# design 1

Design 1, power grid:
Bar = 10 um. Pins as bars on the die edge. Tap cells in gray.
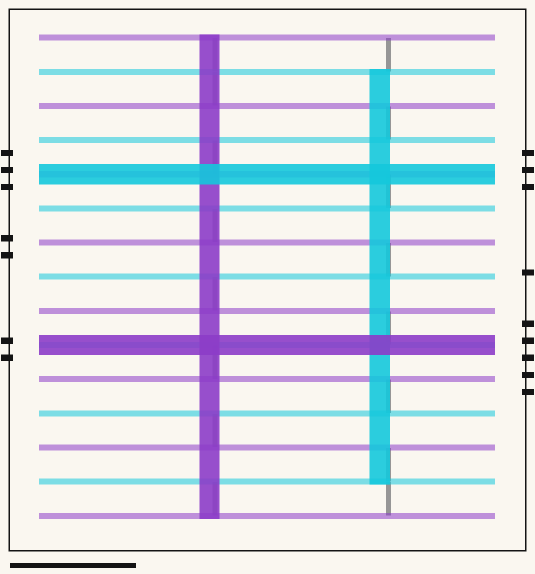
Design 1, nets reached from selected ports:
Bar = 10 um.
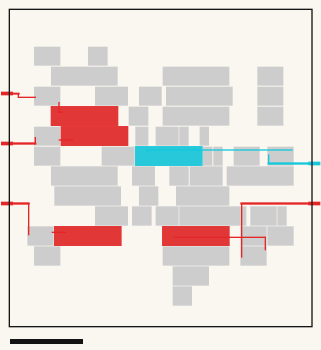
$ cat src/rtl/cla_pkg.sv
// Shared definitions for the registered 4-bit carry-lookahead adder.
// Latency: n/a (types, constants and a combinational helper only).
// Backpressure: none; no flow control at this level.
//
// Contents:
//   CLA_WIDTH   - datapath width (fixed at 4)
//   nibble_t    - 4-bit operand/sum type
//   cla_carries - flat two-level lookahead carry vector c[4:0], with c[0] = carry-in
package cla_pkg;

  localparam int CLA_WIDTH = 4;

  typedef logic [CLA_WIDTH-1:0] nibble_t;

  // Every carry is a sum of products of p/g/c0, so no carry depends on
  // another carry. This keeps the depth constant rather than a ripple chain.
  function automatic logic [CLA_WIDTH:0] cla_carries(input nibble_t p,
                                                     input nibble_t g,
                                                     input logic    c0);
    logic [CLA_WIDTH:0] c;
    c[0] = c0;
    c[1] = g[0] | (p[0] & c0);
    c[2] = g[1] | (p[1] & g[0]) | (p[1] & p[0] & c0);
    c[3] = g[2] | (p[2] & g[1]) | (p[2] & p[1] & g[0]) | (p[2] & p[1] & p[0] & c0);
    c[4] = g[3] | (p[3] & g[2]) | (p[3] & p[2] & g[1]) | (p[3] & p[2] & p[1] & g[0])
         | (p[3] & p[2] & p[1] & p[0] & c0);
    return c;
  endfunction

endpackage

$ cat src/rtl/cla4_core.sv
// Combinational 4-bit carry-lookahead adder core.
// Latency: 0 cycles (purely combinational).
// Backpressure: none; the result is valid whenever the inputs are.
//
// Ports:
//   a, b   - 4-bit unsigned operands
//   cin    - carry-in
//   s      - sum bits [3:0]
//   cout   - carry-out (bit 4 of a + b + cin)
//   grp_p  - group propagate, present only with CLA_GROUP_PG_EN
//   grp_g  - group generate, present only with CLA_GROUP_PG_EN
// Optional feature macro: CLA_GROUP_PG_EN
module cla4_core
  import cla_pkg::*;
(
  input  logic [CLA_WIDTH-1:0] a,
  input  logic [CLA_WIDTH-1:0] b,
  input  logic                 cin,
  output logic [CLA_WIDTH-1:0] s,
  output logic                 cout
`ifdef CLA_GROUP_PG_EN
  ,
  output logic                 grp_p,
  output logic                 grp_g
`endif
);

  nibble_t            p;
  nibble_t            g;
  logic [CLA_WIDTH:0] c;

  always_comb begin
    p    = a ^ b;
    g    = a & b;
    c    = cla_carries(p, g, cin);
    s    = p ^ c[CLA_WIDTH-1:0];
    cout = c[CLA_WIDTH];
  end

`ifdef CLA_GROUP_PG_EN
  // Group terms exclude the carry-in so that a higher-level lookahead unit
  // can combine them with its own carry into this nibble.
  always_comb begin
    grp_p = &p;
    grp_g = g[3] | (p[3] & g[2]) | (p[3] & p[2] & g[1]) | (p[3] & p[2] & p[1] & g[0]);
  end
`endif

endmodule

$ cat src/rtl/full_circuit_with_dff.sv
// Registered 4-bit CLA adder: input flops -> cla4_core -> output flops.
// Latency: 2 cycles (inputs sampled at edge k appear after edge k+1); one op per cycle.
// Backpressure: none; every cycle carries a valid operation.
//
// Ports:
//   clk     - system clock, rising-edge
//   rst     - asynchronous active-high reset, clears both register stages
//   A_in    - operand A (4-bit unsigned)
//   B_in    - operand B (4-bit unsigned)
//   Cin     - carry-in
//   S_out   - registered sum [3:0]
//   C4_out  - registered carry-out
//   P_out   - registered group propagate (only with CLA_GROUP_PG_EN)
//   G_out   - registered group generate  (only with CLA_GROUP_PG_EN)
// Optional feature macro: CLA_GROUP_PG_EN
module full_circuit_with_dff
  import cla_pkg::*;
(
  input  logic                 clk,
  input  logic                 rst,
  input  logic [CLA_WIDTH-1:0] A_in,
  input  logic [CLA_WIDTH-1:0] B_in,
  input  logic                 Cin,
  output logic [CLA_WIDTH-1:0] S_out,
  output logic                 C4_out
`ifdef CLA_GROUP_PG_EN
  ,
  output logic                 P_out,
  output logic                 G_out
`endif
);

  // Stage 1: operand capture
  nibble_t a_r;
  nibble_t b_r;
  logic    cin_r;

  always_ff @(posedge clk or posedge rst) begin
    if (rst) begin
      a_r   <= '0;
      b_r   <= '0;
      cin_r <= 1'b0;
    end else begin
      a_r   <= A_in;
      b_r   <= B_in;
      cin_r <= Cin;
    end
  end

  // Combinational core between the register stages
  nibble_t s_c;
  logic    c4_c;
`ifdef CLA_GROUP_PG_EN
  logic    p_c;
  logic    g_c;
`endif

  cla4_core u_core (
    .a    (a_r),
    .b    (b_r),
    .cin  (cin_r),
    .s    (s_c),
    .cout (c4_c)
`ifdef CLA_GROUP_PG_EN
    ,
    .grp_p(p_c),
    .grp_g(g_c)
`endif
  );

  // Stage 2: result capture. Outputs come only from these flops, so they
  // never follow the inputs combinationally.
  always_ff @(posedge clk or posedge rst) begin
    if (rst) begin
      S_out  <= '0;
      C4_out <= 1'b0;
    end else begin
      S_out  <= s_c;
      C4_out <= c4_c;
    end
  end

`ifdef CLA_GROUP_PG_EN
  always_ff @(posedge clk or posedge rst) begin
    if (rst) begin
      P_out <= 1'b0;
      G_out <= 1'b0;
    end else begin
      P_out <= p_c;
      G_out <= g_c;
    end
  end
`endif

endmodule

$ cat config.mk
export PLATFORM = sky130hd
export DESIGN_NAME = full_circuit_with_dff
export DESIGN_NICKNAME = d
export VERILOG_FILES = /design/src/rtl/cla_pkg.sv /design/src/rtl/cla4_core.sv /design/src/rtl/full_circuit_with_dff.sv
export SDC_FILE = /design/constraint.sdc
export NUM_CORES = 1
export LEC_CHECK = 0
export CAP_MARGIN = 0
export CORE_AREA = 2 2 39 41
export DETAILED_ROUTE_END_ITERATION = 6
export DIE_AREA = 0 0 41 43
export GPL_TIMING_DRIVEN = 0
export PLACE_DENSITY = 0.76
export SLEW_MARGIN = 30
export SYNTH_ARGS = -nofsm -noshare
export SYNTH_HDL_FRONTEND = slang
export SYNTH_SLANG_ARGS = --single-unit
$ cat constraint.sdc
create_clock -name clk -period 3.3 [get_ports clk]
set_input_delay 0.495 -clock clk [delete_from_list [all_inputs] [get_ports clk]]
set_output_delay 0.495 -clock clk [all_outputs]
set_load 0.02 [all_outputs]
==> flow_results.org <==
#+TITLE: Implementation results

** Global routing
- Global routing used 12.3% of the available tracks across all layers.
- Global route summary, busiest routing layer listed as met2.
- Met3 demand-to-capacity share in global routing :: 6.28%

** Synth
- Post-synth the commonest register cell is sky130_fd_sc_hd__dfrtp_1.
- Each instance of the synthesized netlist takes up on average 15.7 um^2.
- The net count after synthesis is 48.
- The synthesized design contains 0 enable-type register cells.
- Per the synthesis report, the adder-cell share of the synthesized area is 14.0%.
- In this run the cell area of the synthesized design comes to 502 um^2.

** STA
- Count of final setup violators :: 0
- Unrepaired setup endpoints after global routing :: false
- Final hold analysis gives a worst-case slack of 0.526 ns.
- The final timing report derives a shortest allowable period of 1.70 ns.

** Status
- The run finished with clean final reports.

** Place
- RD Place Congestion :: 0.700
- The HPWL after detailed placement is 502 um.

** Detailed routing
- In the final routing, the length of wire on met1 measures 252 um.
- Remaining antenna violation count after routing :: 0
- In the log, the iteration count for the first detailed-route pass is 1.

** Worst hold path
- Classification of the worst-slack hold path :: in2async

** Cells and area
- Fraction of cell area in non-clock buffers :: 21.2%
- Dominant logic cell types in the final layout :: sky130_fd_sc_hd__clkdlybuf4s50_1 (15), sky130_fd_sc_hd__dfrtp_1 (14), sky130_fd_sc_hd__inv_1 (5)

** Worst setup path
- Worst reg2reg path depth :: 4
## Picture notes: 'power grid' of design 1
legend:
  cyan:
    net: VDD
  purple:
    net: VSS
signal pins: 16
met4 straps: 2
rows: 14
met5 straps: 2
height of the chip: 43 um
worst voltage drop across the vdd grid: 0.206 mV
floorplan die width: 41 um

## Picture notes: 'nets reached from selected ports' of design 1
legend:
  red:
    port: B_in
    direction: input
    edge: 3 west, 1 east
    end_cells: 4
    buffers: 4
    wire: 49.7 um
  cyan:
    port: Cin
    direction: input
    edge: east
    end_cells: 1
    buffers: 1
    wire: 26.7 um


# design 2

Design 2, nets reached from selected ports:
Bar = 50 um.
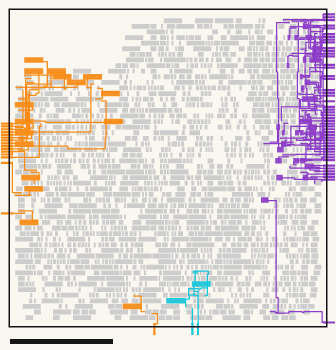
Design 2, cell area per tile:
Bar = 50 um. 15 x 15 tiles, from white (low) to dark blue (high), 0 to 100% covered.
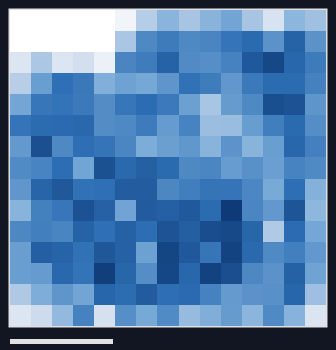
File: config.mk
export PLATFORM = sky130hd
export DESIGN_NAME = sfx_mixer_flat
export DESIGN_NICKNAME = d
export VERILOG_FILES = /design/src/rtl/sfx_mixer_if.sv /design/src/rtl/sfx_mixer.sv /design/src/flat_wrapper.sv
export SDC_FILE = /design/constraint.sdc
export NUM_CORES = 1
export LEC_CHECK = 0
export ABC_AREA = 1
export CORE_MARGIN = 2
export CORE_UTILIZATION = 49
export CTS_CLUSTER_DIAMETER = 80
export DETAILED_ROUTE_END_ITERATION = 10
export PLACE_DENSITY = 0.78
export SETUP_SLACK_MARGIN = 0.02
export SLEW_MARGIN = 5
export SYNTH_ARGS = -nofsm -noshare
export SYNTH_HDL_FRONTEND = slang
export SYNTH_SLANG_ARGS = --single-unit
File: constraint.sdc
create_clock -name clk -period 4.69 [get_ports clk]
set_clock_uncertainty 0.2 [all_clocks]
set_input_delay 1.1725 -clock clk [delete_from_list [all_inputs] [get_ports clk]]
set_output_delay 1.1725 -clock clk [all_outputs]
set_load 0.005 [all_outputs]
File: src/rtl/sfx_mixer_if.sv
// Sample-ROM read port of the sound-effect mixer.
// Handshake: rom_rd is a one-cycle strobe with rom_addr; the ROM returns rom_data in the following cycle; there is no backpressure.
interface sfx_mixer_if #(
  parameter int ADDR_W   = 12,
  parameter int SAMPLE_W = 16
);
  logic                       rom_rd;
  logic [ADDR_W-1:0]          rom_addr;
  logic signed [SAMPLE_W-1:0] rom_data;

  modport master (output rom_rd, output rom_addr, input rom_data);
  modport slave  (input rom_rd, input rom_addr, output rom_data);
endinterface

File: src/rtl/sfx_mixer.sv
// Multi-voice sound-effect mixer: once per audio frame, each playing voice fetches one ROM sample,
// and the samples are panned, summed and saturated into a stereo output pair.
module sfx_mixer #(
  parameter int NUM_VOICES = 4,
  parameter int SAMPLE_W   = 16,
  parameter int ADDR_W     = 12
) (
  input  logic                           clk,
  input  logic                           reset_n,
  input  logic                           sample_tick,
  input  logic [NUM_VOICES-1:0]          trigger,
  input  logic [NUM_VOICES-1:0]          stop,
  input  logic [NUM_VOICES-1:0]          loop_en,
  input  logic [NUM_VOICES*ADDR_W-1:0]   voice_base,
  input  logic [NUM_VOICES*ADDR_W-1:0]   voice_len,
  input  logic [NUM_VOICES*2-1:0]        voice_pan,
  sfx_mixer_if.master                    rom,
  output logic signed [SAMPLE_W-1:0]     left_sample,
  output logic signed [SAMPLE_W-1:0]     right_sample,
  output logic [NUM_VOICES-1:0]          busy,
  output logic                           frame_done,
  output logic                           overrun,
  output logic [1:0]                     fsm_state
);
  localparam int ACC_W = SAMPLE_W + $clog2(NUM_VOICES) + 1;
  localparam int VW    = (NUM_VOICES > 1) ? $clog2(NUM_VOICES) : 1;
  localparam logic [VW-1:0] LAST_V = VW'(NUM_VOICES - 1);
  localparam logic signed [ACC_W-1:0] SAT_MAX = {{(ACC_W-SAMPLE_W+1){1'b0}}, {(SAMPLE_W-1){1'b1}}};
  localparam logic signed [ACC_W-1:0] SAT_MIN = {{(ACC_W-SAMPLE_W+1){1'b1}}, {(SAMPLE_W-1){1'b0}}};

  typedef enum logic [1:0] {IDLE, FETCH, ACCUM, OUTPUT} state_t;

  state_t                   state, state_nxt;
  logic [VW-1:0]            v;
  logic signed [ACC_W-1:0]  acc_l, acc_r, sample_ext;
  logic [ADDR_W-1:0]        pos [NUM_VOICES];
  logic [NUM_VOICES-1:0]    pend_trig, pend_stop, eff_trig, eff_stop;
  logic [ADDR_W-1:0]        cur_base, cur_len, cur_pos;
  logic [1:0]               cur_pan;
  logic                     cur_busy, cur_loop, fetch_rd;

  function automatic logic signed [SAMPLE_W-1:0] sat(input logic signed [ACC_W-1:0] a);
    if (a > SAT_MAX)      return SAT_MAX[SAMPLE_W-1:0];
    else if (a < SAT_MIN) return SAT_MIN[SAMPLE_W-1:0];
    else                  return a[SAMPLE_W-1:0];
  endfunction

  // Configuration of the voice being serviced is read live, not latched per frame.
  always_comb begin
    cur_base = '0;
    cur_len  = '0;
    cur_pos  = '0;
    cur_pan  = '0;
    cur_busy = 1'b0;
    cur_loop = 1'b0;
    for (int i = 0; i < NUM_VOICES; i++) begin
      if (int'(v) == i) begin
        cur_base = voice_base[i*ADDR_W +: ADDR_W];
        cur_len  = voice_len[i*ADDR_W +: ADDR_W];
        cur_pos  = pos[i];
        cur_pan  = voice_pan[i*2 +: 2];
        cur_busy = busy[i];
        cur_loop = loop_en[i];
      end
    end
  end

  // A pulse arriving in the frame-start cycle itself is folded in rather than lost.
  assign eff_trig   = pend_trig | trigger;
  assign eff_stop   = pend_stop | stop;
  assign sample_ext = {{(ACC_W-SAMPLE_W){rom.rom_data[SAMPLE_W-1]}}, rom.rom_data};
  assign fetch_rd   = (state == FETCH) && cur_busy;
  assign rom.rom_rd   = fetch_rd;
  assign rom.rom_addr = fetch_rd ? cur_base + cur_pos : '0;
  assign fsm_state    = state;

  always_ff @(posedge clk or negedge reset_n) begin
    if (!reset_n) state <= IDLE;
    else          state <= state_nxt;
  end

  always_comb begin
    state_nxt = state;
    case (state)
      IDLE:    if (sample_tick) state_nxt = FETCH;
      FETCH:   state_nxt = ACCUM;
      ACCUM:   state_nxt = (v == LAST_V) ? OUTPUT : FETCH;
      OUTPUT:  state_nxt = IDLE;
      default: state_nxt = IDLE;
    endcase
  end

  always_ff @(posedge clk or negedge reset_n) begin
    if (!reset_n) begin
      v            <= '0;
      acc_l        <= '0;
      acc_r        <= '0;
      busy         <= '0;
      pend_trig    <= '0;
      pend_stop    <= '0;
      left_sample  <= '0;
      right_sample <= '0;
      frame_done   <= 1'b0;
      overrun      <= 1'b0;
      for (int i = 0; i < NUM_VOICES; i++) pos[i] <= '0;
    end else begin
      frame_done <= 1'b0;
      overrun    <= sample_tick && (state != IDLE);
      pend_trig  <= pend_trig | trigger;
      pend_stop  <= pend_stop | stop;
      case (state)
        IDLE: begin
          if (sample_tick) begin
            acc_l     <= '0;
            acc_r     <= '0;
            v         <= '0;
            pend_trig <= '0;
            pend_stop <= '0;
            for (int i = 0; i < NUM_VOICES; i++) begin
              if (eff_stop[i]) begin
                busy[i] <= 1'b0;
              end else if (eff_trig[i] && (voice_len[i*ADDR_W +: ADDR_W] != '0)) begin
                busy[i] <= 1'b1;
                pos[i]  <= '0;
              end
            end
          end
        end
        ACCUM: begin
          if (cur_busy) begin
            if (cur_pan == 2'b00 || cur_pan == 2'b01) acc_l <= acc_l + sample_ext;
            if (cur_pan == 2'b00 || cur_pan == 2'b10) acc_r <= acc_r + sample_ext;
            for (int i = 0; i < NUM_VOICES; i++) begin
              if (int'(v) == i) begin
                if (pos[i] == cur_len - 1'b1) begin
                  pos[i]  <= '0;
                  busy[i] <= cur_loop;
                end else begin
                  pos[i] <= pos[i] + 1'b1;
                end
              end
            end
          end
          if (v != LAST_V) v <= v + 1'b1;
        end
        OUTPUT: begin
          left_sample  <= sat(acc_l);
          right_sample <= sat(acc_r);
          frame_done   <= 1'b1;
        end
        default: ;
      endcase
    end
  end
endmodule

File: src/flat_wrapper.sv
// flat-port wrapper written by rule: the top's interface ports become plain ports
module sfx_mixer_flat 
#(
  parameter int NUM_VOICES = 4,
  parameter int SAMPLE_W   = 16,
  parameter int ADDR_W     = 12
)
  (clk, reset_n, sample_tick, trigger, stop, loop_en, voice_base, voice_len, voice_pan, left_sample, right_sample, busy, frame_done, overrun, fsm_state, rom_rom_rd, rom_rom_addr, rom_rom_data);
  sfx_mixer_if #(.ADDR_W(ADDR_W), .SAMPLE_W(SAMPLE_W)) rom_i ();
  input  logic clk;
  input  logic reset_n;
  input  logic sample_tick;
  input  logic [NUM_VOICES-1:0] trigger;
  input  logic [NUM_VOICES-1:0] stop;
  input  logic [NUM_VOICES-1:0] loop_en;
  input  logic [NUM_VOICES*ADDR_W-1:0] voice_base;
  input  logic [NUM_VOICES*ADDR_W-1:0] voice_len;
  input  logic [NUM_VOICES*2-1:0] voice_pan;
  output logic signed [SAMPLE_W-1:0] left_sample;
  output logic signed [SAMPLE_W-1:0] right_sample;
  output logic [NUM_VOICES-1:0] busy;
  output logic frame_done;
  output logic overrun;
  output logic [1:0] fsm_state;
  output wire logic [$bits(rom_i.rom_rd)-1:0] rom_rom_rd;
  output wire logic [$bits(rom_i.rom_addr)-1:0] rom_rom_addr;
  input wire logic [$bits(rom_i.rom_data)-1:0] rom_rom_data;
  assign rom_rom_rd = rom_i.rom_rd;
  assign rom_rom_addr = rom_i.rom_addr;
  assign rom_i.rom_data = rom_rom_data;
  sfx_mixer #(.NUM_VOICES(NUM_VOICES), .SAMPLE_W(SAMPLE_W), .ADDR_W(ADDR_W)) u_core (.clk(clk), .reset_n(reset_n), .sample_tick(sample_tick), .trigger(trigger), .stop(stop), .loop_en(loop_en), .voice_base(voice_base), .voice_len(voice_len), .voice_pan(voice_pan), .rom(rom_i), .left_sample(left_sample), .right_sample(right_sample), .busy(busy), .frame_done(frame_done), .overrun(overrun), .fsm_state(fsm_state));
endmodule
==> flow_results.org <==
#+TITLE: Implementation results

** Status
- Outcome :: finished with violations
- Violated checks :: setup timing

** Clocking
- Post-cts hold-fix buffer tally :: 0
- CTS saw 136 sinks.

** Place
- The placement stage leaves a total instance area of 13400 um^2.

** Cells and area
- For the completed layout, the total cell area is recorded as 14600 um^2.
- 0 antenna diodes ended up in the layout.
- Cell group occupying the most layout area :: logic gates
- Number of signal-net inverters in the final layout :: 143

** Worst hold path
- Endpoint of the worst hold path :: u_core.left_sample[9]

** Job
- The report counts max-capacitance violations totalling 0.

** Worst setup path
- Crit-path slowest cell :: sky130_fd_sc_hd__dfrtp_1
- For flop-to-flop paths, the worst setup slack is 0.59 ns.

** STA
- Once routing completed, OpenROAD measured the worst setup slack at -0.268 ns.
- Endpoints with negative setup slack in the final report add up to 8.

** Detailed routing
- Remaining antenna violation count after routing :: 0
- Routed wire length on met3 :: 2.57 mm

** Die
- The die is 153 um wide.

** Global routing
- Global route hottest layer :: met2
About 'nets reached from selected ports' of design 2:
legend:
  purple:
    port: voice_base
    direction: input
    edge: east
    end_cells: 38
    buffers: 48
    wire: 1350 um
  orange:
    port: right_sample
    direction: output
    edge: 15 west, 1 south
    end_cells: 16
    buffers: 16
    wire: 751 um
  cyan:
    port: fsm_state
    direction: output
    edge: south
    end_cells: 2
    buffers: 2
    wire: 89.9 um

About 'cell area per tile' of design 2:
emptiest ninth of the die: north-west
nearly empty tiles: 4.4%
fullest tile: 96%
tiles over 75% full: 29%


# design 3

Design 3, gate families picked out:
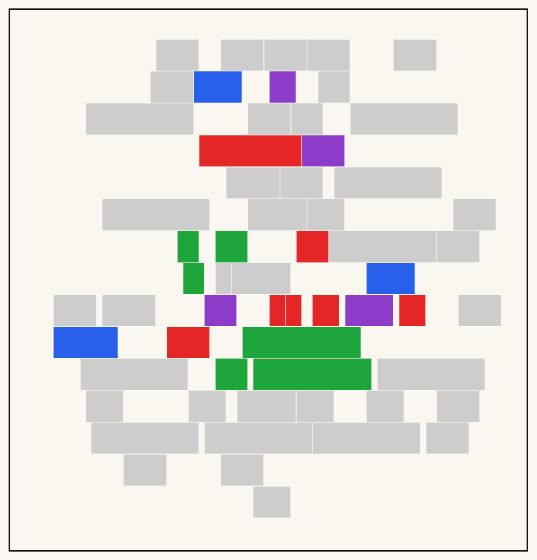
Design 3, cell area per tile:
Bar = 10 um. 9 x 9 tiles, from white (low) to dark blue (high), 0 to 100% covered.
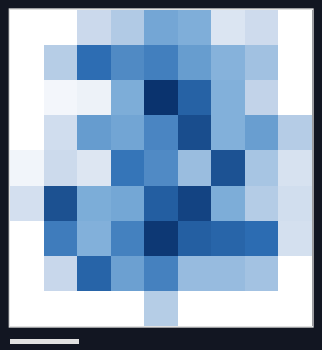
==> config.mk <==
export PLATFORM = sky130hd
export DESIGN_NAME = and_gate_core
export DESIGN_NICKNAME = d
export VERILOG_FILES = /design/src/rtl/and_gate_core.sv
export SDC_FILE = /design/constraint.sdc
export NUM_CORES = 1
export LEC_CHECK = 0
export CORE_AREA = 2 2 42 44
export CTS_BUF_LIST = sky130_fd_sc_hd__clkbuf_8 sky130_fd_sc_hd__clkbuf_16
export DETAILED_ROUTE_END_ITERATION = 16
export DIE_AREA = 0 0 44 46
export GPL_ROUTABILITY_DRIVEN = 0
export PLACE_DENSITY = 0.6
export SLEW_MARGIN = 20
export SYNTH_ARGS = -nofsm -noshare
export SYNTH_HDL_FRONTEND = slang
export SYNTH_SLANG_ARGS = --single-unit
==> constraint.sdc <==
create_clock -name clk -period 2.2 [get_ports clk]
set_input_delay 0.44 -clock clk [delete_from_list [all_inputs] [get_ports clk]]
set_output_delay 0.44 -clock clk [all_outputs]
set_load 0.02 [all_outputs]
==> src/rtl/and_gate_core.sv <==
// Bitwise AND unit: combinational z plus a valid-qualified register, AND-reduction flag and saturating rise counter.
// Latency: z is combinational; z_q/out_valid/all_ones/rise_cnt update 1 cycle after in_valid.
// Backpressure: none; in_valid may be asserted every cycle and out_valid pulses once per capture.
module and_gate_core #(
    parameter int WIDTH = 1,
    parameter int CNT_W = 8
) (
    input  logic             clk,
    input  logic             rst_n,
    input  logic [WIDTH-1:0] x,
    input  logic [WIDTH-1:0] y,
    output logic [WIDTH-1:0] z,
    input  logic             in_valid,
    output logic [WIDTH-1:0] z_q,
    output logic             out_valid,
    output logic             all_ones,
    output logic [CNT_W-1:0] rise_cnt
);

    logic rise;
    logic cnt_sat;

    assign z = x & y;

    // Old z_q[0] is the register contents, so the first capture after reset sees 0.
    assign rise    = in_valid && !z_q[0] && z[0];
    assign cnt_sat = (rise_cnt == {CNT_W{1'b1}});

    always_ff @(posedge clk or negedge rst_n) begin
        if (!rst_n) begin
            z_q       <= '0;
            out_valid <= 1'b0;
            all_ones  <= 1'b0;
        end else begin
            out_valid <= in_valid;
            if (in_valid) begin
                z_q      <= z;
                all_ones <= &z;
            end
        end
    end

    always_ff @(posedge clk or negedge rst_n) begin
        if (!rst_n) begin
            rise_cnt <= '0;
        end else if (rise && !cnt_sat) begin
            rise_cnt <= rise_cnt + 1'b1;
        end
    end

endmodule

==> flow_results.org <==
#+TITLE: Implementation results

** Global routing
- Routing resource usage on met1 recorded by global route was 15.3%.
- Met2 usage :: 17.4%
- The number of antenna violations at the first check in global routing came to 0.

** Cells and area
- Number of combinational gates with multiple inputs :: 28
- Non-clock inverters in the final layout number 1.

** STA
- Worst hold-check slack :: 0.515 ns
- Maximum clock rate :: 478 MHz

** Synth
- Number of synthesized register bits :: 10
- After synthesis, the netlist uses 24 different library cells.
- Number of flops mapped to enable cells by yosys :: 0

** Power and ir drop
- Per the summary, power density relative to cell area is 964 nW/um^2.
- For the clock group, total power comes out at 0.181 mW.
- Overall power :: 0.755 mW

** Detailed routing
- Summed over all nets, wire length on met2 after detailed routing comes to 480 um.
- Top layer used by detailed routing :: met3
- Vias post-DR :: 392

** Status
- Outcome :: finished, final reports clean

** Clocking
- CTS sink count :: 10

** Worst setup path
- Chain of cells forming the critical path :: clkdlybuf4s50_1, and2_1, clkdlybuf4s50_1
About 'gate families picked out' of design 3:
legend:
  red:
    family: NAND gates
    cells: 7
    most_used: nand2_1
    where: center
  green:
    family: inverting AOI/OAI gates
    cells: 6
    where: center
  purple:
    family: AND and OR gates
    cells: 4
  blue:
    family: multiplexers
    cells: 3

About 'cell area per tile' of design 3:
tiles over 75% full: 16%
fullest tile: 99%
emptiest ninth of the die: north-west
nearly empty tiles: 24%
densest ninth of the die: center
Layout Utilization: 48.5%
area of the core region: 1610 um^2
starting density of the core: 34.3%


# design 4

==> src/rtl/ttt_pkg.sv <==
// ----------------------------------------------------------------------------
// ttt_pkg
// Shared definitions for the ttt event path.
//   TS_*          : start/stop codes as produced by the core (bit1 = start,
//                   bit0 = stop).
//   ttt_event_t   : one buffered event for the default configuration
//                   (10 processors, 8-bit timestamp when
//                   TTT_EVENT_TIMESTAMP_EN is defined).
//   is_event()    : a code of TS_NONE carries no information and is dropped
//                   silently before it reaches the FIFO.
// ----------------------------------------------------------------------------
package ttt_pkg;

    localparam logic [1:0] TS_NONE  = 2'b00;
    localparam logic [1:0] TS_STOP  = 2'b01;
    localparam logic [1:0] TS_START = 2'b10;
    localparam logic [1:0] TS_BOTH  = 2'b11;

    localparam int TTT_NUM_PROCESSORS = 10;
    localparam int TTT_ID_W           = $clog2(TTT_NUM_PROCESSORS);
    localparam int TTT_TS_W           = 8;

    typedef struct packed {
        logic [TTT_ID_W-1:0] id;
        logic [1:0]          code;
`ifdef TTT_EVENT_TIMESTAMP_EN
        logic [TTT_TS_W-1:0] ts;
`endif
    } ttt_event_t;

    function automatic logic is_event(input logic [1:0] code);
        return code != TS_NONE;
    endfunction

endpackage

==> src/rtl/ttt_event_fifo_if.sv <==
// ----------------------------------------------------------------------------
// ttt_event_fifo_if
// Bundles both sides of the event buffer.
//   Capture side (from core): event_valid_in, processor_id_in,
//                             token_startstop_in
//   Drain side (to serializer): event_valid_out, event_ready_in,
//                             processor_id_out, token_startstop_out,
//                             timestamp_out (only with TTT_EVENT_TIMESTAMP_EN)
//   Status: fifo_count, dropped_count, overflow
// Modports: slave = the buffer itself, master = its environment.
// ----------------------------------------------------------------------------
interface ttt_event_fifo_if #(
    parameter int NUM_PROCESSORS = 10,
    parameter int FIFO_DEPTH     = 4,
    parameter int DROP_BITS      = 8,
    parameter int TIMESTAMP_BITS = 8
);
    localparam int ID_W  = $clog2(NUM_PROCESSORS);
    localparam int CNT_W = $clog2(FIFO_DEPTH) + 1;

    logic                      event_valid_in;
    logic [ID_W-1:0]           processor_id_in;
    logic [1:0]                token_startstop_in;
    logic                      event_valid_out;
    logic                      event_ready_in;
    logic [ID_W-1:0]           processor_id_out;
    logic [1:0]                token_startstop_out;
`ifdef TTT_EVENT_TIMESTAMP_EN
    logic [TIMESTAMP_BITS-1:0] timestamp_out;
`endif
    logic [CNT_W-1:0]          fifo_count;
    logic [DROP_BITS-1:0]      dropped_count;
    logic                      overflow;

    modport slave (
        input  event_valid_in, processor_id_in, token_startstop_in, event_ready_in,
        output event_valid_out, processor_id_out, token_startstop_out,
               fifo_count, dropped_count, overflow
`ifdef TTT_EVENT_TIMESTAMP_EN
        , output timestamp_out
`endif
    );

    modport master (
        output event_valid_in, processor_id_in, token_startstop_in, event_ready_in,
        input  event_valid_out, processor_id_out, token_startstop_out,
               fifo_count, dropped_count, overflow
`ifdef TTT_EVENT_TIMESTAMP_EN
        , input timestamp_out
`endif
    );

endinterface

==> src/rtl/ttt_sync_fifo.sv <==
// ----------------------------------------------------------------------------
// ttt_sync_fifo
// Generic single-clock FIFO, DEPTH must be a power of two >= 2.
//   clk, rst   : clock, synchronous active-high reset (control state only)
//   wr_en      : write request; honoured when not full or when a read is
//                taken in the same cycle
//   wr_accept  : wr_en was honoured this cycle
//   rd_en      : read request; ignored while empty
//   wdata      : write payload
//   rdata      : payload at the read pointer (stale when empty)
//   count      : occupancy 0..DEPTH
//   full/empty : decoded from count, not from the pointers
// ----------------------------------------------------------------------------
module ttt_sync_fifo #(
    parameter int WIDTH = 8,
    parameter int DEPTH = 4
) (
    input  logic                   clk,
    input  logic                   rst,
    input  logic                   wr_en,
    output logic                   wr_accept,
    input  logic                   rd_en,
    input  logic [WIDTH-1:0]       wdata,
    output logic [WIDTH-1:0]       rdata,
    output logic [$clog2(DEPTH):0] count,
    output logic                   full,
    output logic                   empty
);
    localparam int PTR_W = $clog2(DEPTH);
    localparam logic [PTR_W:0] DEPTH_C = (PTR_W + 1)'(DEPTH);

    logic [WIDTH-1:0] mem [DEPTH];
    logic [PTR_W-1:0] wr_ptr;
    logic [PTR_W-1:0] rd_ptr;
    logic             rd_ok;

    assign full      = (count == DEPTH_C);
    assign empty     = (count == '0);
    assign rd_ok     = rd_en && !empty;
    // A read in the same cycle frees the slot the write lands in.
    assign wr_accept = wr_en && (!full || rd_ok);
    assign rdata     = mem[rd_ptr];

    // Storage: data only, never reset.
    always_ff @(posedge clk) begin
        if (wr_accept) begin
            mem[wr_ptr] <= wdata;
        end
    end

    // Control: pointers wrap naturally at the power-of-two depth.
    always_ff @(posedge clk) begin
        if (rst) begin
            wr_ptr <= '0;
            rd_ptr <= '0;
            count  <= '0;
        end else begin
            if (wr_accept) wr_ptr <= wr_ptr + 1'b1;
            if (rd_ok)     rd_ptr <= rd_ptr + 1'b1;
            case ({wr_accept, rd_ok})
                2'b10:   count <= count + 1'b1;
                2'b01:   count <= count - 1'b1;
                default: count <= count;
            endcase
        end
    end

endmodule

==> src/rtl/ttt_event_fifo.sv <==
// ----------------------------------------------------------------------------
// ttt_event_fifo
// Output event buffer behind the ttt core. Every start/stop event the core
// emits is captured in the cycle it appears (the core cannot be stalled),
// queued, and offered to the pin serializer over valid/ready. Events that
// find the queue full are counted in dropped_count and flag overflow.
//
// Ports:
//   clock_fast : sole clock, rising edge
//   reset      : synchronous, active-high
//   bus        : ttt_event_fifo_if.slave (capture inputs, drain outputs,
//                fifo_count, dropped_count, overflow)
//
// Build option: define TTT_EVENT_TIMESTAMP_EN to tag each entry with a
// free-running TIMESTAMP_BITS cycle counter and expose it on
// bus.timestamp_out.
// ----------------------------------------------------------------------------
module ttt_event_fifo
    import ttt_pkg::*;
#(
    parameter int NUM_PROCESSORS = 10,
    parameter int FIFO_DEPTH     = 4,
    parameter int DROP_BITS      = 8,
    parameter int TIMESTAMP_BITS = 8
) (
    input  logic           clock_fast,
    input  logic           reset,
    ttt_event_fifo_if.slave bus
);
    localparam int ID_W  = $clog2(NUM_PROCESSORS);
    localparam int CNT_W = $clog2(FIFO_DEPTH) + 1;

    typedef struct packed {
        logic [ID_W-1:0]           id;
        logic [1:0]                code;
`ifdef TTT_EVENT_TIMESTAMP_EN
        logic [TIMESTAMP_BITS-1:0] ts;
`endif
    } ev_t;

    localparam int PAYLOAD_W = $bits(ev_t);

    ev_t                  wr_ev;
    ev_t                  rd_ev;
    logic [PAYLOAD_W-1:0] rdata;
    logic                 push_req;
    logic                 push_ok;
    logic                 pop;
    logic                 drop;
    logic                 full;
    logic                 empty;
    logic [CNT_W-1:0]     count;
    logic [DROP_BITS-1:0] drop_cnt;
    logic                 ovf;

`ifdef TTT_EVENT_TIMESTAMP_EN
    logic [TIMESTAMP_BITS-1:0] ts_cnt;

    always_ff @(posedge clock_fast) begin
        if (reset) ts_cnt <= '0;
        else       ts_cnt <= ts_cnt + 1'b1;
    end
`endif

    // Capture stage: qualify the core's event and build the entry.
    assign push_req   = bus.event_valid_in && is_event(bus.token_startstop_in);
    assign pop        = bus.event_valid_out && bus.event_ready_in;
    assign drop       = push_req && !push_ok;

    always_comb begin
        wr_ev      = '0;
        wr_ev.id   = bus.processor_id_in;
        wr_ev.code = bus.token_startstop_in;
`ifdef TTT_EVENT_TIMESTAMP_EN
        wr_ev.ts   = ts_cnt;
`endif
    end

    ttt_sync_fifo #(
        .WIDTH (PAYLOAD_W),
        .DEPTH (FIFO_DEPTH)
    ) u_fifo (
        .clk       (clock_fast),
        .rst       (reset),
        .wr_en     (push_req),
        .wr_accept (push_ok),
        .rd_en     (pop),
        .wdata     (wr_ev),
        .rdata     (rdata),
        .count     (count),
        .full      (full),
        .empty     (empty)
    );

    // Drop accounting: saturating, cleared only by reset.
    always_ff @(posedge clock_fast) begin
        if (reset) begin
            drop_cnt <= '0;
            ovf      <= 1'b0;
        end else if (drop) begin
            ovf <= 1'b1;
            if (drop_cnt != '1) drop_cnt <= drop_cnt + 1'b1;
        end
    end

    // Drain stage: head entry, zeroed while empty so the pins stay quiet.
    assign rd_ev                   = ev_t'(rdata);
    assign bus.event_valid_out     = !empty;
    assign bus.processor_id_out    = empty ? '0 : rd_ev.id;
    assign bus.token_startstop_out = empty ? '0 : rd_ev.code;
`ifdef TTT_EVENT_TIMESTAMP_EN
    assign bus.timestamp_out       = empty ? '0 : rd_ev.ts;
`endif
    assign bus.fifo_count          = count;
    assign bus.dropped_count       = drop_cnt;
    assign bus.overflow            = ovf;

    // full is only consumed inside the FIFO's accept decision.
    logic unused_full;
    assign unused_full = full;

endmodule

==> src/flat_wrapper.sv <==
// flat-port wrapper written by rule: the top's interface ports become plain ports
module ttt_event_fifo_flat import ttt_pkg::*;
#(
    parameter int NUM_PROCESSORS = 10,
    parameter int FIFO_DEPTH     = 4,
    parameter int DROP_BITS      = 8,
    parameter int TIMESTAMP_BITS = 8
)
  (clock_fast, reset, bus_event_valid_in, bus_processor_id_in, bus_token_startstop_in, bus_event_ready_in, bus_event_valid_out, bus_processor_id_out, bus_token_startstop_out, bus_fifo_count, bus_dropped_count, bus_overflow);
  ttt_event_fifo_if #(.NUM_PROCESSORS(NUM_PROCESSORS), .FIFO_DEPTH(FIFO_DEPTH), .DROP_BITS(DROP_BITS), .TIMESTAMP_BITS(TIMESTAMP_BITS)) bus_i ();
  input  logic clock_fast;
  input  logic reset;
  input wire logic [$bits(bus_i.event_valid_in)-1:0] bus_event_valid_in;
  input wire logic [$bits(bus_i.processor_id_in)-1:0] bus_processor_id_in;
  input wire logic [$bits(bus_i.token_startstop_in)-1:0] bus_token_startstop_in;
  input wire logic [$bits(bus_i.event_ready_in)-1:0] bus_event_ready_in;
  output wire logic [$bits(bus_i.event_valid_out)-1:0] bus_event_valid_out;
  output wire logic [$bits(bus_i.processor_id_out)-1:0] bus_processor_id_out;
  output wire logic [$bits(bus_i.token_startstop_out)-1:0] bus_token_startstop_out;
  output wire logic [$bits(bus_i.fifo_count)-1:0] bus_fifo_count;
  output wire logic [$bits(bus_i.dropped_count)-1:0] bus_dropped_count;
  output wire logic [$bits(bus_i.overflow)-1:0] bus_overflow;
  assign bus_i.event_valid_in = bus_event_valid_in;
  assign bus_i.processor_id_in = bus_processor_id_in;
  assign bus_i.token_startstop_in = bus_token_startstop_in;
  assign bus_i.event_ready_in = bus_event_ready_in;
  assign bus_event_valid_out = bus_i.event_valid_out;
  assign bus_processor_id_out = bus_i.processor_id_out;
  assign bus_token_startstop_out = bus_i.token_startstop_out;
  assign bus_fifo_count = bus_i.fifo_count;
  assign bus_dropped_count = bus_i.dropped_count;
  assign bus_overflow = bus_i.overflow;
  ttt_event_fifo #(.NUM_PROCESSORS(NUM_PROCESSORS), .FIFO_DEPTH(FIFO_DEPTH), .DROP_BITS(DROP_BITS), .TIMESTAMP_BITS(TIMESTAMP_BITS)) u_core (.clock_fast(clock_fast), .reset(reset), .bus(bus_i));
endmodule
==> config.mk <==
export PLATFORM = sky130hd
export DESIGN_NAME = ttt_event_fifo_flat
export DESIGN_NICKNAME = d
export VERILOG_FILES = /design/src/rtl/ttt_pkg.sv /design/src/rtl/ttt_event_fifo_if.sv /design/src/rtl/ttt_sync_fifo.sv /design/src/rtl/ttt_event_fifo.sv /design/src/flat_wrapper.sv
export SDC_FILE = /design/constraint.sdc
export NUM_CORES = 1
export LEC_CHECK = 0
export CORE_MARGIN = 2
export CORE_UTILIZATION = 45
export CTS_CLUSTER_SIZE = 25
export DETAILED_ROUTE_END_ITERATION = 6
export PLACE_DENSITY = 0.78
export SLEW_MARGIN = 20
export SYNTH_ARGS = -nofsm -noshare
export SYNTH_HDL_FRONTEND = slang
export SYNTH_SLANG_ARGS = --single-unit
==> constraint.sdc <==
create_clock -name clock_fast -period 2.5 [get_ports clock_fast]
set_input_delay 0.375 -clock clock_fast [delete_from_list [all_inputs] [get_ports clock_fast]]
set_output_delay 0.375 -clock clock_fast [all_outputs]
set_load 0.01 [all_outputs]
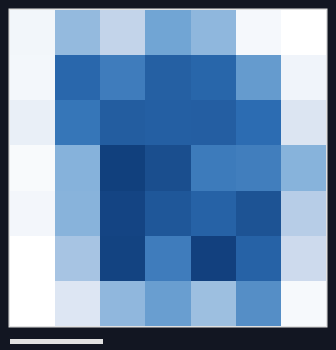
Design 4: cell area per tile
Bar = 20 um. 7 x 7 tiles, from white (low) to dark blue (high), 0 to 100% covered.
densest ninth of the die: center
emptiest ninth of the die: south-west
mean over tiles: 49%
tiles over 75% full: 33%
fullest tile: 94%

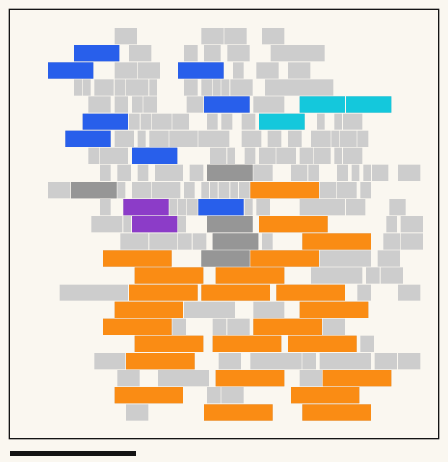
Design 4: sequential cells colored by netlist name
Bar = 20 um.
legend:
  cyan:
    netlist_name: u_core.u_fifo.count
    sequential_cells: 3
  blue:
    netlist_name: u_core.bus.dropped_count
    sequential_cells: 8
  purple:
    netlist_name: u_core.u_fifo.wr_ptr
    sequential_cells: 2
  orange:
    netlist_name: u_core.u_fifo.mem
    sequential_cells: 24
not colored: 5

==> flow_results.org <==
#+TITLE: Implementation results

** Power and ir drop
- The dominant power group in this design is registers.
- The flow reports that combinational logic draws 18.3% of the design power.

** Worst setup path
- The worst setup path is launched from a flop.

** Clocking
- Late-Pin Clk Latency :: 0.30 ns
- The report lists the number of cells resized after CTS as 0.

** Status
- The run finished with clean final reports.

** Synth
- Number of synthesized register bits :: 42
- Complex Gates by Area :: 9.07%

** Cells and area
- The largest cell class by area is sequential cells.
- Area Growth Syn to Fin :: 26.9%
- The final layout report lists a non-clock inverter count of 4.

** Detailed routing
- Routed length on met2 :: 1.82 mm
- Routed wire length on met3 :: 125 um

** Job
- The tool warning count for the run is 29.

** Die
- Floorplan die width :: 68.1 um
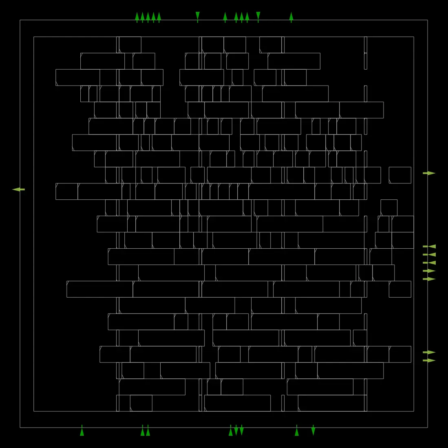
Design 4: cell placement
sequential share of cell area: 46.2%
well-tap cell count: 50
Layout fillers: 318


# design 5

--- src/rtl/sle_vec_if.sv ---
// Bus interface for sle_vec: control, data and registered outputs.
// Optional macro SLE_VEC_PARITY_EN adds the PAR output signal.
interface sle_vec_if #(
  parameter int unsigned WIDTH = 8
);
  logic             EN;
  logic             SLn;
  logic [WIDTH-1:0] SD;
  logic [1:0]       MODE;
  logic [WIDTH-1:0] D;
  logic             SI;
  logic [WIDTH-1:0] Q;
  logic             SO;
  logic             TC;
`ifdef SLE_VEC_PARITY_EN
  logic             PAR;
`endif

  // Driver side: issues controls and data, observes the register.
  modport master (
    output EN, SLn, SD, MODE, D, SI,
`ifdef SLE_VEC_PARITY_EN
    input  PAR,
`endif
    input  Q, SO, TC
  );

  // Register side: consumes controls and data, presents the state.
  modport slave (
    input  EN, SLn, SD, MODE, D, SI,
`ifdef SLE_VEC_PARITY_EN
    output PAR,
`endif
    output Q, SO, TC
  );
endinterface

--- src/rtl/sle_vec.sv ---
// sle_vec: loadable shift-left/shift-right/up-count register with
// synchronous load, shift-out bit and terminal-count pulse.
// Optional macro SLE_VEC_PARITY_EN adds registered parity of Q on PAR.
module sle_vec #(
  parameter int unsigned     WIDTH = 8,
  parameter logic [WIDTH-1:0] INIT = '0
) (
  input  logic     CLK,
  input  logic     RSTn,
  sle_vec_if.slave bus
);

  typedef enum logic [1:0] {
    MODE_LOAD = 2'b00,
    MODE_SHL  = 2'b01,
    MODE_SHR  = 2'b10,
    MODE_CNT  = 2'b11
  } mode_e;

  logic [WIDTH-1:0] q_q, q_d;
  logic             so_q, so_d;
  logic             tc_q, tc_d;
  mode_e            mode;

  assign mode = mode_e'(bus.MODE);

  // Next state: SLn load beats the enabled MODE operation; TC only survives a wrap.
  always_comb begin
    q_d  = q_q;
    so_d = so_q;
    tc_d = 1'b0;
    if (!bus.SLn) begin
      q_d = bus.SD;
    end else if (bus.EN) begin
      case (mode)
        MODE_LOAD: q_d = bus.D;
        MODE_SHL: begin
          q_d  = {q_q[WIDTH-2:0], bus.SI};
          so_d = q_q[WIDTH-1];
        end
        MODE_SHR: begin
          q_d  = {bus.SI, q_q[WIDTH-1:1]};
          so_d = q_q[0];
        end
        MODE_CNT: begin
          q_d  = q_q + WIDTH'(1);
          tc_d = &q_q;
        end
        default: q_d = q_q;
      endcase
    end
  end

  // State registers with synchronous active-low reset.
  always_ff @(posedge CLK) begin
    if (!RSTn) begin
      q_q  <= INIT;
      so_q <= 1'b0;
      tc_q <= 1'b0;
    end else begin
      q_q  <= q_d;
      so_q <= so_d;
      tc_q <= tc_d;
    end
  end

  assign bus.Q  = q_q;
  assign bus.SO = so_q;
  assign bus.TC = tc_q;

`ifdef SLE_VEC_PARITY_EN
  logic par_q, par_d;

  // Parity follows whatever value Q is about to take.
  always_comb begin
    par_d = ^q_d;
  end

  // Parity register; forced to 0 on reset regardless of INIT.
  always_ff @(posedge CLK) begin
    if (!RSTn) par_q <= 1'b0;
    else       par_q <= par_d;
  end

  assign bus.PAR = par_q;
`endif

endmodule

--- src/flat_wrapper.sv ---
// flat-port wrapper written by rule: the top's interface ports become plain ports
module sle_vec_flat 
#(
  parameter int unsigned     WIDTH = 8,
  parameter logic [WIDTH-1:0] INIT = '0
)
  (CLK, RSTn, bus_EN, bus_SLn, bus_SD, bus_MODE, bus_D, bus_SI, bus_Q, bus_SO, bus_TC);
  sle_vec_if #(.WIDTH(WIDTH)) bus_i ();
  input  logic CLK;
  input  logic RSTn;
  input wire logic [$bits(bus_i.EN)-1:0] bus_EN;
  input wire logic [$bits(bus_i.SLn)-1:0] bus_SLn;
  input wire logic [$bits(bus_i.SD)-1:0] bus_SD;
  input wire logic [$bits(bus_i.MODE)-1:0] bus_MODE;
  input wire logic [$bits(bus_i.D)-1:0] bus_D;
  input wire logic [$bits(bus_i.SI)-1:0] bus_SI;
  output wire logic [$bits(bus_i.Q)-1:0] bus_Q;
  output wire logic [$bits(bus_i.SO)-1:0] bus_SO;
  output wire logic [$bits(bus_i.TC)-1:0] bus_TC;
  assign bus_i.EN = bus_EN;
  assign bus_i.SLn = bus_SLn;
  assign bus_i.SD = bus_SD;
  assign bus_i.MODE = bus_MODE;
  assign bus_i.D = bus_D;
  assign bus_i.SI = bus_SI;
  assign bus_Q = bus_i.Q;
  assign bus_SO = bus_i.SO;
  assign bus_TC = bus_i.TC;
  sle_vec #(.WIDTH(WIDTH), .INIT(INIT)) u_core (.CLK(CLK), .RSTn(RSTn), .bus(bus_i));
endmodule
--- config.mk ---
export PLATFORM = sky130hd
export DESIGN_NAME = sle_vec_flat
export DESIGN_NICKNAME = d
export VERILOG_FILES = /design/src/rtl/sle_vec_if.sv /design/src/rtl/sle_vec.sv /design/src/flat_wrapper.sv
export SDC_FILE = /design/constraint.sdc
export NUM_CORES = 1
export LEC_CHECK = 0
export CORE_AREA = 2 2 47 49
export CTS_BUF_LIST = sky130_fd_sc_hd__clkbuf_4 sky130_fd_sc_hd__clkbuf_8
export DETAILED_ROUTE_END_ITERATION = 12
export DIE_AREA = 0 0 49 51
export GPL_ROUTABILITY_DRIVEN = 1
export PLACE_DENSITY_LB_ADDON = 0.1
export RECOVER_POWER = 25
export SYNTH_ARGS = -nofsm -noshare
export SYNTH_HDL_FRONTEND = slang
export SYNTH_SLANG_ARGS = --single-unit
--- constraint.sdc ---
create_clock -name CLK -period 1.9 [get_ports CLK]
set_input_delay 0.38 -clock CLK [delete_from_list [all_inputs] [get_ports CLK]]
set_output_delay 0.38 -clock CLK [all_outputs]
set_load 0.01 [all_outputs]
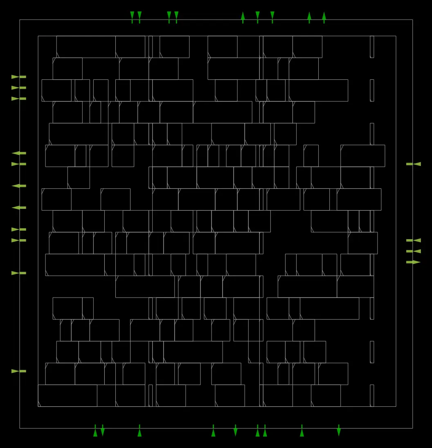
Design 5: cell placement
standard-cell rows: 17
sequential share of cell area: 15.2%
Layout fillers: 194
Layout Utilization: 63.7%

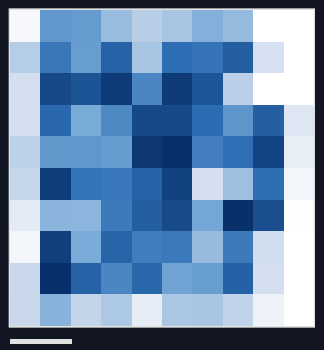
Design 5: cell area per tile
Bar = 10 um. 10 x 10 tiles, from white (low) to dark blue (high), 0 to 100% covered.
mean over tiles: 51%
nearly empty tiles: 9.0%
emptiest ninth of the die: north-east
fullest tile: 100%
densest ninth of the die: center
tiles over 75% full: 29%

==> flow_results.org <==
#+TITLE: Implementation results

** Status
- The flow ran to the end, and the final reports show no timing, DRC or antenna violations.

** Cells and area
- Cell group occupying the most layout area :: logic gates
- The flow measured a signed area growth from synthesis to layout of 52.8%.
- The layout has 46 buffers outside the clock class.
- Number of combinational gates with multiple inputs :: 79
- Final Net Count :: 181

** Power and ir drop
- The analysis attributes to net switching a power of 0.199 mW.
- Overall power :: 0.659 mW
- For this design the ratio of total power to cell area is 502 nW/um^2.

** Clocking
- Number of CTS-inserted buffers :: 3
- Looking at the clock tree report, the H-tree level count equals 1.
- Longest Clk Path Bufs :: 2
- CTS tree :: done
- The clock net in this run drives a total of 10 sinks.

** Detailed routing
- Total iterations of the first detailed-routing run :: 5
- Via count normalized by instance count :: 5.65
- Wire length on met1 :: 1.11 mm

** Worst setup path
- Crit-path slowest cell :: sky130_fd_sc_hd__clkdlybuf4s50_1
- Crit path launch type :: input port
- Crit. End Element :: flop

** Synth
- For this run, asynchronously set or reset flops after synthesis account for 0%.
- Share of synthesized area spent on multiplexers :: 1.16%

** STA
- The most critical hold endpoint after final layout shows a slack of 0.511 ns.
- The pin closest to its max-slew limit shows a slew of 0.431 ns.
- Setup repair after global routing left no endpoint under its margin.
- Max-Slew Margin vs Limit :: 71.2%

** Global routing
- met2 is the most crowded layer.
- Met2 usage :: 37.0%
- Met3 demand-to-capacity share in global routing :: 2.34%

** Worst hold path
- Hold Crit Start :: u_core.bus.SO
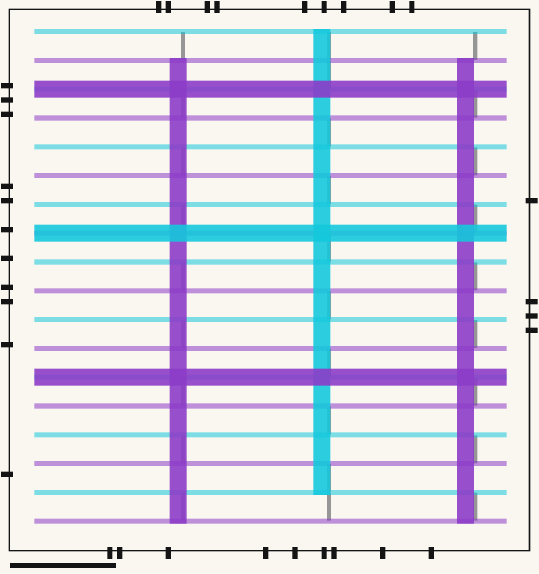
Design 5: power grid
Bar = 10 um. Pins as bars on the die edge. Tap cells in gray.
legend:
  cyan:
    net: VDD
  purple:
    net: VSS
met1 rails: 18
rows: 17
floorplan die width: 49 um
area of the core region: 2060 um^2
height of the chip: 51 um


# design 6

## src/rtl/control_sequencer.sv

```systemverilog
// Microcoded control sequencer: steps one opcode through T0..T2 and
// drives registered datapath enables and immediates for each step.
module control_sequencer (
    input  logic        clk,
    input  logic        clear,
    input  logic        start,
    input  logic [2:0]  opcode,
    input  logic [31:0] imm,
    output logic        RAout,
    output logic        RBout,
    output logic        RZout,
    output logic        RAin,
    output logic        RBin,
    output logic        RZin,
    output logic [31:0] AddImmediate,
    output logic [31:0] RegisterAImmediate,
    output logic        busy,
    output logic        done,
    output logic        illegal
);

    typedef enum logic [2:0] {
        IDLE = 3'd0,
        T0   = 3'd1,
        T1   = 3'd2,
        T2   = 3'd3,
        FIN  = 3'd4,
        ERR  = 3'd5
    } state_t;

    localparam logic [2:0] OP_LDA   = 3'd0;
    localparam logic [2:0] OP_ADDI  = 3'd1;
    localparam logic [2:0] OP_MOVAB = 3'd2;
    localparam logic [2:0] OP_MOVBA = 3'd3;
    localparam logic [2:0] OP_LDADD = 3'd4;

    state_t      state_q, state_d;
    logic [2:0]  op_q, op_d;
    logic [31:0] imm_q, imm_d;

    logic        ra_out_d, rb_out_d, rz_out_d;
    logic        ra_in_d, rb_in_d, rz_in_d;
    logic [31:0] add_imm_d, ra_imm_d;
    logic        busy_d, done_d, illegal_d;

    always_comb begin
        state_d = state_q;
        op_d    = op_q;
        imm_d   = imm_q;
        case (state_q)
            IDLE: begin
                if (start) begin
                    op_d    = opcode;
                    imm_d   = imm;
                    state_d = (opcode <= OP_LDADD) ? T0 : ERR;
                end
            end
            T0: begin
                if (op_q == OP_ADDI || op_q == OP_LDADD)
                    state_d = T1;
                else
                    state_d = FIN;
            end
            T1:      state_d = (op_q == OP_LDADD) ? T2 : FIN;
            T2:      state_d = FIN;
            FIN:     state_d = IDLE;
            ERR:     state_d = IDLE;
            default: state_d = IDLE;
        endcase
    end

    // Decode from the next state so values line up with the Tk cycle.
    always_comb begin
        ra_out_d  = 1'b0;
        rb_out_d  = 1'b0;
        rz_out_d  = 1'b0;
        ra_in_d   = 1'b0;
        rb_in_d   = 1'b0;
        rz_in_d   = 1'b0;
        add_imm_d = '0;
        ra_imm_d  = '0;
        busy_d    = (state_d != IDLE);
        done_d    = (state_d == FIN);
        illegal_d = (state_d == ERR);
        case (state_d)
            T0: begin
                case (op_d)
                    OP_LDA, OP_LDADD: begin
                        ra_imm_d = imm_d;
                        ra_in_d  = 1'b1;
                    end
                    OP_ADDI: begin
                        ra_out_d  = 1'b1;
                        add_imm_d = imm_d;
                        rz_in_d   = 1'b1;
                    end
                    OP_MOVAB: begin
                        ra_out_d = 1'b1;
                        rb_in_d  = 1'b1;
                    end
                    OP_MOVBA: begin
                        rb_out_d = 1'b1;
                        ra_in_d  = 1'b1;
                    end
                    default: ;
                endcase
            end
            T1: begin
                if (op_d == OP_ADDI) begin
                    rz_out_d = 1'b1;
                    rb_in_d  = 1'b1;
                end else if (op_d == OP_LDADD) begin
                    ra_out_d  = 1'b1;
                    add_imm_d = imm_d;
                    rz_in_d   = 1'b1;
                end
            end
            T2: begin
                rz_out_d = 1'b1;
                rb_in_d  = 1'b1;
            end
            default: ;
        endcase
    end

    always_ff @(posedge clk or negedge clear) begin
        if (!clear) begin
            state_q            <= IDLE;
            op_q               <= '0;
            imm_q              <= '0;
            RAout              <= 1'b0;
            RBout              <= 1'b0;
            RZout              <= 1'b0;
            RAin               <= 1'b0;
            RBin               <= 1'b0;
            RZin               <= 1'b0;
            AddImmediate       <= '0;
            RegisterAImmediate <= '0;
            busy               <= 1'b0;
            done               <= 1'b0;
            illegal            <= 1'b0;
        end else begin
            state_q            <= state_d;
            op_q               <= op_d;
            imm_q              <= imm_d;
            RAout              <= ra_out_d;
            RBout              <= rb_out_d;
            RZout              <= rz_out_d;
            RAin               <= ra_in_d;
            RBin               <= rb_in_d;
            RZin               <= rz_in_d;
            AddImmediate       <= add_imm_d;
            RegisterAImmediate <= ra_imm_d;
            busy               <= busy_d;
            done               <= done_d;
            illegal            <= illegal_d;
        end
    end

endmodule

```

## config.mk

```make
export PLATFORM = sky130hd
export DESIGN_NAME = control_sequencer
export DESIGN_NICKNAME = d
export VERILOG_FILES = /design/src/rtl/control_sequencer.sv
export SDC_FILE = /design/constraint.sdc
export NUM_CORES = 1
export LEC_CHECK = 0
export CAP_MARGIN = 25
export CORE_AREA = 2 2 118 120
export DETAILED_ROUTE_END_ITERATION = 7
export DIE_AREA = 0 0 120 122
export PLACE_DENSITY = 0.53
export SYNTH_ARGS = -nofsm -noshare
export SYNTH_HDL_FRONTEND = slang
export SYNTH_SLANG_ARGS = --single-unit
```

## constraint.sdc

```tcl
create_clock -name clk -period 1.7 [get_ports clk]
set_input_delay 0.34 -clock clk [delete_from_list [all_inputs] [get_ports clk]]
set_output_delay 0.34 -clock clk [all_outputs]
set_load 0.01 [all_outputs]
```

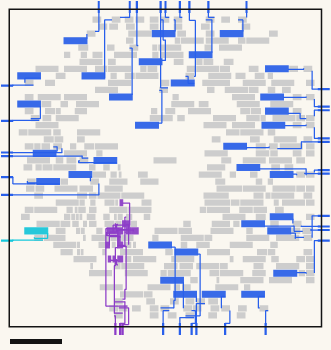
Design 6: nets reached from selected ports
Bar = 20 um.
legend:
  blue:
    port: AddImmediate
    direction: output
    edge: 11 east, 9 north, 6 west, 6 south
    end_cells: 32
    buffers: 32
    wire: 709 um
  purple:
    port: opcode
    direction: input
    edge: south
    end_cells: 12
    buffers: 7
    wire: 221 um
  cyan:
    port: done
    direction: output
    edge: west
    end_cells: 1
    buffers: 1
    wire: 19.8 um

==> flow_results.org <==
#+TITLE: Implementation results

** Clocking
- The root buffer cell chosen for the clock tree is sky130_fd_sc_hd__clkbuf_16.

** Detailed routing
- Remaining antenna violation count after routing :: 0

** Cells and area
- Number of inserted diodes :: 0
- The layout report gives the multi-input gate share of total cell area as 20.0%.

** Die
- Floorplan die width :: 120 um
- The floorplan report lists the tap cell count as 180.

** Status
- Outcome :: finished with violations
- Violated checks :: setup timing

** STA
- Endpoints with negative setup slack in the final report add up to 34.
- Final Max Tran Viols :: 0
- Final Worst Setup Slack :: -0.0308 ns
- Unrepaired setup endpoints after global routing :: true

** Synth
- Xor-xnor portion of the synthesized cell area :: 0.447%
- Complex Gates by Area :: 7.24%

** Worst setup path
- The critical path's slowest stage uses the library cell sky130_fd_sc_hd__dfrtp_1.

** Power and ir drop
- The analysis reports a worst IR drop on VDD of 0.597 mV.
- Net switching component of the power :: 2.23 mW
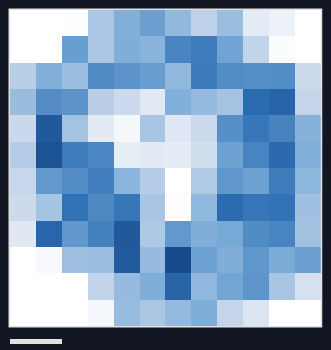
Design 6: cell area per tile
Bar = 20 um. 12 x 12 tiles, from white (low) to dark blue (high), 0 to 100% covered.
tiles over 75% full: 7.6%
mean over tiles: 40%
fullest tile: 89%


# design 7

File: config.mk
export PLATFORM = sky130hd
export DESIGN_NAME = j1_uart
export DESIGN_NICKNAME = d
export VERILOG_FILES = /design/src/rtl/j1_uart.sv
export SDC_FILE = /design/constraint.sdc
export NUM_CORES = 1
export LEC_CHECK = 0
export CAP_MARGIN = 25
export CELL_PAD_IN_SITES_DETAIL_PLACEMENT = 2
export CELL_PAD_IN_SITES_GLOBAL_PLACEMENT = 2
export CORE_ASPECT_RATIO = 0.9
export CORE_MARGIN = 2
export CORE_UTILIZATION = 38
export CTS_CLUSTER_SIZE = 25
export DETAILED_ROUTE_END_ITERATION = 8
export GPL_TIMING_DRIVEN = 0
export PLACE_DENSITY_LB_ADDON = 0.1
export SYNTH_ARGS = -nofsm -noshare
export SYNTH_HDL_FRONTEND = slang
export SYNTH_SLANG_ARGS = --single-unit
File: constraint.sdc
create_clock -name sys_clk_i -period 4.3 [get_ports sys_clk_i]
set_clock_uncertainty 0.2 [all_clocks]
set_input_delay 0.645 -clock sys_clk_i [delete_from_list [all_inputs] [get_ports sys_clk_i]]
set_output_delay 0.645 -clock sys_clk_i [all_outputs]
set_load 0.03 [all_outputs]
File: src/rtl/j1_uart.sv
`timescale 1ns/1ps
// j1_uart: memory-mapped UART with a 4-entry TX FIFO and a single-byte RX holding register
module j1_uart #(
    parameter logic [15:0] BASE_ADDR = 16'hF000,
    parameter logic [15:0] DIV_RESET = 16'd434
) (
    input  logic        sys_clk_i,
    input  logic        sys_rst_i,
    input  logic        io_rd,
    input  logic        io_wr,
    input  logic [15:0] io_addr,
    input  logic [15:0] io_dout,
    output logic [15:0] io_din,
    input  logic        uart_rxd,
    output logic        uart_txd
);
    typedef enum logic [1:0] {RX_IDLE, RX_START, RX_DATA, RX_STOP} rx_state_e;

    logic        sel;
    logic [2:0]  reg_idx;
    logic        data_wr, div_wr, data_rd, stat_rd;
    logic [15:0] div_q, eff_div;
    logic [7:0]  fifo_q [4];
    logic [1:0]  wr_ptr_q, rd_ptr_q;
    logic [2:0]  tx_cnt_q;
    logic        tx_push, tx_pop, tx_full, tx_idle;
    logic        tx_busy_q, tx_busy_d;
    logic [9:0]  tx_sh_q, tx_sh_d;
    logic [3:0]  tx_bit_q, tx_bit_d;
    logic [15:0] tx_tmr_q, tx_tmr_d;
    logic [2:0]  sync_q;
    logic        rx_line, rx_fall, rx_pop, rx_done;
    rx_state_e   rx_state_q, rx_state_d;
    logic [15:0] rx_tmr_q, rx_tmr_d;
    logic [2:0]  rx_bit_q, rx_bit_d;
    logic [7:0]  rx_sh_q, rx_sh_d, rx_data_q, rx_data_d;
    logic        rx_valid_q, rx_valid_d, rx_ovr_q, rx_ovr_d, rx_ferr_q, rx_ferr_d;

    // Address decode works on halfword index so io_addr[0] drops out naturally
    assign sel     = io_addr[15:3] == BASE_ADDR[15:3];
    assign reg_idx = io_addr[2:0] >> 1;
    assign data_wr = io_wr && sel && reg_idx == 3'd0;
    assign div_wr  = io_wr && sel && reg_idx == 3'd2;
    assign data_rd = io_rd && sel && reg_idx == 3'd0;
    assign stat_rd = io_rd && sel && reg_idx == 3'd1;
    assign eff_div = div_q < 16'd2 ? 16'd2 : div_q;

    assign tx_full  = tx_cnt_q == 3'd4;
    assign tx_pop   = !tx_busy_q && tx_cnt_q != 3'd0;
    assign tx_push  = data_wr && (!tx_full || tx_pop);
    assign tx_idle  = tx_cnt_q == 3'd0 && !tx_busy_q;
    assign uart_txd = !tx_busy_q || tx_sh_q[0];

    assign rx_line = sync_q[1];
    assign rx_fall = sync_q[2] && !sync_q[1];
    assign rx_pop  = data_rd && rx_valid_q;
    assign rx_done = rx_state_q == RX_STOP && rx_tmr_q == 16'd0;

    // Zero-wait read mux, forced to zero when not addressed so responders can be OR-ed
    assign io_din = !(io_rd && sel) ? 16'h0000 :
                    reg_idx == 3'd0 ? (rx_valid_q ? {8'h80, rx_data_q} : 16'h0000) :
                    reg_idx == 3'd1 ? {11'd0, rx_ferr_q, rx_ovr_q, rx_valid_q, tx_idle, tx_full} :
                    reg_idx == 3'd2 ? div_q : 16'h0000;

    // FIFO storage needs no reset; occupancy alone defines emptiness
    always_ff @(posedge sys_clk_i)
        if (tx_push) fifo_q[wr_ptr_q] <= io_dout[7:0];

    // TX shifter: each bit timer reloads from the divisor only at a bit boundary
    always_comb begin
        tx_busy_d = tx_busy_q;
        tx_sh_d   = tx_sh_q;
        tx_bit_d  = tx_bit_q;
        tx_tmr_d  = tx_tmr_q;
        if (tx_pop) begin
            tx_busy_d = 1'b1;
            tx_sh_d   = {1'b1, fifo_q[rd_ptr_q], 1'b0};
            tx_bit_d  = 4'd0;
            tx_tmr_d  = eff_div - 16'd1;
        end else if (tx_busy_q) begin
            if (tx_tmr_q != 16'd0) tx_tmr_d = tx_tmr_q - 16'd1;
            else if (tx_bit_q == 4'd9) tx_busy_d = 1'b0;
            else begin
                tx_sh_d  = {1'b1, tx_sh_q[9:1]};
                tx_bit_d = tx_bit_q + 4'd1;
                tx_tmr_d = eff_div - 16'd1;
            end
        end
    end

    // RX FSM next state plus holding register and sticky flag updates
    always_comb begin
        rx_state_d = rx_state_q;
        rx_tmr_d   = rx_tmr_q;
        rx_bit_d   = rx_bit_q;
        rx_sh_d    = rx_sh_q;
        case (rx_state_q)
            RX_IDLE:
                if (rx_fall) begin
                    rx_state_d = RX_START;
                    rx_tmr_d   = (eff_div >> 1) - 16'd1;
                end
            RX_START:
                if (rx_tmr_q != 16'd0) rx_tmr_d = rx_tmr_q - 16'd1;
                else if (!rx_line) begin
                    rx_state_d = RX_DATA;
                    rx_tmr_d   = eff_div - 16'd1;
                    rx_bit_d   = 3'd0;
                end else rx_state_d = RX_IDLE;
            RX_DATA:
                if (rx_tmr_q != 16'd0) rx_tmr_d = rx_tmr_q - 16'd1;
                else begin
                    rx_sh_d    = {rx_line, rx_sh_q[7:1]};
                    rx_tmr_d   = eff_div - 16'd1;
                    rx_bit_d   = rx_bit_q + 3'd1;
                    rx_state_d = rx_bit_q == 3'd7 ? RX_STOP : RX_DATA;
                end
            RX_STOP:
                if (rx_tmr_q != 16'd0) rx_tmr_d = rx_tmr_q - 16'd1;
                else rx_state_d = RX_IDLE;
            default: rx_state_d = RX_IDLE;
        endcase
        rx_valid_d = rx_done || (rx_valid_q && !rx_pop);
        rx_data_d  = rx_done && (!rx_valid_q || rx_pop) ? rx_sh_q : rx_data_q;
        rx_ovr_d   = (rx_done && rx_valid_q && !rx_pop) || (rx_ovr_q && !stat_rd);
        rx_ferr_d  = (rx_done && !rx_line) || (rx_ferr_q && !stat_rd);
    end

    // State registers; reset aborts any frame in flight
    always_ff @(posedge sys_clk_i or posedge sys_rst_i)
        if (sys_rst_i) begin
            div_q      <= DIV_RESET;
            wr_ptr_q   <= 2'd0;
            rd_ptr_q   <= 2'd0;
            tx_cnt_q   <= 3'd0;
            tx_busy_q  <= 1'b0;
            tx_sh_q    <= 10'h3FF;
            tx_bit_q   <= 4'd0;
            tx_tmr_q   <= 16'd0;
            sync_q     <= 3'b111;
            rx_state_q <= RX_IDLE;
            rx_tmr_q   <= 16'd0;
            rx_bit_q   <= 3'd0;
            rx_sh_q    <= 8'h00;
            rx_data_q  <= 8'h00;
            rx_valid_q <= 1'b0;
            rx_ovr_q   <= 1'b0;
            rx_ferr_q  <= 1'b0;
        end else begin
            if (div_wr) div_q <= io_dout;
            if (tx_push) wr_ptr_q <= wr_ptr_q + 2'd1;
            if (tx_pop) rd_ptr_q <= rd_ptr_q + 2'd1;
            tx_cnt_q   <= tx_cnt_q + {2'd0, tx_push} - {2'd0, tx_pop};
            tx_busy_q  <= tx_busy_d;
            tx_sh_q    <= tx_sh_d;
            tx_bit_q   <= tx_bit_d;
            tx_tmr_q   <= tx_tmr_d;
            sync_q     <= {sync_q[1:0], uart_rxd};
            rx_state_q <= rx_state_d;
            rx_tmr_q   <= rx_tmr_d;
            rx_bit_q   <= rx_bit_d;
            rx_sh_q    <= rx_sh_d;
            rx_data_q  <= rx_data_d;
            rx_valid_q <= rx_valid_d;
            rx_ovr_q   <= rx_ovr_d;
            rx_ferr_q  <= rx_ferr_d;
        end
endmodule

==> flow_results.org <==
#+TITLE: Implementation results

** Global routing
- GRT Util Overall :: 26.6%
- Antenna violations before repair :: 0

** Die
- According to the tapcell log, the count of inserted taps is 245.

** Synth
- Yosys Instances :: 731
- Instance count of the mapped netlist :: 731
- By area the synthesized netlist is led by sky130_fd_sc_hd__dfrtp_1 (27%), sky130_fd_sc_hd__edfxtp_1 (13%), sky130_fd_sc_hd__dfstp_2 (6.2%).
- Cell Area, Synth :: 7200 um^2
- Counting flops with an async set or reset pin after synthesis yields a share of 75.0%.
- Mapped Nets :: 791
- Proportion of netlist area held by the largest area contributor :: 27.5%

** Clocking
- Number of CTS-inserted buffers :: 17
- Late-Pin Clk Latency :: 0.45 ns
- The clock passes through at most 2 buffers.

** Cells and area
- Fraction of final layout cells with drive strength greater than 1 :: 15.1%
- Post-route cell area :: 8720 um^2
- Buffers outside the clock tree occupy 7.97% of the routed design's cell area.
- Per the layout area report, the combinational fraction of cell area is 41.1%.

** Place
- Buffers on Ports :: 52
- After detailed placement, the design holds a cell count of 1030.

** Status
- Outcome :: finished, final reports clean

** Worst hold path
- Worst hold path stage count :: 0

** STA
- Count of final setup violators :: 0
- In the final report, the number of hold violations comes to 0.

** Detailed routing
- 1st-iter DRT viols :: 276
- Top layer used by detailed routing :: met4

** Power and ir drop
- Pwr Density :: 529 nW/um^2
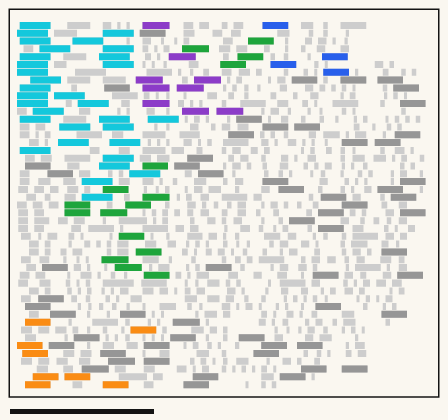
Design 7: sequential cells colored by netlist name
Bar = 50 um.
legend:
  green:
    netlist_name: div_q
    sequential_cells: 16
  blue:
    netlist_name: tx_bit_q
    sequential_cells: 4
  purple:
    netlist_name: tx_sh_q
    sequential_cells: 9
    where: north
  cyan:
    netlist_name: fifo_q
    sequential_cells: 32
    where: north-west
  orange:
    netlist_name: rx_sh_q
    sequential_cells: 8
    where: south-west
not colored: 59
power of the sequential group: 1.70 mW
sequential share of cell area: 38.8%
Layout Utilization: 47.2%
sequential cell area: 3380 um^2

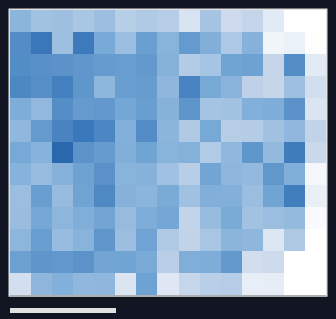
Design 7: cell area per tile
Bar = 50 um. 15 x 13 tiles, from white (low) to dark blue (high), 0 to 100% covered.
mean over tiles: 42%
fullest tile: 77%
tiles over 75% full: 0.50%
nearly empty tiles: 4.1%
area of the core region: 18500 um^2
starting density of the core: 39.0%

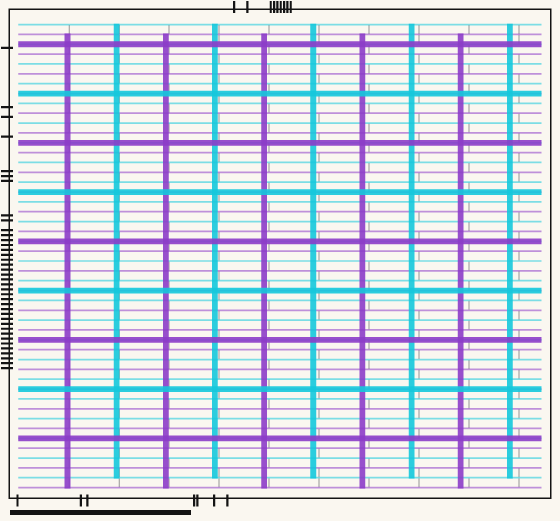
Design 7: power grid
Bar = 50 um. Pins as bars on the die edge. Tap cells in gray.
legend:
  purple:
    net: VSS
  cyan:
    net: VDD
met1 rails: 48
met4 straps: 10
signal pins: 54


# design 8

## config.mk

```make
export PLATFORM = sky130hd
export DESIGN_NAME = spike_packetizer
export DESIGN_NICKNAME = d
export VERILOG_FILES = /design/src/rtl/noc_pkg.sv /design/src/rtl/spike_fifo.sv /design/src/rtl/spike_packetizer.sv
export SDC_FILE = /design/constraint.sdc
export NUM_CORES = 2
export LEC_CHECK = 0
export ABC_CLOCK_PERIOD_IN_PS = 5400
export CAP_MARGIN = 20
export CELL_PAD_IN_SITES_DETAIL_PLACEMENT = 1
export CELL_PAD_IN_SITES_GLOBAL_PLACEMENT = 1
export CORE_ASPECT_RATIO = 0.5
export CORE_MARGIN = 5
export CORE_UTILIZATION = 35
export CTS_CLUSTER_DIAMETER = 60
export DETAILED_ROUTE_END_ITERATION = 8
export PLACE_DENSITY = 0.54
export SYNTH_ARGS = -nofsm -noshare
export SYNTH_HDL_FRONTEND = slang
export SYNTH_SLANG_ARGS = --single-unit
export TNS_END_PERCENT = 20
```

## constraint.sdc

```tcl
create_clock -name i_clk -period 5.4 [get_ports i_clk]
set_input_delay 0.54 -clock i_clk [delete_from_list [all_inputs] [get_ports i_clk]]
set_output_delay 0.54 -clock i_clk [all_outputs]
set_load 0.02 [all_outputs]
```

## src/rtl/noc_pkg.sv

```systemverilog
// Shared NoC definitions: flit layout, coordinate width and packetizer FSM states.
package noc_pkg;

    localparam int unsigned FLIT_W      = 42;
    localparam int unsigned COORD_W     = 4;
    localparam int unsigned TS_W        = 10;
    localparam int unsigned NID_FIELD_W = 16;
    localparam int unsigned CFG_W       = 1 + 2 * COORD_W;

    localparam int unsigned DST_X_LSB = 38;
    localparam int unsigned DST_Y_LSB = 34;
    localparam int unsigned SRC_X_LSB = 30;
    localparam int unsigned SRC_Y_LSB = 26;
    localparam int unsigned TS_LSB    = 16;
    localparam int unsigned NID_LSB   = 0;

    typedef enum logic [1:0] {
        StIdle,
        StScan,
        StSend
    } pkt_state_e;

    function automatic logic [FLIT_W-1:0] make_flit(
        input logic [COORD_W-1:0]     dst_x,
        input logic [COORD_W-1:0]     dst_y,
        input logic [COORD_W-1:0]     src_x,
        input logic [COORD_W-1:0]     src_y,
        input logic [TS_W-1:0]        ts,
        input logic [NID_FIELD_W-1:0] nid
    );
        return {dst_x, dst_y, src_x, src_y, ts, nid};
    endfunction

endpackage

```

## src/rtl/spike_fifo.sv

```systemverilog
// Synchronous FIFO for spike events; DEPTH must be a power of two so pointers wrap naturally.
module spike_fifo #(
    parameter int unsigned WIDTH = 6,
    parameter int unsigned DEPTH = 8
) (
    input  logic                         i_clk,
    input  logic                         i_rst,
    input  logic                         i_push,
    input  logic [WIDTH-1:0]             i_data,
    input  logic                         i_pop,
    output logic [WIDTH-1:0]             o_data,
    output logic                         o_full,
    output logic                         o_empty,
    output logic [$clog2(DEPTH+1)-1:0]   o_count
);

    localparam int unsigned AW = $clog2(DEPTH);
    localparam int unsigned CW = $clog2(DEPTH + 1);

    logic [WIDTH-1:0] mem_q [DEPTH];
    logic [AW-1:0]    wr_ptr_q, rd_ptr_q;
    logic [CW-1:0]    count_q, count_d;

    always_comb begin
        count_d = count_q;
        case ({i_push, i_pop})
            2'b10:   count_d = count_q + 1'b1;
            2'b01:   count_d = count_q - 1'b1;
            default: count_d = count_q;
        endcase
    end

    always_ff @(posedge i_clk) begin
        if (i_rst) begin
            wr_ptr_q <= '0;
            rd_ptr_q <= '0;
            count_q  <= '0;
        end else begin
            if (i_push) wr_ptr_q <= wr_ptr_q + 1'b1;
            if (i_pop)  rd_ptr_q <= rd_ptr_q + 1'b1;
            count_q <= count_d;
        end
    end

    always_ff @(posedge i_clk) begin
        if (i_push) mem_q[wr_ptr_q] <= i_data;
    end

    assign o_data  = mem_q[rd_ptr_q];
    assign o_full  = (count_q == CW'(DEPTH));
    assign o_empty = (count_q == '0);
    assign o_count = count_q;

endmodule

```

## src/rtl/spike_packetizer.sv

```systemverilog
// Spike-to-flit injection stage: FIFO, per-neuron fan-out table, one unicast flit per enabled slot.
// Optional SPIKE_TIMESTAMP_EN carries a 10-bit acceptance timestamp in flit bits [25:16].
module spike_packetizer
    import noc_pkg::*;
#(
    parameter int unsigned MY_X       = 0,
    parameter int unsigned MY_Y       = 0,
    parameter int unsigned NID_W      = 6,
    parameter int unsigned FANOUT     = 4,
    parameter int unsigned FIFO_DEPTH = 8
) (
    input  logic                              i_clk,
    input  logic                              i_rst,
    input  logic                              i_spk_valid,
    output logic                              o_spk_ready,
    input  logic [NID_W-1:0]                  i_spk_nid,
    input  logic                              i_cfg_we,
    input  logic [NID_W+$clog2(FANOUT)-1:0]   i_cfg_addr,
    input  logic [CFG_W-1:0]                  i_cfg_data,
    output logic                              o_flit_valid,
    input  logic                              i_flit_ready,
    output logic [FLIT_W-1:0]                 o_flit_data,
    output logic                              o_busy
);

    localparam int unsigned SLOT_W  = $clog2(FANOUT);
    localparam int unsigned ADDR_W  = NID_W + SLOT_W;
    localparam int unsigned ENTRIES = FANOUT << NID_W;
    localparam int unsigned CNT_W   = $clog2(FIFO_DEPTH + 1);
`ifdef SPIKE_TIMESTAMP_EN
    localparam int unsigned FIFO_W  = NID_W + TS_W;
`else
    localparam int unsigned FIFO_W  = NID_W;
`endif

    logic              push, pop, fifo_full, fifo_empty;
    logic [FIFO_W-1:0] push_data, pop_data;
    logic [CNT_W-1:0]  fifo_count;
    logic [NID_W-1:0]  fifo_nid;
    logic [TS_W-1:0]   fifo_ts;

    assign push     = i_spk_valid && o_spk_ready;
    assign fifo_nid = pop_data[NID_W-1:0];

`ifdef SPIKE_TIMESTAMP_EN
    logic [TS_W-1:0] tcnt_q;

    always_ff @(posedge i_clk) begin
        if (i_rst) tcnt_q <= '0;
        else       tcnt_q <= tcnt_q + 1'b1;
    end

    assign push_data = {tcnt_q, i_spk_nid};
    assign fifo_ts   = pop_data[FIFO_W-1:NID_W];
`else
    assign push_data = i_spk_nid;
    assign fifo_ts   = '0;
`endif

    spike_fifo #(
        .WIDTH (FIFO_W),
        .DEPTH (FIFO_DEPTH)
    ) u_fifo (
        .i_clk   (i_clk),
        .i_rst   (i_rst),
        .i_push  (push),
        .i_data  (push_data),
        .i_pop   (pop),
        .o_data  (pop_data),
        .o_full  (fifo_full),
        .o_empty (fifo_empty),
        .o_count (fifo_count)
    );

    // Fan-out table, addressed {nid, slot}; entry = {en, dst_x, dst_y}.
    logic [CFG_W-1:0] tbl_q [ENTRIES];

    always_ff @(posedge i_clk) begin
        if (i_rst) begin
            for (int i = 0; i < ENTRIES; i++) tbl_q[i] <= '0;
        end else if (i_cfg_we) begin
            tbl_q[i_cfg_addr] <= i_cfg_data;
        end
    end

    pkt_state_e         state_q, state_d;
    logic [SLOT_W-1:0]  slot_q, slot_d;
    logic [NID_W-1:0]   nid_q, nid_d;
    logic [TS_W-1:0]    ts_q, ts_d;
    logic               valid_q, valid_d;
    logic [FLIT_W-1:0]  flit_q, flit_d;
    logic [CFG_W-1:0]   cur_entry;
    logic               last_slot;

    assign cur_entry = tbl_q[ADDR_W'({nid_q, slot_q})];
    assign last_slot = (slot_q == SLOT_W'(FANOUT - 1));

    always_comb begin
        state_d = state_q;
        slot_d  = slot_q;
        nid_d   = nid_q;
        ts_d    = ts_q;
        valid_d = valid_q;
        flit_d  = flit_q;
        pop     = 1'b0;
        unique case (state_q)
            StIdle: begin
                if (!fifo_empty) begin
                    pop     = 1'b1;
                    nid_d   = fifo_nid;
                    ts_d    = fifo_ts;
                    slot_d  = '0;
                    state_d = StScan;
                end
            end
            StScan: begin
                if (cur_entry[CFG_W-1]) begin
                    flit_d  = make_flit(cur_entry[2*COORD_W-1:COORD_W], cur_entry[COORD_W-1:0],
                                        COORD_W'(MY_X), COORD_W'(MY_Y), ts_q,
                                        NID_FIELD_W'(nid_q));
                    valid_d = 1'b1;
                    state_d = StSend;
                end else if (last_slot) begin
                    state_d = StIdle;
                end else begin
                    slot_d = slot_q + 1'b1;
                end
            end
            StSend: begin
                // Flit is registered, so later table writes cannot disturb it.
                if (i_flit_ready) begin
                    valid_d = 1'b0;
                    if (last_slot) begin
                        state_d = StIdle;
                    end else begin
                        slot_d  = slot_q + 1'b1;
                        state_d = StScan;
                    end
                end
            end
            default: state_d = StIdle;
        endcase
    end

    always_ff @(posedge i_clk) begin
        if (i_rst) begin
            state_q <= StIdle;
            slot_q  <= '0;
            nid_q   <= '0;
            ts_q    <= '0;
            valid_q <= 1'b0;
            flit_q  <= '0;
        end else begin
            state_q <= state_d;
            slot_q  <= slot_d;
            nid_q   <= nid_d;
            ts_q    <= ts_d;
            valid_q <= valid_d;
            flit_q  <= flit_d;
        end
    end

    assign o_spk_ready  = !fifo_full;
    assign o_flit_valid = valid_q;
    assign o_flit_data  = flit_q;
    assign o_busy       = (state_q != StIdle) || (fifo_count != '0);

endmodule

```

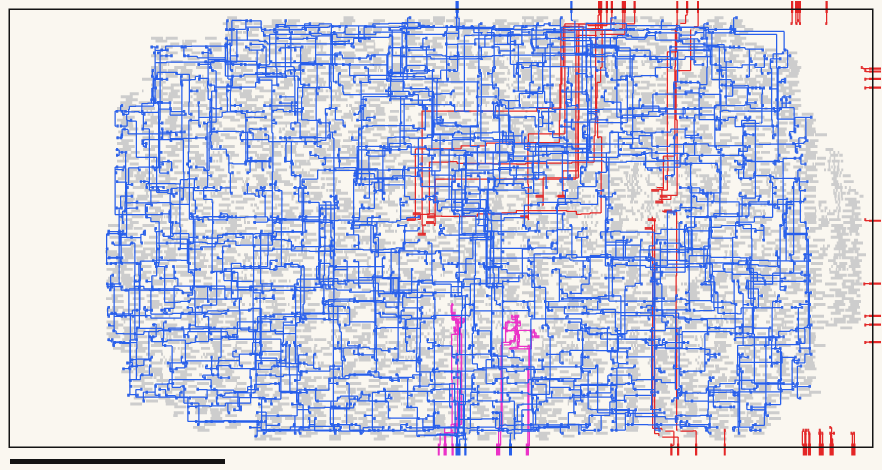
Design 8: nets reached from selected ports
Bar = 200 um.
legend:
  blue:
    port: i_cfg_data
    direction: input
    edge: 6 south, 3 north
    end_cells: 2304
    buffers: 30
    wire: 48.7 mm
  red:
    port: o_flit_data
    direction: output
    edge: 17 south, 16 north, 9 east
    end_cells: 42
    buffers: 14
    wire: 4250 um
  magenta:
    port: i_cfg_addr
    direction: input
    edge: south
    end_cells: 35
    buffers: 8
    wire: 1320 um
Buffers on Ports: 44
number of I/O pins: 73

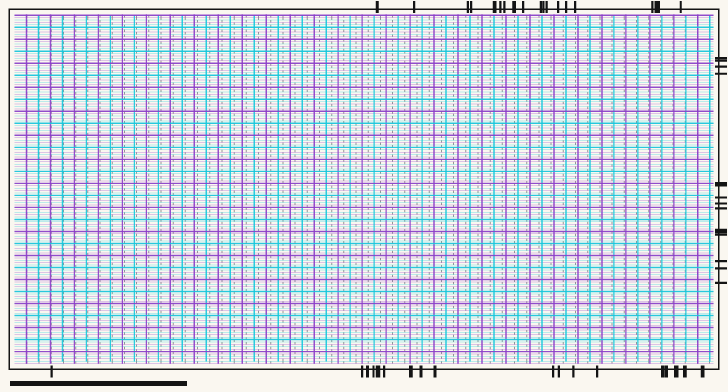
Design 8: power grid
Bar = 200 um. Pins as bars on the die edge. Tap cells in gray.
legend:
  cyan:
    net: VDD
  purple:
    net: VSS
met5 straps: 29
met4 straps: 58
met1 rails: 146

==> flow_results.org <==
#+TITLE: Implementation results

** Detailed routing
- The routed layout has 62.8k vias.
- Wire length on met1 :: 163 mm
- Routed wirelength normalized by instance count :: 31.3 um

** Clocking
- In the CTS report, the clock slew at the register clock pins of the worst setup and hold paths is listed as 0.06 ns.

** Cells and area
- Number of signal-net inverters in the final layout :: 8
- Layout Utilization :: 39.6%
- Multi-input logic area :: 35700 um^2

** Power and ir drop
- The power report shows net switching accounting for 29.7% of the total.
- Combinational power :: 11.9 mW
- The power report lists cell-internal power as 35.2 mW.
- Overall power :: 50.1 mW
- Power attributed to sequential cells is 22.0 mW.

** Worst setup path
- In this run the register-to-register setup slack is 0.68 ns.
- Data on the critical path arrives at its endpoint at 5.47 ns.

** Global routing
- Wire length of the first global-routing pass :: 510 mm
- The global router reports that the layer with the highest usage is met2.

** Place
- Cell Count Post-Placement :: 11.0k

** Synth
- Looking at the cell usage after synthesis, the top flip-flop cell is sky130_fd_sc_hd__edfxtp_1.

** Status
- The run finished with clean final reports.

# design 9

Design 9, sequential cells colored by netlist name:
Bar = 20 um.
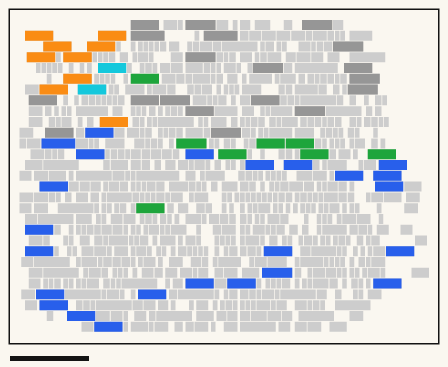
--- config.mk ---
export PLATFORM = sky130hd
export DESIGN_NAME = booth_mac_acc
export DESIGN_NICKNAME = d
export VERILOG_FILES = /design/src/rtl/booth_mac_acc.sv
export SDC_FILE = /design/constraint.sdc
export NUM_CORES = 1
export LEC_CHECK = 0
export ABC_AREA = 1
export CORE_AREA = 2 2 106 82
export CTS_CLUSTER_DIAMETER = 150
export DETAILED_ROUTE_END_ITERATION = 16
export DIE_AREA = 0 0 108 84
export PLACE_DENSITY = 0.8
export SETUP_SLACK_MARGIN = 0.5
export SYNTH_ARGS = -nofsm -noshare
export SYNTH_HDL_FRONTEND = slang
export SYNTH_SLANG_ARGS = --single-unit
--- constraint.sdc ---
create_clock -name clk -period 2.46 [get_ports clk]
set_input_delay 0.492 -clock clk [delete_from_list [all_inputs] [get_ports clk]]
set_output_delay 0.492 -clock clk [all_outputs]
set_load 0.02 [all_outputs]
--- src/rtl/booth_mac_acc.sv ---
// Accumulator stage behind the pipelined Booth multiplier. It tracks issued operand pairs
// with a latency-matched valid delay line and sums LEN products into a saturating accumulator.
module booth_mac_acc #(
    parameter int WIDTH     = 8,
    parameter int MUL_LAT   = WIDTH + 1,
    parameter int ACC_WIDTH = 24,
    parameter int LEN_W     = 8
) (
    input  logic                 clk,
    input  logic                 rst,
    input  logic                 start,
    input  logic [LEN_W-1:0]     len,
    input  logic                 in_valid,
    output logic                 in_ready,
    input  logic [2*WIDTH-1:0]   mul2acc,
    output logic [ACC_WIDTH-1:0] acc_out,
    output logic                 out_valid,
    input  logic                 out_ready,
    output logic                 ovf,
    output logic                 busy
);

    typedef enum logic [1:0] {IDLE, ACCUM, DONE} state_t;

    state_t               state;
    logic [MUL_LAT-1:0]   vld_sr;
    logic [LEN_W-1:0]     len_q;
    logic [LEN_W-1:0]     issued;
    logic [LEN_W-1:0]     retired;
    logic [ACC_WIDTH-1:0] acc;
    logic [ACC_WIDTH:0]   sum;
    logic                 issue;
    logic                 retire;

    assign in_ready = (state == ACCUM) && (issued < len_q);
    assign issue    = in_valid & in_ready;
    assign retire   = vld_sr[MUL_LAT-1];
    assign acc_out  = acc;

    // One spare bit catches the carry out of the add; it is the saturation flag.
    assign sum = {1'b0, acc} + {{(ACC_WIDTH + 1 - 2*WIDTH){1'b0}}, mul2acc};

    always_ff @(posedge clk) begin
        if (rst) begin
            state     <= IDLE;
            acc       <= '0;
            ovf       <= 1'b0;
            out_valid <= 1'b0;
            busy      <= 1'b0;
            vld_sr    <= '0;
            len_q     <= '0;
            issued    <= '0;
            retired   <= '0;
        end else begin
            // NOTE: non-blocking assignments keep every register reading last cycle's values,
            // so the shift and the FSM below see a consistent snapshot regardless of order.
            vld_sr <= (vld_sr << 1) | MUL_LAT'(issue);
            if (issue)
                issued <= issued + 1'b1;

            case (state)
                IDLE: begin
                    if (start) begin
                        acc     <= '0;
                        ovf     <= 1'b0;
                        len_q   <= len;
                        issued  <= '0;
                        retired <= '0;
                        busy    <= 1'b1;
                        if (len == '0) begin
                            state     <= DONE;
                            out_valid <= 1'b1;
                        end else begin
                            state <= ACCUM;
                        end
                    end
                end
                ACCUM: begin
                    if (retire) begin
                        acc     <= sum[ACC_WIDTH] ? '1 : sum[ACC_WIDTH-1:0];
                        retired <= retired + 1'b1;
                        if (sum[ACC_WIDTH])
                            ovf <= 1'b1;
                        if (retired + 1'b1 == len_q) begin
                            state     <= DONE;
                            out_valid <= 1'b1;
                        end
                    end
                end
                DONE: begin
                    if (out_ready) begin
                        state     <= IDLE;
                        out_valid <= 1'b0;
                        busy      <= 1'b0;
                    end
                end
                default: state <= IDLE;
            endcase
        end
    end

endmodule

==> flow_results.org <==
#+TITLE: Implementation results

** Status
- Outcome :: finished, final reports clean

** Worst setup path
- Data on the critical path arrives at its endpoint at 1.68 ns.
- The worst setup path is launched from a flop.
- The critical path crosses 7 cells after its start point.

** Power and ir drop
- Combinational power :: 0.510 mW
- Internal :: 1.82 mW

** Global routing
- The first global-routing pass estimated 22.5 mm of wire.
- Pin count of the biggest net entering global routing :: 21

** Synth
- Warning count from the yosys run :: 0
- Number of flops mapped to enable cells by yosys :: 0
- Share of synthesized area spent on multiplexers :: 0%
- Largest family of logic cells by area :: simple AND/OR/NAND/NOR gates

** Cells and area
- Multi-input logic area :: 3230 um^2
- The top cell type in the final layout, fill and taps aside, is sky130_fd_sc_hd__nand2_1.
- In the final layout, excluding clock buffers the buffer count is 101.
- Cell group occupying the most layout area :: logic gates
- Sequential share of cell area :: 20.6%

** Detailed routing
- In the routed layout, each cell is associated on average with a via count of 5.63.
- 1st-iter DRT viols :: 442
- Total iterations of the first detailed-routing run :: 6

** STA
- The end-of-flow timing check tallies setup violations at 0.
- Final Worst Setup Slack :: 0.290 ns

** Clocking
- Clock transition at the register clock pins on the worst setup and hold paths after CTS :: 0.08 ns

** Die
- Die Area :: 9070 um^2
Notes on 'sequential cells colored by netlist name' of design 9 above:
legend:
  cyan:
    netlist_name: state
    sequential_cells: 2
  green:
    netlist_name: retired
    sequential_cells: 8
  orange:
    netlist_name: vld_sr
    sequential_cells: 9
    where: north-west
  blue:
    netlist_name: acc_out
    sequential_cells: 24


# design 10

===== config.mk =====
export PLATFORM = sky130hd
export DESIGN_NAME = ram_refresh_sched
export DESIGN_NICKNAME = d
export VERILOG_FILES = /design/src/rtl/ram_sched_pkg.sv /design/src/rtl/ref_debt_ctr.sv /design/src/rtl/ram_refresh_sched.sv
export SDC_FILE = /design/constraint.sdc
export NUM_CORES = 1
export LEC_CHECK = 0
export CAP_MARGIN = 40
export CORE_AREA = 5 5 42 44
export CTS_CLUSTER_SIZE = 8
export DETAILED_ROUTE_END_ITERATION = 7
export DIE_AREA = 0 0 47 49
export PLACE_DENSITY = 0.73
export SLEW_MARGIN = 10
export SYNTH_ARGS = -nofsm -noshare
export SYNTH_HDL_FRONTEND = slang
export SYNTH_SLANG_ARGS = --single-unit
export TNS_END_PERCENT = 5

===== constraint.sdc =====
create_clock -name CLK -period 3.1 [get_ports CLK]
set_input_delay 0.62 -clock CLK [delete_from_list [all_inputs] [get_ports CLK]]
set_output_delay 0.62 -clock CLK [all_outputs]
set_load 0.03 [all_outputs]

===== src/rtl/ram_sched_pkg.sv =====
// ram_sched_pkg: shared state encoding, default refresh timing and debt width
package ram_sched_pkg;
    typedef enum logic [2:0] {IDLE, CPU, CBR_CAS, CBR_RAS, PRECH} state_t;
    localparam int unsigned T_CSR_DEF    = 1;
    localparam int unsigned T_RAS_DEF    = 4;
    localparam int unsigned T_RP_DEF     = 2;
    localparam int unsigned DEBT_MAX_DEF = 3;
    // DEBT_MAX never exceeds 3, so two bits always hold the owed count
    localparam int unsigned DEBT_W       = 2;
endpackage


===== src/rtl/ref_debt_ctr.sv =====
// ref_debt_ctr: counts owed refreshes from RefReq rises, saturates, flags lost ones
//   clk, rst  : clock, synchronous active-high reset
//   ref_req   : timer request level, each rise owes one refresh
//   dec       : final precharge cycle, one owed refresh paid off
//   debt      : owed refresh count
//   overrun   : sticky, a rise arrived while saturated
module ref_debt_ctr
    import ram_sched_pkg::*;
#(
    parameter int unsigned DEBT_MAX = DEBT_MAX_DEF
) (
    input  logic              clk,
    input  logic              rst,
    input  logic              ref_req,
    input  logic              dec,
    output logic [DEBT_W-1:0] debt,
    output logic              overrun
);
    logic              req_q;
    logic [DEBT_W-1:0] debt_q, debt_d;
    logic              overrun_q, overrun_d;
    logic              rise, full;

    assign rise = ref_req && !req_q;
    assign full = debt_q == DEBT_W'(DEBT_MAX);

    // a simultaneous rise and payoff cancel, so neither path fires
    always_comb begin
        debt_d    = (rise && !dec && !full)           ? debt_q + 1'b1
                  : (dec && !rise && debt_q != '0)    ? debt_q - 1'b1
                  : debt_q;
        overrun_d = overrun_q || (rise && !dec && full);
    end

    always_ff @(posedge clk) begin
        if (rst) begin
            req_q     <= 1'b0;
            debt_q    <= '0;
            overrun_q <= 1'b0;
        end else begin
            req_q     <= ref_req;
            debt_q    <= debt_d;
            overrun_q <= overrun_d;
        end
    end

    assign debt    = debt_q;
    assign overrun = overrun_q;
endmodule


===== src/rtl/ram_refresh_sched.sv =====
// ram_refresh_sched: arbitrates shared RAM between CPU cycles and CBR refresh
//   CLK, RST        : clock, synchronous active-high reset
//   RefReq, RefUrg  : timer refresh request / urgency levels
//   CpuReq, CpuDone : CPU cycle pending level / end-of-cycle pulse
//   CpuGnt          : CPU owns the RAM
//   RefCAS, RefRAS  : refresh strobe requests
//   RefBusy         : refresh sequence in progress
//   RefDebt         : owed refreshes
//   RefOverrun      : sticky, an owed refresh was lost to saturation
module ram_refresh_sched
    import ram_sched_pkg::*;
#(
    parameter int unsigned T_CSR    = T_CSR_DEF,
    parameter int unsigned T_RAS    = T_RAS_DEF,
    parameter int unsigned T_RP     = T_RP_DEF,
    parameter int unsigned DEBT_MAX = DEBT_MAX_DEF
) (
    input  logic              CLK,
    input  logic              RST,
    input  logic              RefReq,
    input  logic              RefUrg,
    input  logic              CpuReq,
    input  logic              CpuDone,
    output logic              CpuGnt,
    output logic              RefCAS,
    output logic              RefRAS,
    output logic              RefBusy,
    output logic [DEBT_W-1:0] RefDebt,
    output logic              RefOverrun
);
    state_t     state_q, state_d;
    logic [2:0] cnt_q, cnt_d;
    logic       cpu_gnt_q, cpu_gnt_d;
    logic       ref_cas_q, ref_cas_d;
    logic       ref_ras_q, ref_ras_d;
    logic       ref_busy_q, ref_busy_d;
    logic       last, ref_done, owed;

    assign last     = cnt_q == 3'd0;
    assign ref_done = state_q == PRECH && last;
    assign owed     = RefDebt != '0;

    ref_debt_ctr #(.DEBT_MAX(DEBT_MAX)) u_debt (
        .clk     (CLK),
        .rst     (RST),
        .ref_req (RefReq),
        .dec     (ref_done),
        .debt    (RefDebt),
        .overrun (RefOverrun)
    );

    // cnt holds remaining cycles minus one of the current refresh phase
    always_comb begin
        state_d = state_q;
        cnt_d   = cnt_q - 3'd1;
        case (state_q)
            IDLE: begin
                state_d = (owed && (RefUrg || !CpuReq)) ? CBR_CAS : CpuReq ? CPU : IDLE;
                cnt_d   = 3'(T_CSR - 1);
            end
            CPU:     state_d = CpuDone ? IDLE : CPU;
            CBR_CAS: if (last) begin
                state_d = CBR_RAS;
                cnt_d   = 3'(T_RAS - 1);
            end
            CBR_RAS: if (last) begin
                state_d = PRECH;
                cnt_d   = 3'(T_RP - 1);
            end
            PRECH:   if (last) state_d = IDLE;
            default: state_d = IDLE;
        endcase
        // outputs are decoded from the next state so they register alongside it
        cpu_gnt_d  = state_d == CPU;
        ref_ras_d  = state_d == CBR_RAS;
        ref_cas_d  = state_d == CBR_CAS || ref_ras_d;
        ref_busy_d = ref_cas_d || state_d == PRECH;
    end

    always_ff @(posedge CLK) begin
        if (RST) begin
            state_q    <= IDLE;
            cnt_q      <= 3'd0;
            cpu_gnt_q  <= 1'b0;
            ref_cas_q  <= 1'b0;
            ref_ras_q  <= 1'b0;
            ref_busy_q <= 1'b0;
        end else begin
            state_q    <= state_d;
            cnt_q      <= cnt_d;
            cpu_gnt_q  <= cpu_gnt_d;
            ref_cas_q  <= ref_cas_d;
            ref_ras_q  <= ref_ras_d;
            ref_busy_q <= ref_busy_d;
        end
    end

    assign CpuGnt  = cpu_gnt_q;
    assign RefCAS  = ref_cas_q;
    assign RefRAS  = ref_ras_q;
    assign RefBusy = ref_busy_q;
endmodule


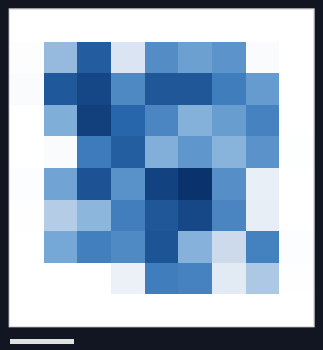
Design 10: cell area per tile
Bar = 10 um. 9 x 10 tiles, from white (low) to dark blue (high), 0 to 100% covered.
nearly empty tiles: 39%
mean over tiles: 35%
densest ninth of the die: center
tiles over 75% full: 16%
fullest tile: 99%
emptiest ninth of the die: south-west

==> flow_results.org <==
#+TITLE: Implementation results

** Synth
- Synth Area per Inst :: 9.05 um^2
- Proportion of netlist area held by the largest area contributor :: 43.0%

** Power and ir drop
- Looking at the VDD voltage map, the peak drop is 0.386 mV.
- Sequential Power Share :: 41.4%

** Worst setup path
- Critical Path Fanout Max :: 7
- The script reports the combined buffer and inverter count of the critical path as 1.
- Register-to-register setup slack :: 1.54 ns
- Looking at the reg2reg group, the worst path ends at u_debt.debt[0].
- STA classifies the critical path startpoint as a flop.
- Classification of the worst setup path :: reg2out
- Endpoint required time on the critical path :: 2.48 ns

** Die
- After floorplanning, the core was divided into 14 placement rows.
- Floorplan die width :: 47 um

** Cells and area
- Most frequent standard cell in the layout excluding fill and tap cells :: sky130_fd_sc_hd__dfxtp_1
- Sequential cell area :: 280 um^2
- Dominant logic cell types in the final layout :: sky130_fd_sc_hd__dfxtp_1 (14), sky130_fd_sc_hd__clkdlybuf4s50_1 (12), sky130_fd_sc_hd__a21oi_1 (6), sky130_fd_sc_hd__nor2_1 (6), sky130_fd_sc_hd__inv_1 (5)
- With fillers left out, the area of the finished cells amounts to 820 um^2.
- Leaving out the clock tree, the finished layout contains a buffer count of 12.

** Status
- Outcome :: finished, final reports clean

** Place
- Cell Count Post-Placement :: 98

** Detailed routing
- Total iterations of the first detailed-routing run :: 4
- Per the detail_route report, the via count comes to 569.
- Routed length on met2 :: 616 um

** STA
- Between clock sinks in the finished design, the worst skew comes to 0.00647 ns.
- Unrepaired setup endpoints after global routing :: false

** Global routing
- Global route summary, busiest routing layer listed as met2.
- GRT Util Overall :: 12.7%

** Clocking
- Clock transition at the register clock pins on the worst setup and hold paths after CTS :: 0.08 ns
- The number of setup buffers added after CTS is 0.

** Worst hold path
- Hold Crit Start :: u_debt.overrun
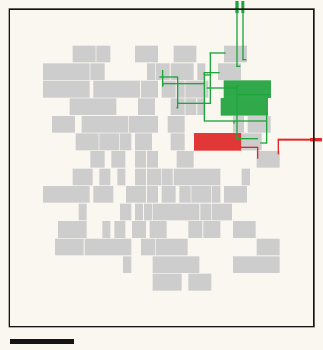
Design 10: nets reached from selected ports
Bar = 10 um.
legend:
  red:
    port: RefCAS
    direction: output
    edge: east
    end_cells: 1
    buffers: 1
    wire: 11.5 um
  green:
    port: RefDebt
    direction: output
    edge: north
    end_cells: 2
    buffers: 2
    wire: 96.7 um
number of I/O pins: 13
Buffers on Ports: 12


# design 11

$ cat src/rtl/timer_scheduler.sv
// Shared countdown timer: one requester at a time owns the counter, chosen
// round-robin; expiry is signalled with a one-cycle done pulse to the owner.
module timer_scheduler #(
    parameter int N_REQ = 4,
    parameter int CW    = 9
) (
    input  logic                  clock,
    input  logic                  reset,
    input  logic                  tick,
    input  logic [N_REQ-1:0]      req,
    input  logic [N_REQ*CW-1:0]   delay_bus,
    input  logic                  abort,
    output logic [N_REQ-1:0]      grant,
    output logic [N_REQ-1:0]      done,
    output logic                  busy,
    output logic [CW-1:0]         count,
    output logic [1:0]            fsm_state
);

    localparam int IW = (N_REQ > 1) ? $clog2(N_REQ) : 1;

    typedef enum logic [1:0] {
        IDLE  = 2'd0,
        COUNT = 2'd1,
        DONE  = 2'd2
    } state_t;

    state_t        state;
    logic [IW-1:0] last_grant;
    logic [IW-1:0] pick;
    logic [IW-1:0] idx;
    logic          pick_valid;

    assign fsm_state = state;

    // Search starts just after the previous owner so a persistent requester
    // falls behind every other active requester.
    always_comb begin
        pick       = '0;
        pick_valid = 1'b0;
        idx        = '0;
        for (int k = 1; k <= N_REQ; k++) begin
            idx = IW'((int'(last_grant) + k) % N_REQ);
            if (!pick_valid && req[idx]) begin
                pick       = idx;
                pick_valid = 1'b1;
            end
        end
    end

    always_ff @(posedge clock) begin
        if (!reset) begin
            state      <= IDLE;
            grant      <= '0;
            done       <= '0;
            busy       <= 1'b0;
            count      <= '0;
            last_grant <= IW'(N_REQ - 1);
        end else begin
            done <= '0;
            case (state)
                IDLE: begin
                    if (pick_valid) begin
                        state      <= COUNT;
                        grant      <= N_REQ'(1) << pick;
                        busy       <= 1'b1;
                        count      <= delay_bus[pick*CW +: CW];
                        last_grant <= pick;
                    end
                end
                COUNT: begin
                    // Abort wins over expiry so a cancelled interval never pulses done.
                    if (abort) begin
                        state <= IDLE;
                        grant <= '0;
                        busy  <= 1'b0;
                        count <= '0;
                    end else if (count == '0) begin
                        state <= DONE;
                        done  <= grant;
                        grant <= '0;
                        busy  <= 1'b0;
                    end else if (tick) begin
                        count <= count - CW'(1);
                    end
                end
                DONE: begin
                    state <= IDLE;
                end
                default: begin
                    state <= IDLE;
                    grant <= '0;
                    busy  <= 1'b0;
                    count <= '0;
                end
            endcase
        end
    end

endmodule

$ cat config.mk
export PLATFORM = sky130hd
export DESIGN_NAME = timer_scheduler
export DESIGN_NICKNAME = d
export VERILOG_FILES = /design/src/rtl/timer_scheduler.sv
export SDC_FILE = /design/constraint.sdc
export NUM_CORES = 1
export LEC_CHECK = 0
export CAP_MARGIN = 20
export CORE_UTILIZATION = 35
export CTS_CLUSTER_DIAMETER = 120
export DETAILED_ROUTE_END_ITERATION = 8
export GPL_ROUTABILITY_DRIVEN = 0
export PLACE_DENSITY = 0.65
export SLEW_MARGIN = 0
export SYNTH_ARGS = -nofsm -noshare
export SYNTH_HDL_FRONTEND = slang
export SYNTH_SLANG_ARGS = --single-unit
$ cat constraint.sdc
create_clock -name clock -period 5.3 [get_ports clock]
set_clock_uncertainty 0.1 [all_clocks]
set_input_delay 1.59 -clock clock [delete_from_list [all_inputs] [get_ports clock]]
set_output_delay 1.59 -clock clock [all_outputs]
set_load 0.05 [all_outputs]
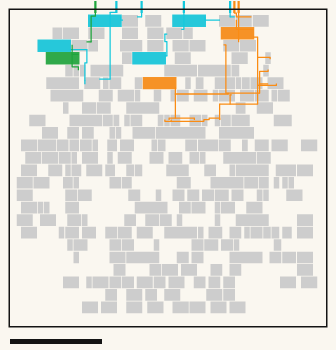
Design 11: nets reached from selected ports
Bar = 20 um.
legend:
  orange:
    port: fsm_state
    direction: output
    edge: north
    end_cells: 2
    buffers: 2
    wire: 120 um
  cyan:
    port: done
    direction: output
    edge: north
    end_cells: 4
    buffers: 4
    wire: 50.2 um
  green:
    port: busy
    direction: output
    edge: north
    end_cells: 1
    buffers: 1
    wire: 16.8 um
number of I/O pins: 64
Buffers on Ports: 63

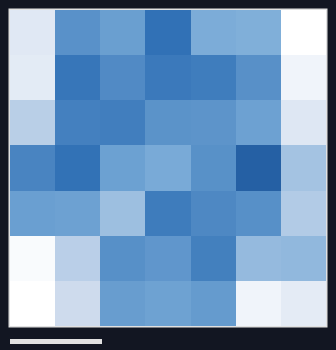
Design 11: cell area per tile
Bar = 20 um. 7 x 7 tiles, from white (low) to dark blue (high), 0 to 100% covered.
mean over tiles: 47%
nearly empty tiles: 4.1%
densest ninth of the die: north
emptiest ninth of the die: south-west
Layout Utilization: 53.4%
starting density of the core: 36.3%
area of the core region: 4320 um^2

==> flow_results.org <==
#+TITLE: Implementation results

** Status
- Outcome :: finished, final reports clean

** Worst setup path
- For the worst setup path, the data arrival time is 3.93 ns.
- STA lists the endpoint of the worst register-to-register path as count[5].
- Crit. End Element :: flop

** STA
- Final Worst Setup Slack :: 1.47 ns
- Maximum clock rate :: 261 MHz
- The final timing report lists a max-slew violation count of 0.
- The end-of-flow timing check tallies setup violations at 0.

** Synth
- And+or+nand+nor area frac :: 26.4%
- Counting flops with an async set or reset pin after synthesis yields a share of 0%.
- For reference, compound AND-OR and OR-AND cells occupy 35.8% of the area reported after synthesis.

** Worst hold path
- Classification of the worst-slack hold path :: reg2reg
- The number of cells on the worst hold path is listed as 2.

** Cells and area
- Fraction of area in multi-input gates :: 44.9%
- Per the layout area report, the sequential fraction of cell area is 19.1%.
- Fraction of final layout cells with drive strength greater than 1 :: 10.2%
- Count of clock-net buffers in the final layout :: 3
- Area Growth Syn to Fin :: 46.8%
- Number of combinational gates with multiple inputs :: 151

** Power and ir drop
- Clock network fraction of total power :: 19.6%
- Proportion of total power due to net switching :: 42.6%

** Global routing
- Met2 usage :: 29.4%
- The number of global-route vias before repair is 1564.

** Clocking
- Post-cts hold-fix buffer tally :: 0
- Clock tree synthesis found a total of 22 sinks.

** Place
- Detail Placement HPWL :: 3.67 mm
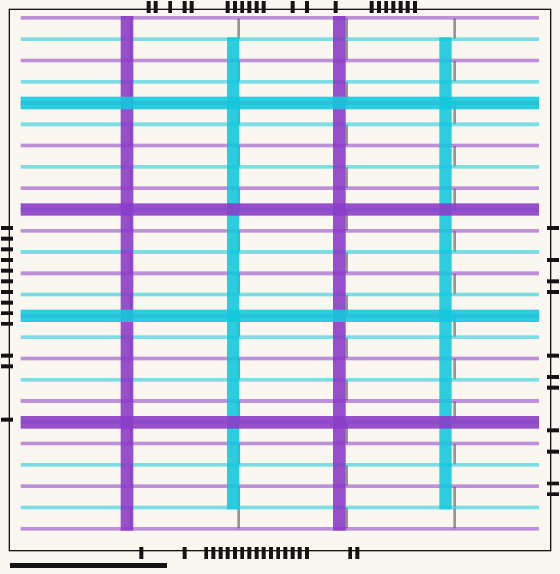
Design 11: power grid
Bar = 20 um. Pins as bars on the die edge. Tap cells in gray.
legend:
  cyan:
    net: VDD
  purple:
    net: VSS
met1 rails: 25
met4 straps: 4
signal pins: 64
met5 straps: 4
rows: 24
worst voltage drop across the vdd grid: 0.152 mV
height of the chip: 69.0 um


# design 12

Design 12, cell placement:
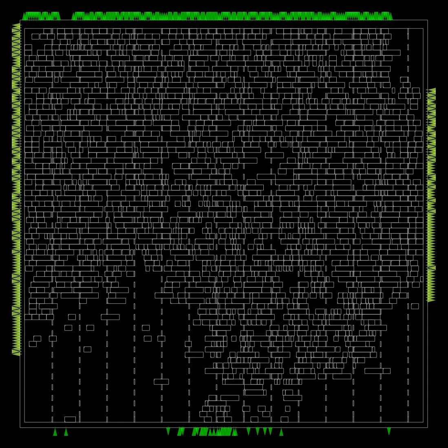
Design 12, cell area per tile:
Bar = 50 um. 21 x 21 tiles, from white (low) to dark blue (high), 0 to 100% covered.
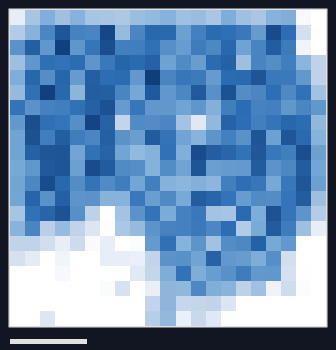
Design 12, nets reached from selected ports:
Bar = 50 um.
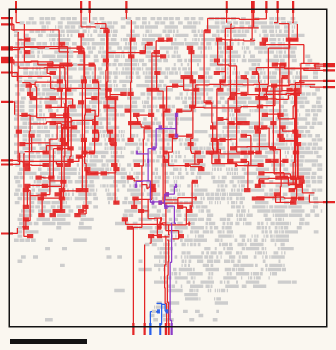
$ cat config.mk
export PLATFORM = sky130hd
export DESIGN_NAME = ddr3_csr_bank
export DESIGN_NICKNAME = d
export VERILOG_FILES = /design/src/rtl/ddr3_csr_bank.sv
export SDC_FILE = /design/constraint.sdc
export NUM_CORES = 1
export LEC_CHECK = 0
export CAP_MARGIN = 20
export CELL_PAD_IN_SITES_DETAIL_PLACEMENT = 0
export CELL_PAD_IN_SITES_GLOBAL_PLACEMENT = 1
export CORE_MARGIN = 2
export CORE_UTILIZATION = 38
export DETAILED_ROUTE_END_ITERATION = 8
export PLACE_DENSITY = 0.87
export SETUP_SLACK_MARGIN = 0.05
export SLEW_MARGIN = 20
export SYNTH_ARGS = -nofsm -noshare
export SYNTH_HDL_FRONTEND = slang
export SYNTH_SLANG_ARGS = --single-unit
$ cat constraint.sdc
create_clock -name clk -period 5.5 [get_ports clk]
set_input_delay 1.1 -clock clk [delete_from_list [all_inputs] [get_ports clk]]
set_output_delay 1.1 -clock clk [all_outputs]
set_load 0.02 [all_outputs]
$ cat src/rtl/ddr3_csr_bank.sv
// ddr3_csr_bank: single-clock CSR bank for DDR3 frame-buffer offsets and test control.
// Holds NUM_BUF buffer offsets with full flags, a DATA_W-wide test data path and two
// independent test channels (write/read), each with busy, timeout and sticky errors.
// Optional build macro: DDR3_CSR_IRQ_EN adds IRQ_MASK at 0x06, sticky done bits ERR[4:3]
// and a registered interrupt. Without it irq is tied low and 0x06 is unmapped.
module ddr3_csr_bank #(
    parameter int unsigned NUM_BUF = 2,
    parameter int unsigned OFFS_W  = 26,
    parameter int unsigned DATA_W  = 128,
    parameter int unsigned TMO_W   = 16
) (
    input  logic                      clk,
    input  logic                      reset_n,
    input  logic                      csr_read,
    input  logic                      csr_write,
    input  logic [7:0]                csr_addr,
    input  logic [31:0]               csr_wr_data,
    output logic [31:0]               csr_rd_data,
    output logic [NUM_BUF*OFFS_W-1:0] buf_offset,
    output logic [NUM_BUF-1:0]        buf_full,
    input  logic [NUM_BUF-1:0]        clear_buffer,
    output logic [31:0]               test_addr,
    output logic [DATA_W-1:0]         test_wr_data,
    input  logic [DATA_W-1:0]         test_rd_data,
    output logic                      test_wr,
    output logic                      test_rd,
    input  logic                      wr_finish,
    input  logic                      rd_finish,
    output logic                      wr_busy,
    output logic                      rd_busy,
    output logic                      test_pat,
    output logic                      irq
);

    localparam int unsigned W = DATA_W / 32;

    localparam logic [31:0] IdValue = 32'hB00BB00B;

    localparam logic [7:0] AddrId        = 8'h00;
    localparam logic [7:0] AddrBufStatus = 8'h01;
    localparam logic [7:0] AddrCmd       = 8'h02;
    localparam logic [7:0] AddrErr       = 8'h03;
    localparam logic [7:0] AddrTestAddr  = 8'h04;
    localparam logic [7:0] AddrTmo       = 8'h05;
    localparam logic [7:0] AddrIrqMask   = 8'h06;
    localparam logic [7:0] AddrOffsBase  = 8'h10;
    localparam logic [7:0] AddrWdatBase  = 8'h20;
    localparam logic [7:0] AddrRdatBase  = 8'h30;

    localparam logic [TMO_W-1:0] TmoOne = TMO_W'(1);

`ifdef DDR3_CSR_IRQ_EN
    localparam logic DoneEn = 1'b1;
    logic [4:0] mask_q, mask_d;
    logic       irq_q, irq_d;
`else
    localparam logic DoneEn = 1'b0;
`endif

    // Channel index 0 is the write test channel, 1 is the read test channel.
    typedef enum logic {ChIdle = 1'b0, ChBusy = 1'b1} ch_state_e;

    ch_state_e        ch_st_q [2];
    ch_state_e        ch_st_d [2];
    logic [TMO_W-1:0] cnt_q   [2];
    logic [TMO_W-1:0] cnt_d   [2];
    logic [1:0]       pulse_q, pulse_d;
    logic [1:0]       ch_start, ch_fin;
    logic [1:0]       ch_busy_err, ch_tmo, ch_done;
    logic [1:0]       ch_busy;

    logic [NUM_BUF-1:0]             buf_full_q, buf_full_d;
    logic [NUM_BUF-1:0][OFFS_W-1:0] offs_q, offs_d;
    logic [31:0]                    taddr_q, taddr_d;
    logic [TMO_W-1:0]               tmo_q, tmo_d;
    logic [W-1:0][31:0]             wdat_q, wdat_d;
    logic                           pat_q, pat_d;
    logic [4:0]                     err_q, err_d;
    logic [4:0]                     err_set, err_clr;
    logic [31:0]                    rd_data_q, rd_data_d;
    logic [31:0]                    rd_val;

    // Decode CMD writes into per-channel start requests.
    always_comb begin
        ch_start    = '0;
        ch_fin      = {rd_finish, wr_finish};
        if (csr_write && (csr_addr == AddrCmd)) begin
            ch_start = csr_wr_data[1:0];
        end
    end

    // Channel next-state: start from idle, finish or timeout from busy.
    always_comb begin
        ch_busy_err = '0;
        ch_tmo      = '0;
        ch_done     = '0;
        pulse_d     = '0;
        for (int c = 0; c < 2; c++) begin
            ch_st_d[c] = ch_st_q[c];
            cnt_d[c]   = cnt_q[c];
            case (ch_st_q[c])
                ChIdle: begin
                    if (ch_start[c]) begin
                        ch_st_d[c] = ChBusy;
                        cnt_d[c]   = '0;
                        pulse_d[c] = 1'b1;
                    end
                end
                ChBusy: begin
                    // A re-start while busy only flags an error; the count keeps running.
                    ch_busy_err[c] = ch_start[c];
                    if (ch_fin[c]) begin
                        ch_st_d[c] = ChIdle;
                        ch_done[c] = 1'b1;
                    end else if ((tmo_q != '0) && (cnt_q[c] >= (tmo_q - TmoOne))) begin
                        // >= also catches a limit lowered below the running count.
                        ch_st_d[c] = ChIdle;
                        ch_tmo[c]  = 1'b1;
                    end else if (cnt_q[c] != '1) begin
                        cnt_d[c] = cnt_q[c] + TmoOne;
                    end
                end
                default: ch_st_d[c] = ChIdle;
            endcase
        end
    end

    // Channel outputs decoded from state.
    always_comb begin
        for (int c = 0; c < 2; c++) begin
            ch_busy[c] = (ch_st_q[c] == ChBusy);
        end
    end

    // Channel state, counters and start pulses.
    always_ff @(posedge clk or negedge reset_n) begin
        if (!reset_n) begin
            for (int c = 0; c < 2; c++) begin
                ch_st_q[c] <= ChIdle;
                cnt_q[c]   <= '0;
            end
            pulse_q <= '0;
        end else begin
            for (int c = 0; c < 2; c++) begin
                ch_st_q[c] <= ch_st_d[c];
                cnt_q[c]   <= cnt_d[c];
            end
            pulse_q <= pulse_d;
        end
    end

    // Sticky error/done bits; a hardware set beats a simultaneous W1C.
    always_comb begin
        err_set      = '0;
        err_set[0]   = |ch_busy_err;
        err_set[2:1] = ch_tmo;
        err_set[4:3] = ch_done & {2{DoneEn}};
        err_clr      = '0;
        if (csr_write && (csr_addr == AddrErr)) begin
            err_clr = csr_wr_data[4:0];
        end
        err_d = (err_q & ~err_clr) | err_set;
    end

    // Software-visible register next-state.
    always_comb begin
        // W1S beats clear_buffer on the same bit.
        buf_full_d = buf_full_q & ~clear_buffer;
        offs_d     = offs_q;
        taddr_d    = taddr_q;
        tmo_d      = tmo_q;
        wdat_d     = wdat_q;
        pat_d      = pat_q;
        if (csr_write) begin
            if (csr_addr == AddrBufStatus) begin
                buf_full_d = buf_full_d | csr_wr_data[NUM_BUF-1:0];
            end
            if (csr_addr == AddrCmd) begin
                pat_d = csr_wr_data[2];
            end
            if (csr_addr == AddrTestAddr) begin
                taddr_d = csr_wr_data;
            end
            if (csr_addr == AddrTmo) begin
                tmo_d = csr_wr_data[TMO_W-1:0];
            end
            for (int i = 0; i < NUM_BUF; i++) begin
                if (csr_addr == (AddrOffsBase + 8'(i))) begin
                    offs_d[i] = csr_wr_data[OFFS_W-1:0];
                end
            end
            for (int j = 0; j < W; j++) begin
                if (csr_addr == (AddrWdatBase + 8'(j))) begin
                    wdat_d[j] = csr_wr_data;
                end
            end
        end
    end

    // Read mux over pre-write state; unmapped addresses return zero.
    always_comb begin
        rd_val = '0;
        case (csr_addr)
            AddrId:        rd_val = IdValue;
            AddrBufStatus: rd_val[NUM_BUF-1:0] = buf_full_q;
            AddrCmd:       rd_val[2:0] = {pat_q, ch_busy[1], ch_busy[0]};
            AddrErr:       rd_val[4:0] = err_q;
            AddrTestAddr:  rd_val = taddr_q;
            AddrTmo:       rd_val[TMO_W-1:0] = tmo_q;
`ifdef DDR3_CSR_IRQ_EN
            AddrIrqMask:   rd_val[4:0] = mask_q;
`endif
            default:       rd_val = '0;
        endcase
        for (int i = 0; i < NUM_BUF; i++) begin
            if (csr_addr == (AddrOffsBase + 8'(i))) begin
                rd_val[OFFS_W-1:0] = offs_q[i];
            end
        end
        for (int j = 0; j < W; j++) begin
            if (csr_addr == (AddrWdatBase + 8'(j))) begin
                rd_val = wdat_q[j];
            end
            if (csr_addr == (AddrRdatBase + 8'(j))) begin
                rd_val = test_rd_data[j*32 +: 32];
            end
        end
        rd_data_d = csr_read ? rd_val : rd_data_q;
    end

    // CSR storage and registered read data.
    always_ff @(posedge clk or negedge reset_n) begin
        if (!reset_n) begin
            buf_full_q <= '0;
            offs_q     <= '0;
            taddr_q    <= '0;
            tmo_q      <= '0;
            wdat_q     <= '0;
            pat_q      <= 1'b0;
            err_q      <= '0;
            rd_data_q  <= '0;
        end else begin
            buf_full_q <= buf_full_d;
            offs_q     <= offs_d;
            taddr_q    <= taddr_d;
            tmo_q      <= tmo_d;
            wdat_q     <= wdat_d;
            pat_q      <= pat_d;
            err_q      <= err_d;
            rd_data_q  <= rd_data_d;
        end
    end

`ifdef DDR3_CSR_IRQ_EN
    // Mask register and interrupt, one cycle behind the ERR update.
    always_comb begin
        mask_d = mask_q;
        if (csr_write && (csr_addr == AddrIrqMask)) begin
            mask_d = csr_wr_data[4:0];
        end
        irq_d = |(err_q & mask_q);
    end

    // Interrupt state.
    always_ff @(posedge clk or negedge reset_n) begin
        if (!reset_n) begin
            mask_q <= '0;
            irq_q  <= 1'b0;
        end else begin
            mask_q <= mask_d;
            irq_q  <= irq_d;
        end
    end

    assign irq = irq_q;
`else
    assign irq = 1'b0;
`endif

    assign csr_rd_data  = rd_data_q;
    assign buf_offset   = offs_q;
    assign buf_full     = buf_full_q;
    assign test_addr    = taddr_q;
    assign test_wr_data = wdat_q;
    assign test_wr      = pulse_q[0];
    assign test_rd      = pulse_q[1];
    assign wr_busy      = ch_busy[0];
    assign rd_busy      = ch_busy[1];
    assign test_pat     = pat_q;

endmodule

==> flow_results.org <==
#+TITLE: Implementation results

** Worst setup path
- The number of buffers and inverters on the critical path is 0.
- CP Capture Point :: cnt_q[5]

** Detailed routing
- Once detail routing completed, the nets flagged for antenna violations numbered 0.
- Wire segments on met3 add up to 6.22 mm in the final route.

** Power and ir drop
- Per report_power, the Combinational row totals 0.784 mW.
- The script computed a power per unit cell area of 261 nW/um^2.
- The share of total power dissipated in sequential elements is 43.3%.

** Status
- The run finished with clean final reports.

** Synth
- After Yosys synthesis, full adders, half adders and majority gates account for 2.51% of the synthesized area.
- Yosys Instances :: 1419
- Share of the yosys chip area belonging to registers :: 49.3%

** Cells and area
- Total number of sequential cells :: 304
- The final antenna diode tally reported by the flow is 6.
- Count of clock-net buffers in the final layout :: 46
- Number of combinational gates with multiple inputs :: 1009

** Die
- Die Area :: 42300 um^2

** Worst hold path
- Classification of the worst-slack hold path :: in2async

** STA
- Per the slew report, the remaining headroom to the max-slew limit stands at 29.7%.
Notes on 'cell placement' of design 12 above:
post-route non-filler standard cell count: 2387
well-tap cell count: 525

Notes on 'cell area per tile' of design 12 above:
tiles over 75% full: 19%
emptiest ninth of the die: south-west
fullest tile: 95%
nearly empty tiles: 14%
mean over tiles: 49%
Layout Utilization: 53.9%
area of the core region: 39900 um^2
starting density of the core: 38.7%

Notes on 'nets reached from selected ports' of design 12 above:
legend:
  blue:
    port: clear_buffer
    direction: input
    edge: south
    end_cells: 2
    buffers: 2
    wire: 37.4 um
  red:
    port: csr_wr_data
    direction: input
    edge: 12 west, 10 north, 6 east, 4 south
    end_cells: 239
    buffers: 32
    wire: 5570 um
  purple:
    port: csr_write
    direction: input
    edge: south
    end_cells: 12
    buffers: 1
    wire: 222 um
number of I/O pins: 428
Buffers on Ports: 426



==> screenshots <==
Cell placement.
panel A
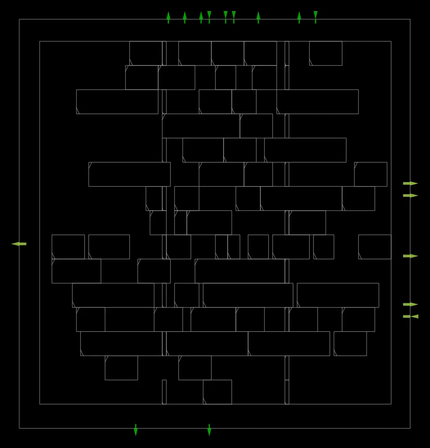
panel B
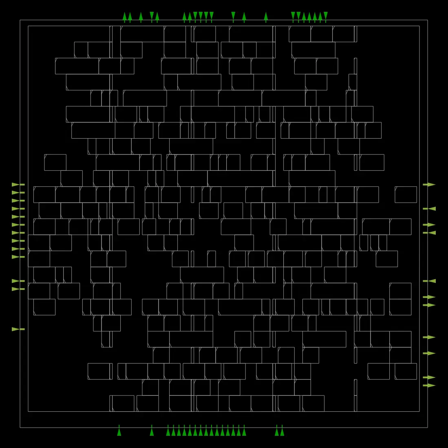
panel C
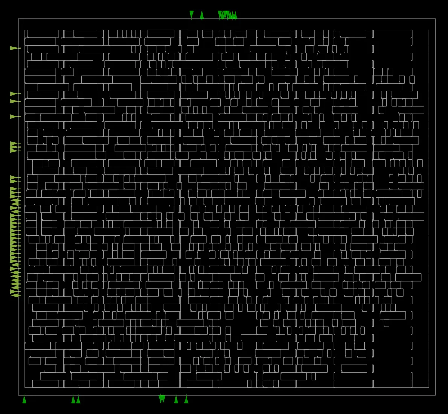
panel D
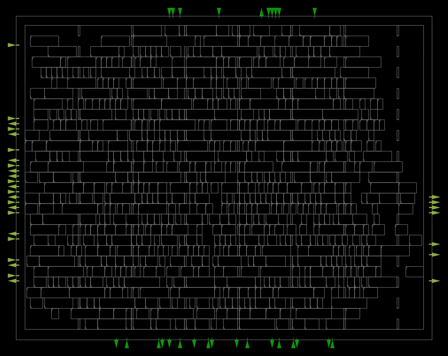
panel E
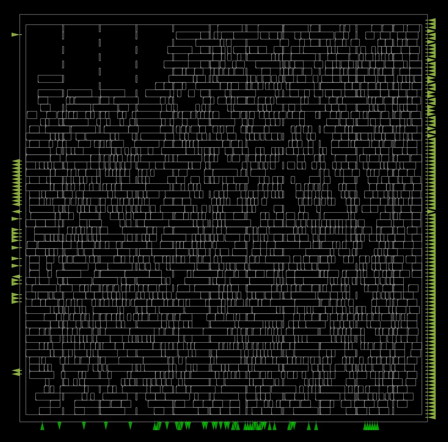
panel F
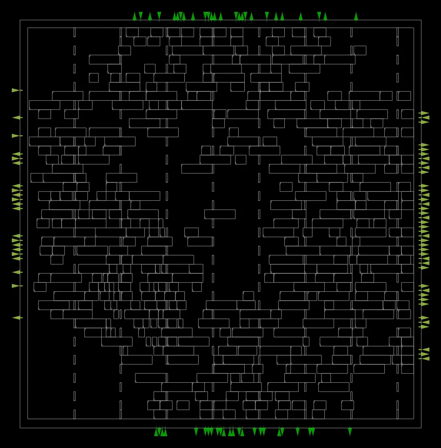
For design 9, see panel D.
For design 6, see panel F.
For design 3, see panel A.
For design 11, see panel B.
For design 2, see panel E.
For design 7, see panel C.
The one with the fewest sequential cells is panel A.


==> layout pictures side by side <==
Sequential cells colored by netlist name.
image #1
Bar = 200 um.
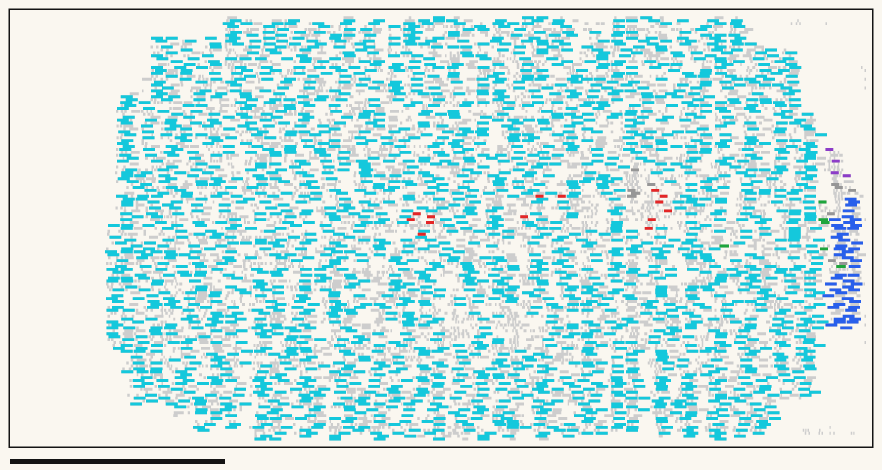
image #2
Bar = 10 um.
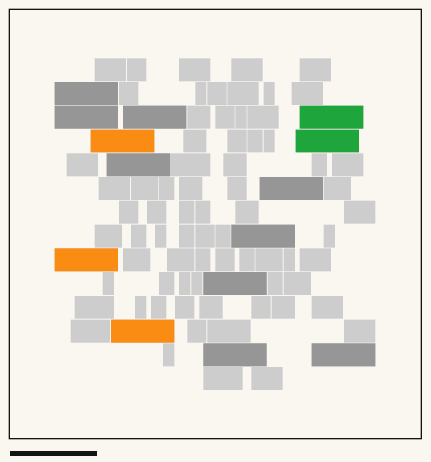
image #3
Bar = 50 um.
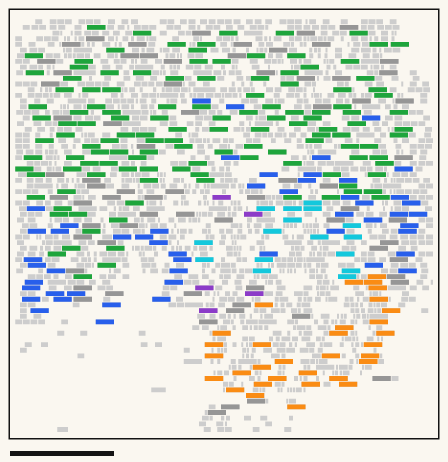
image #4
Bar = 20 um.
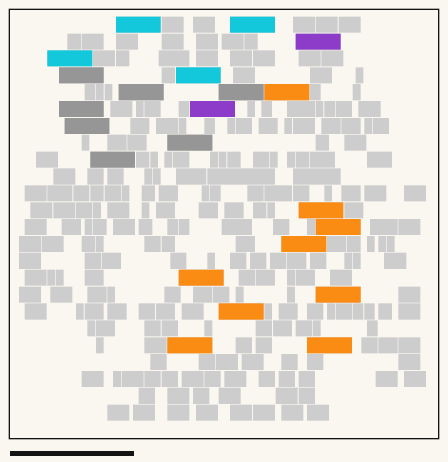
image #5
Bar = 50 um.
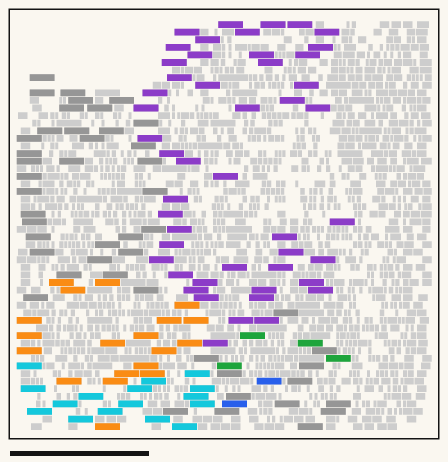
image #6
Bar = 20 um.
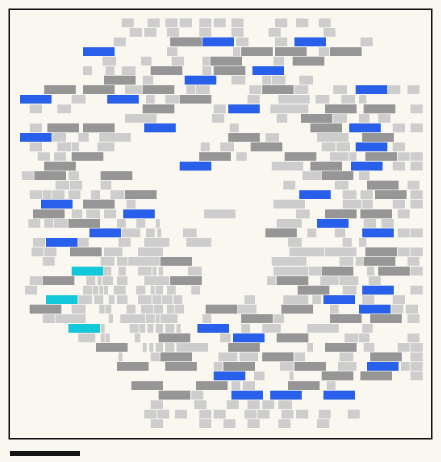
image #4: design 11
image #2: design 10
image #3: design 12
image #6: design 6
image #5: design 2
image #1: design 8

Power and IR drop assume default switching activity.
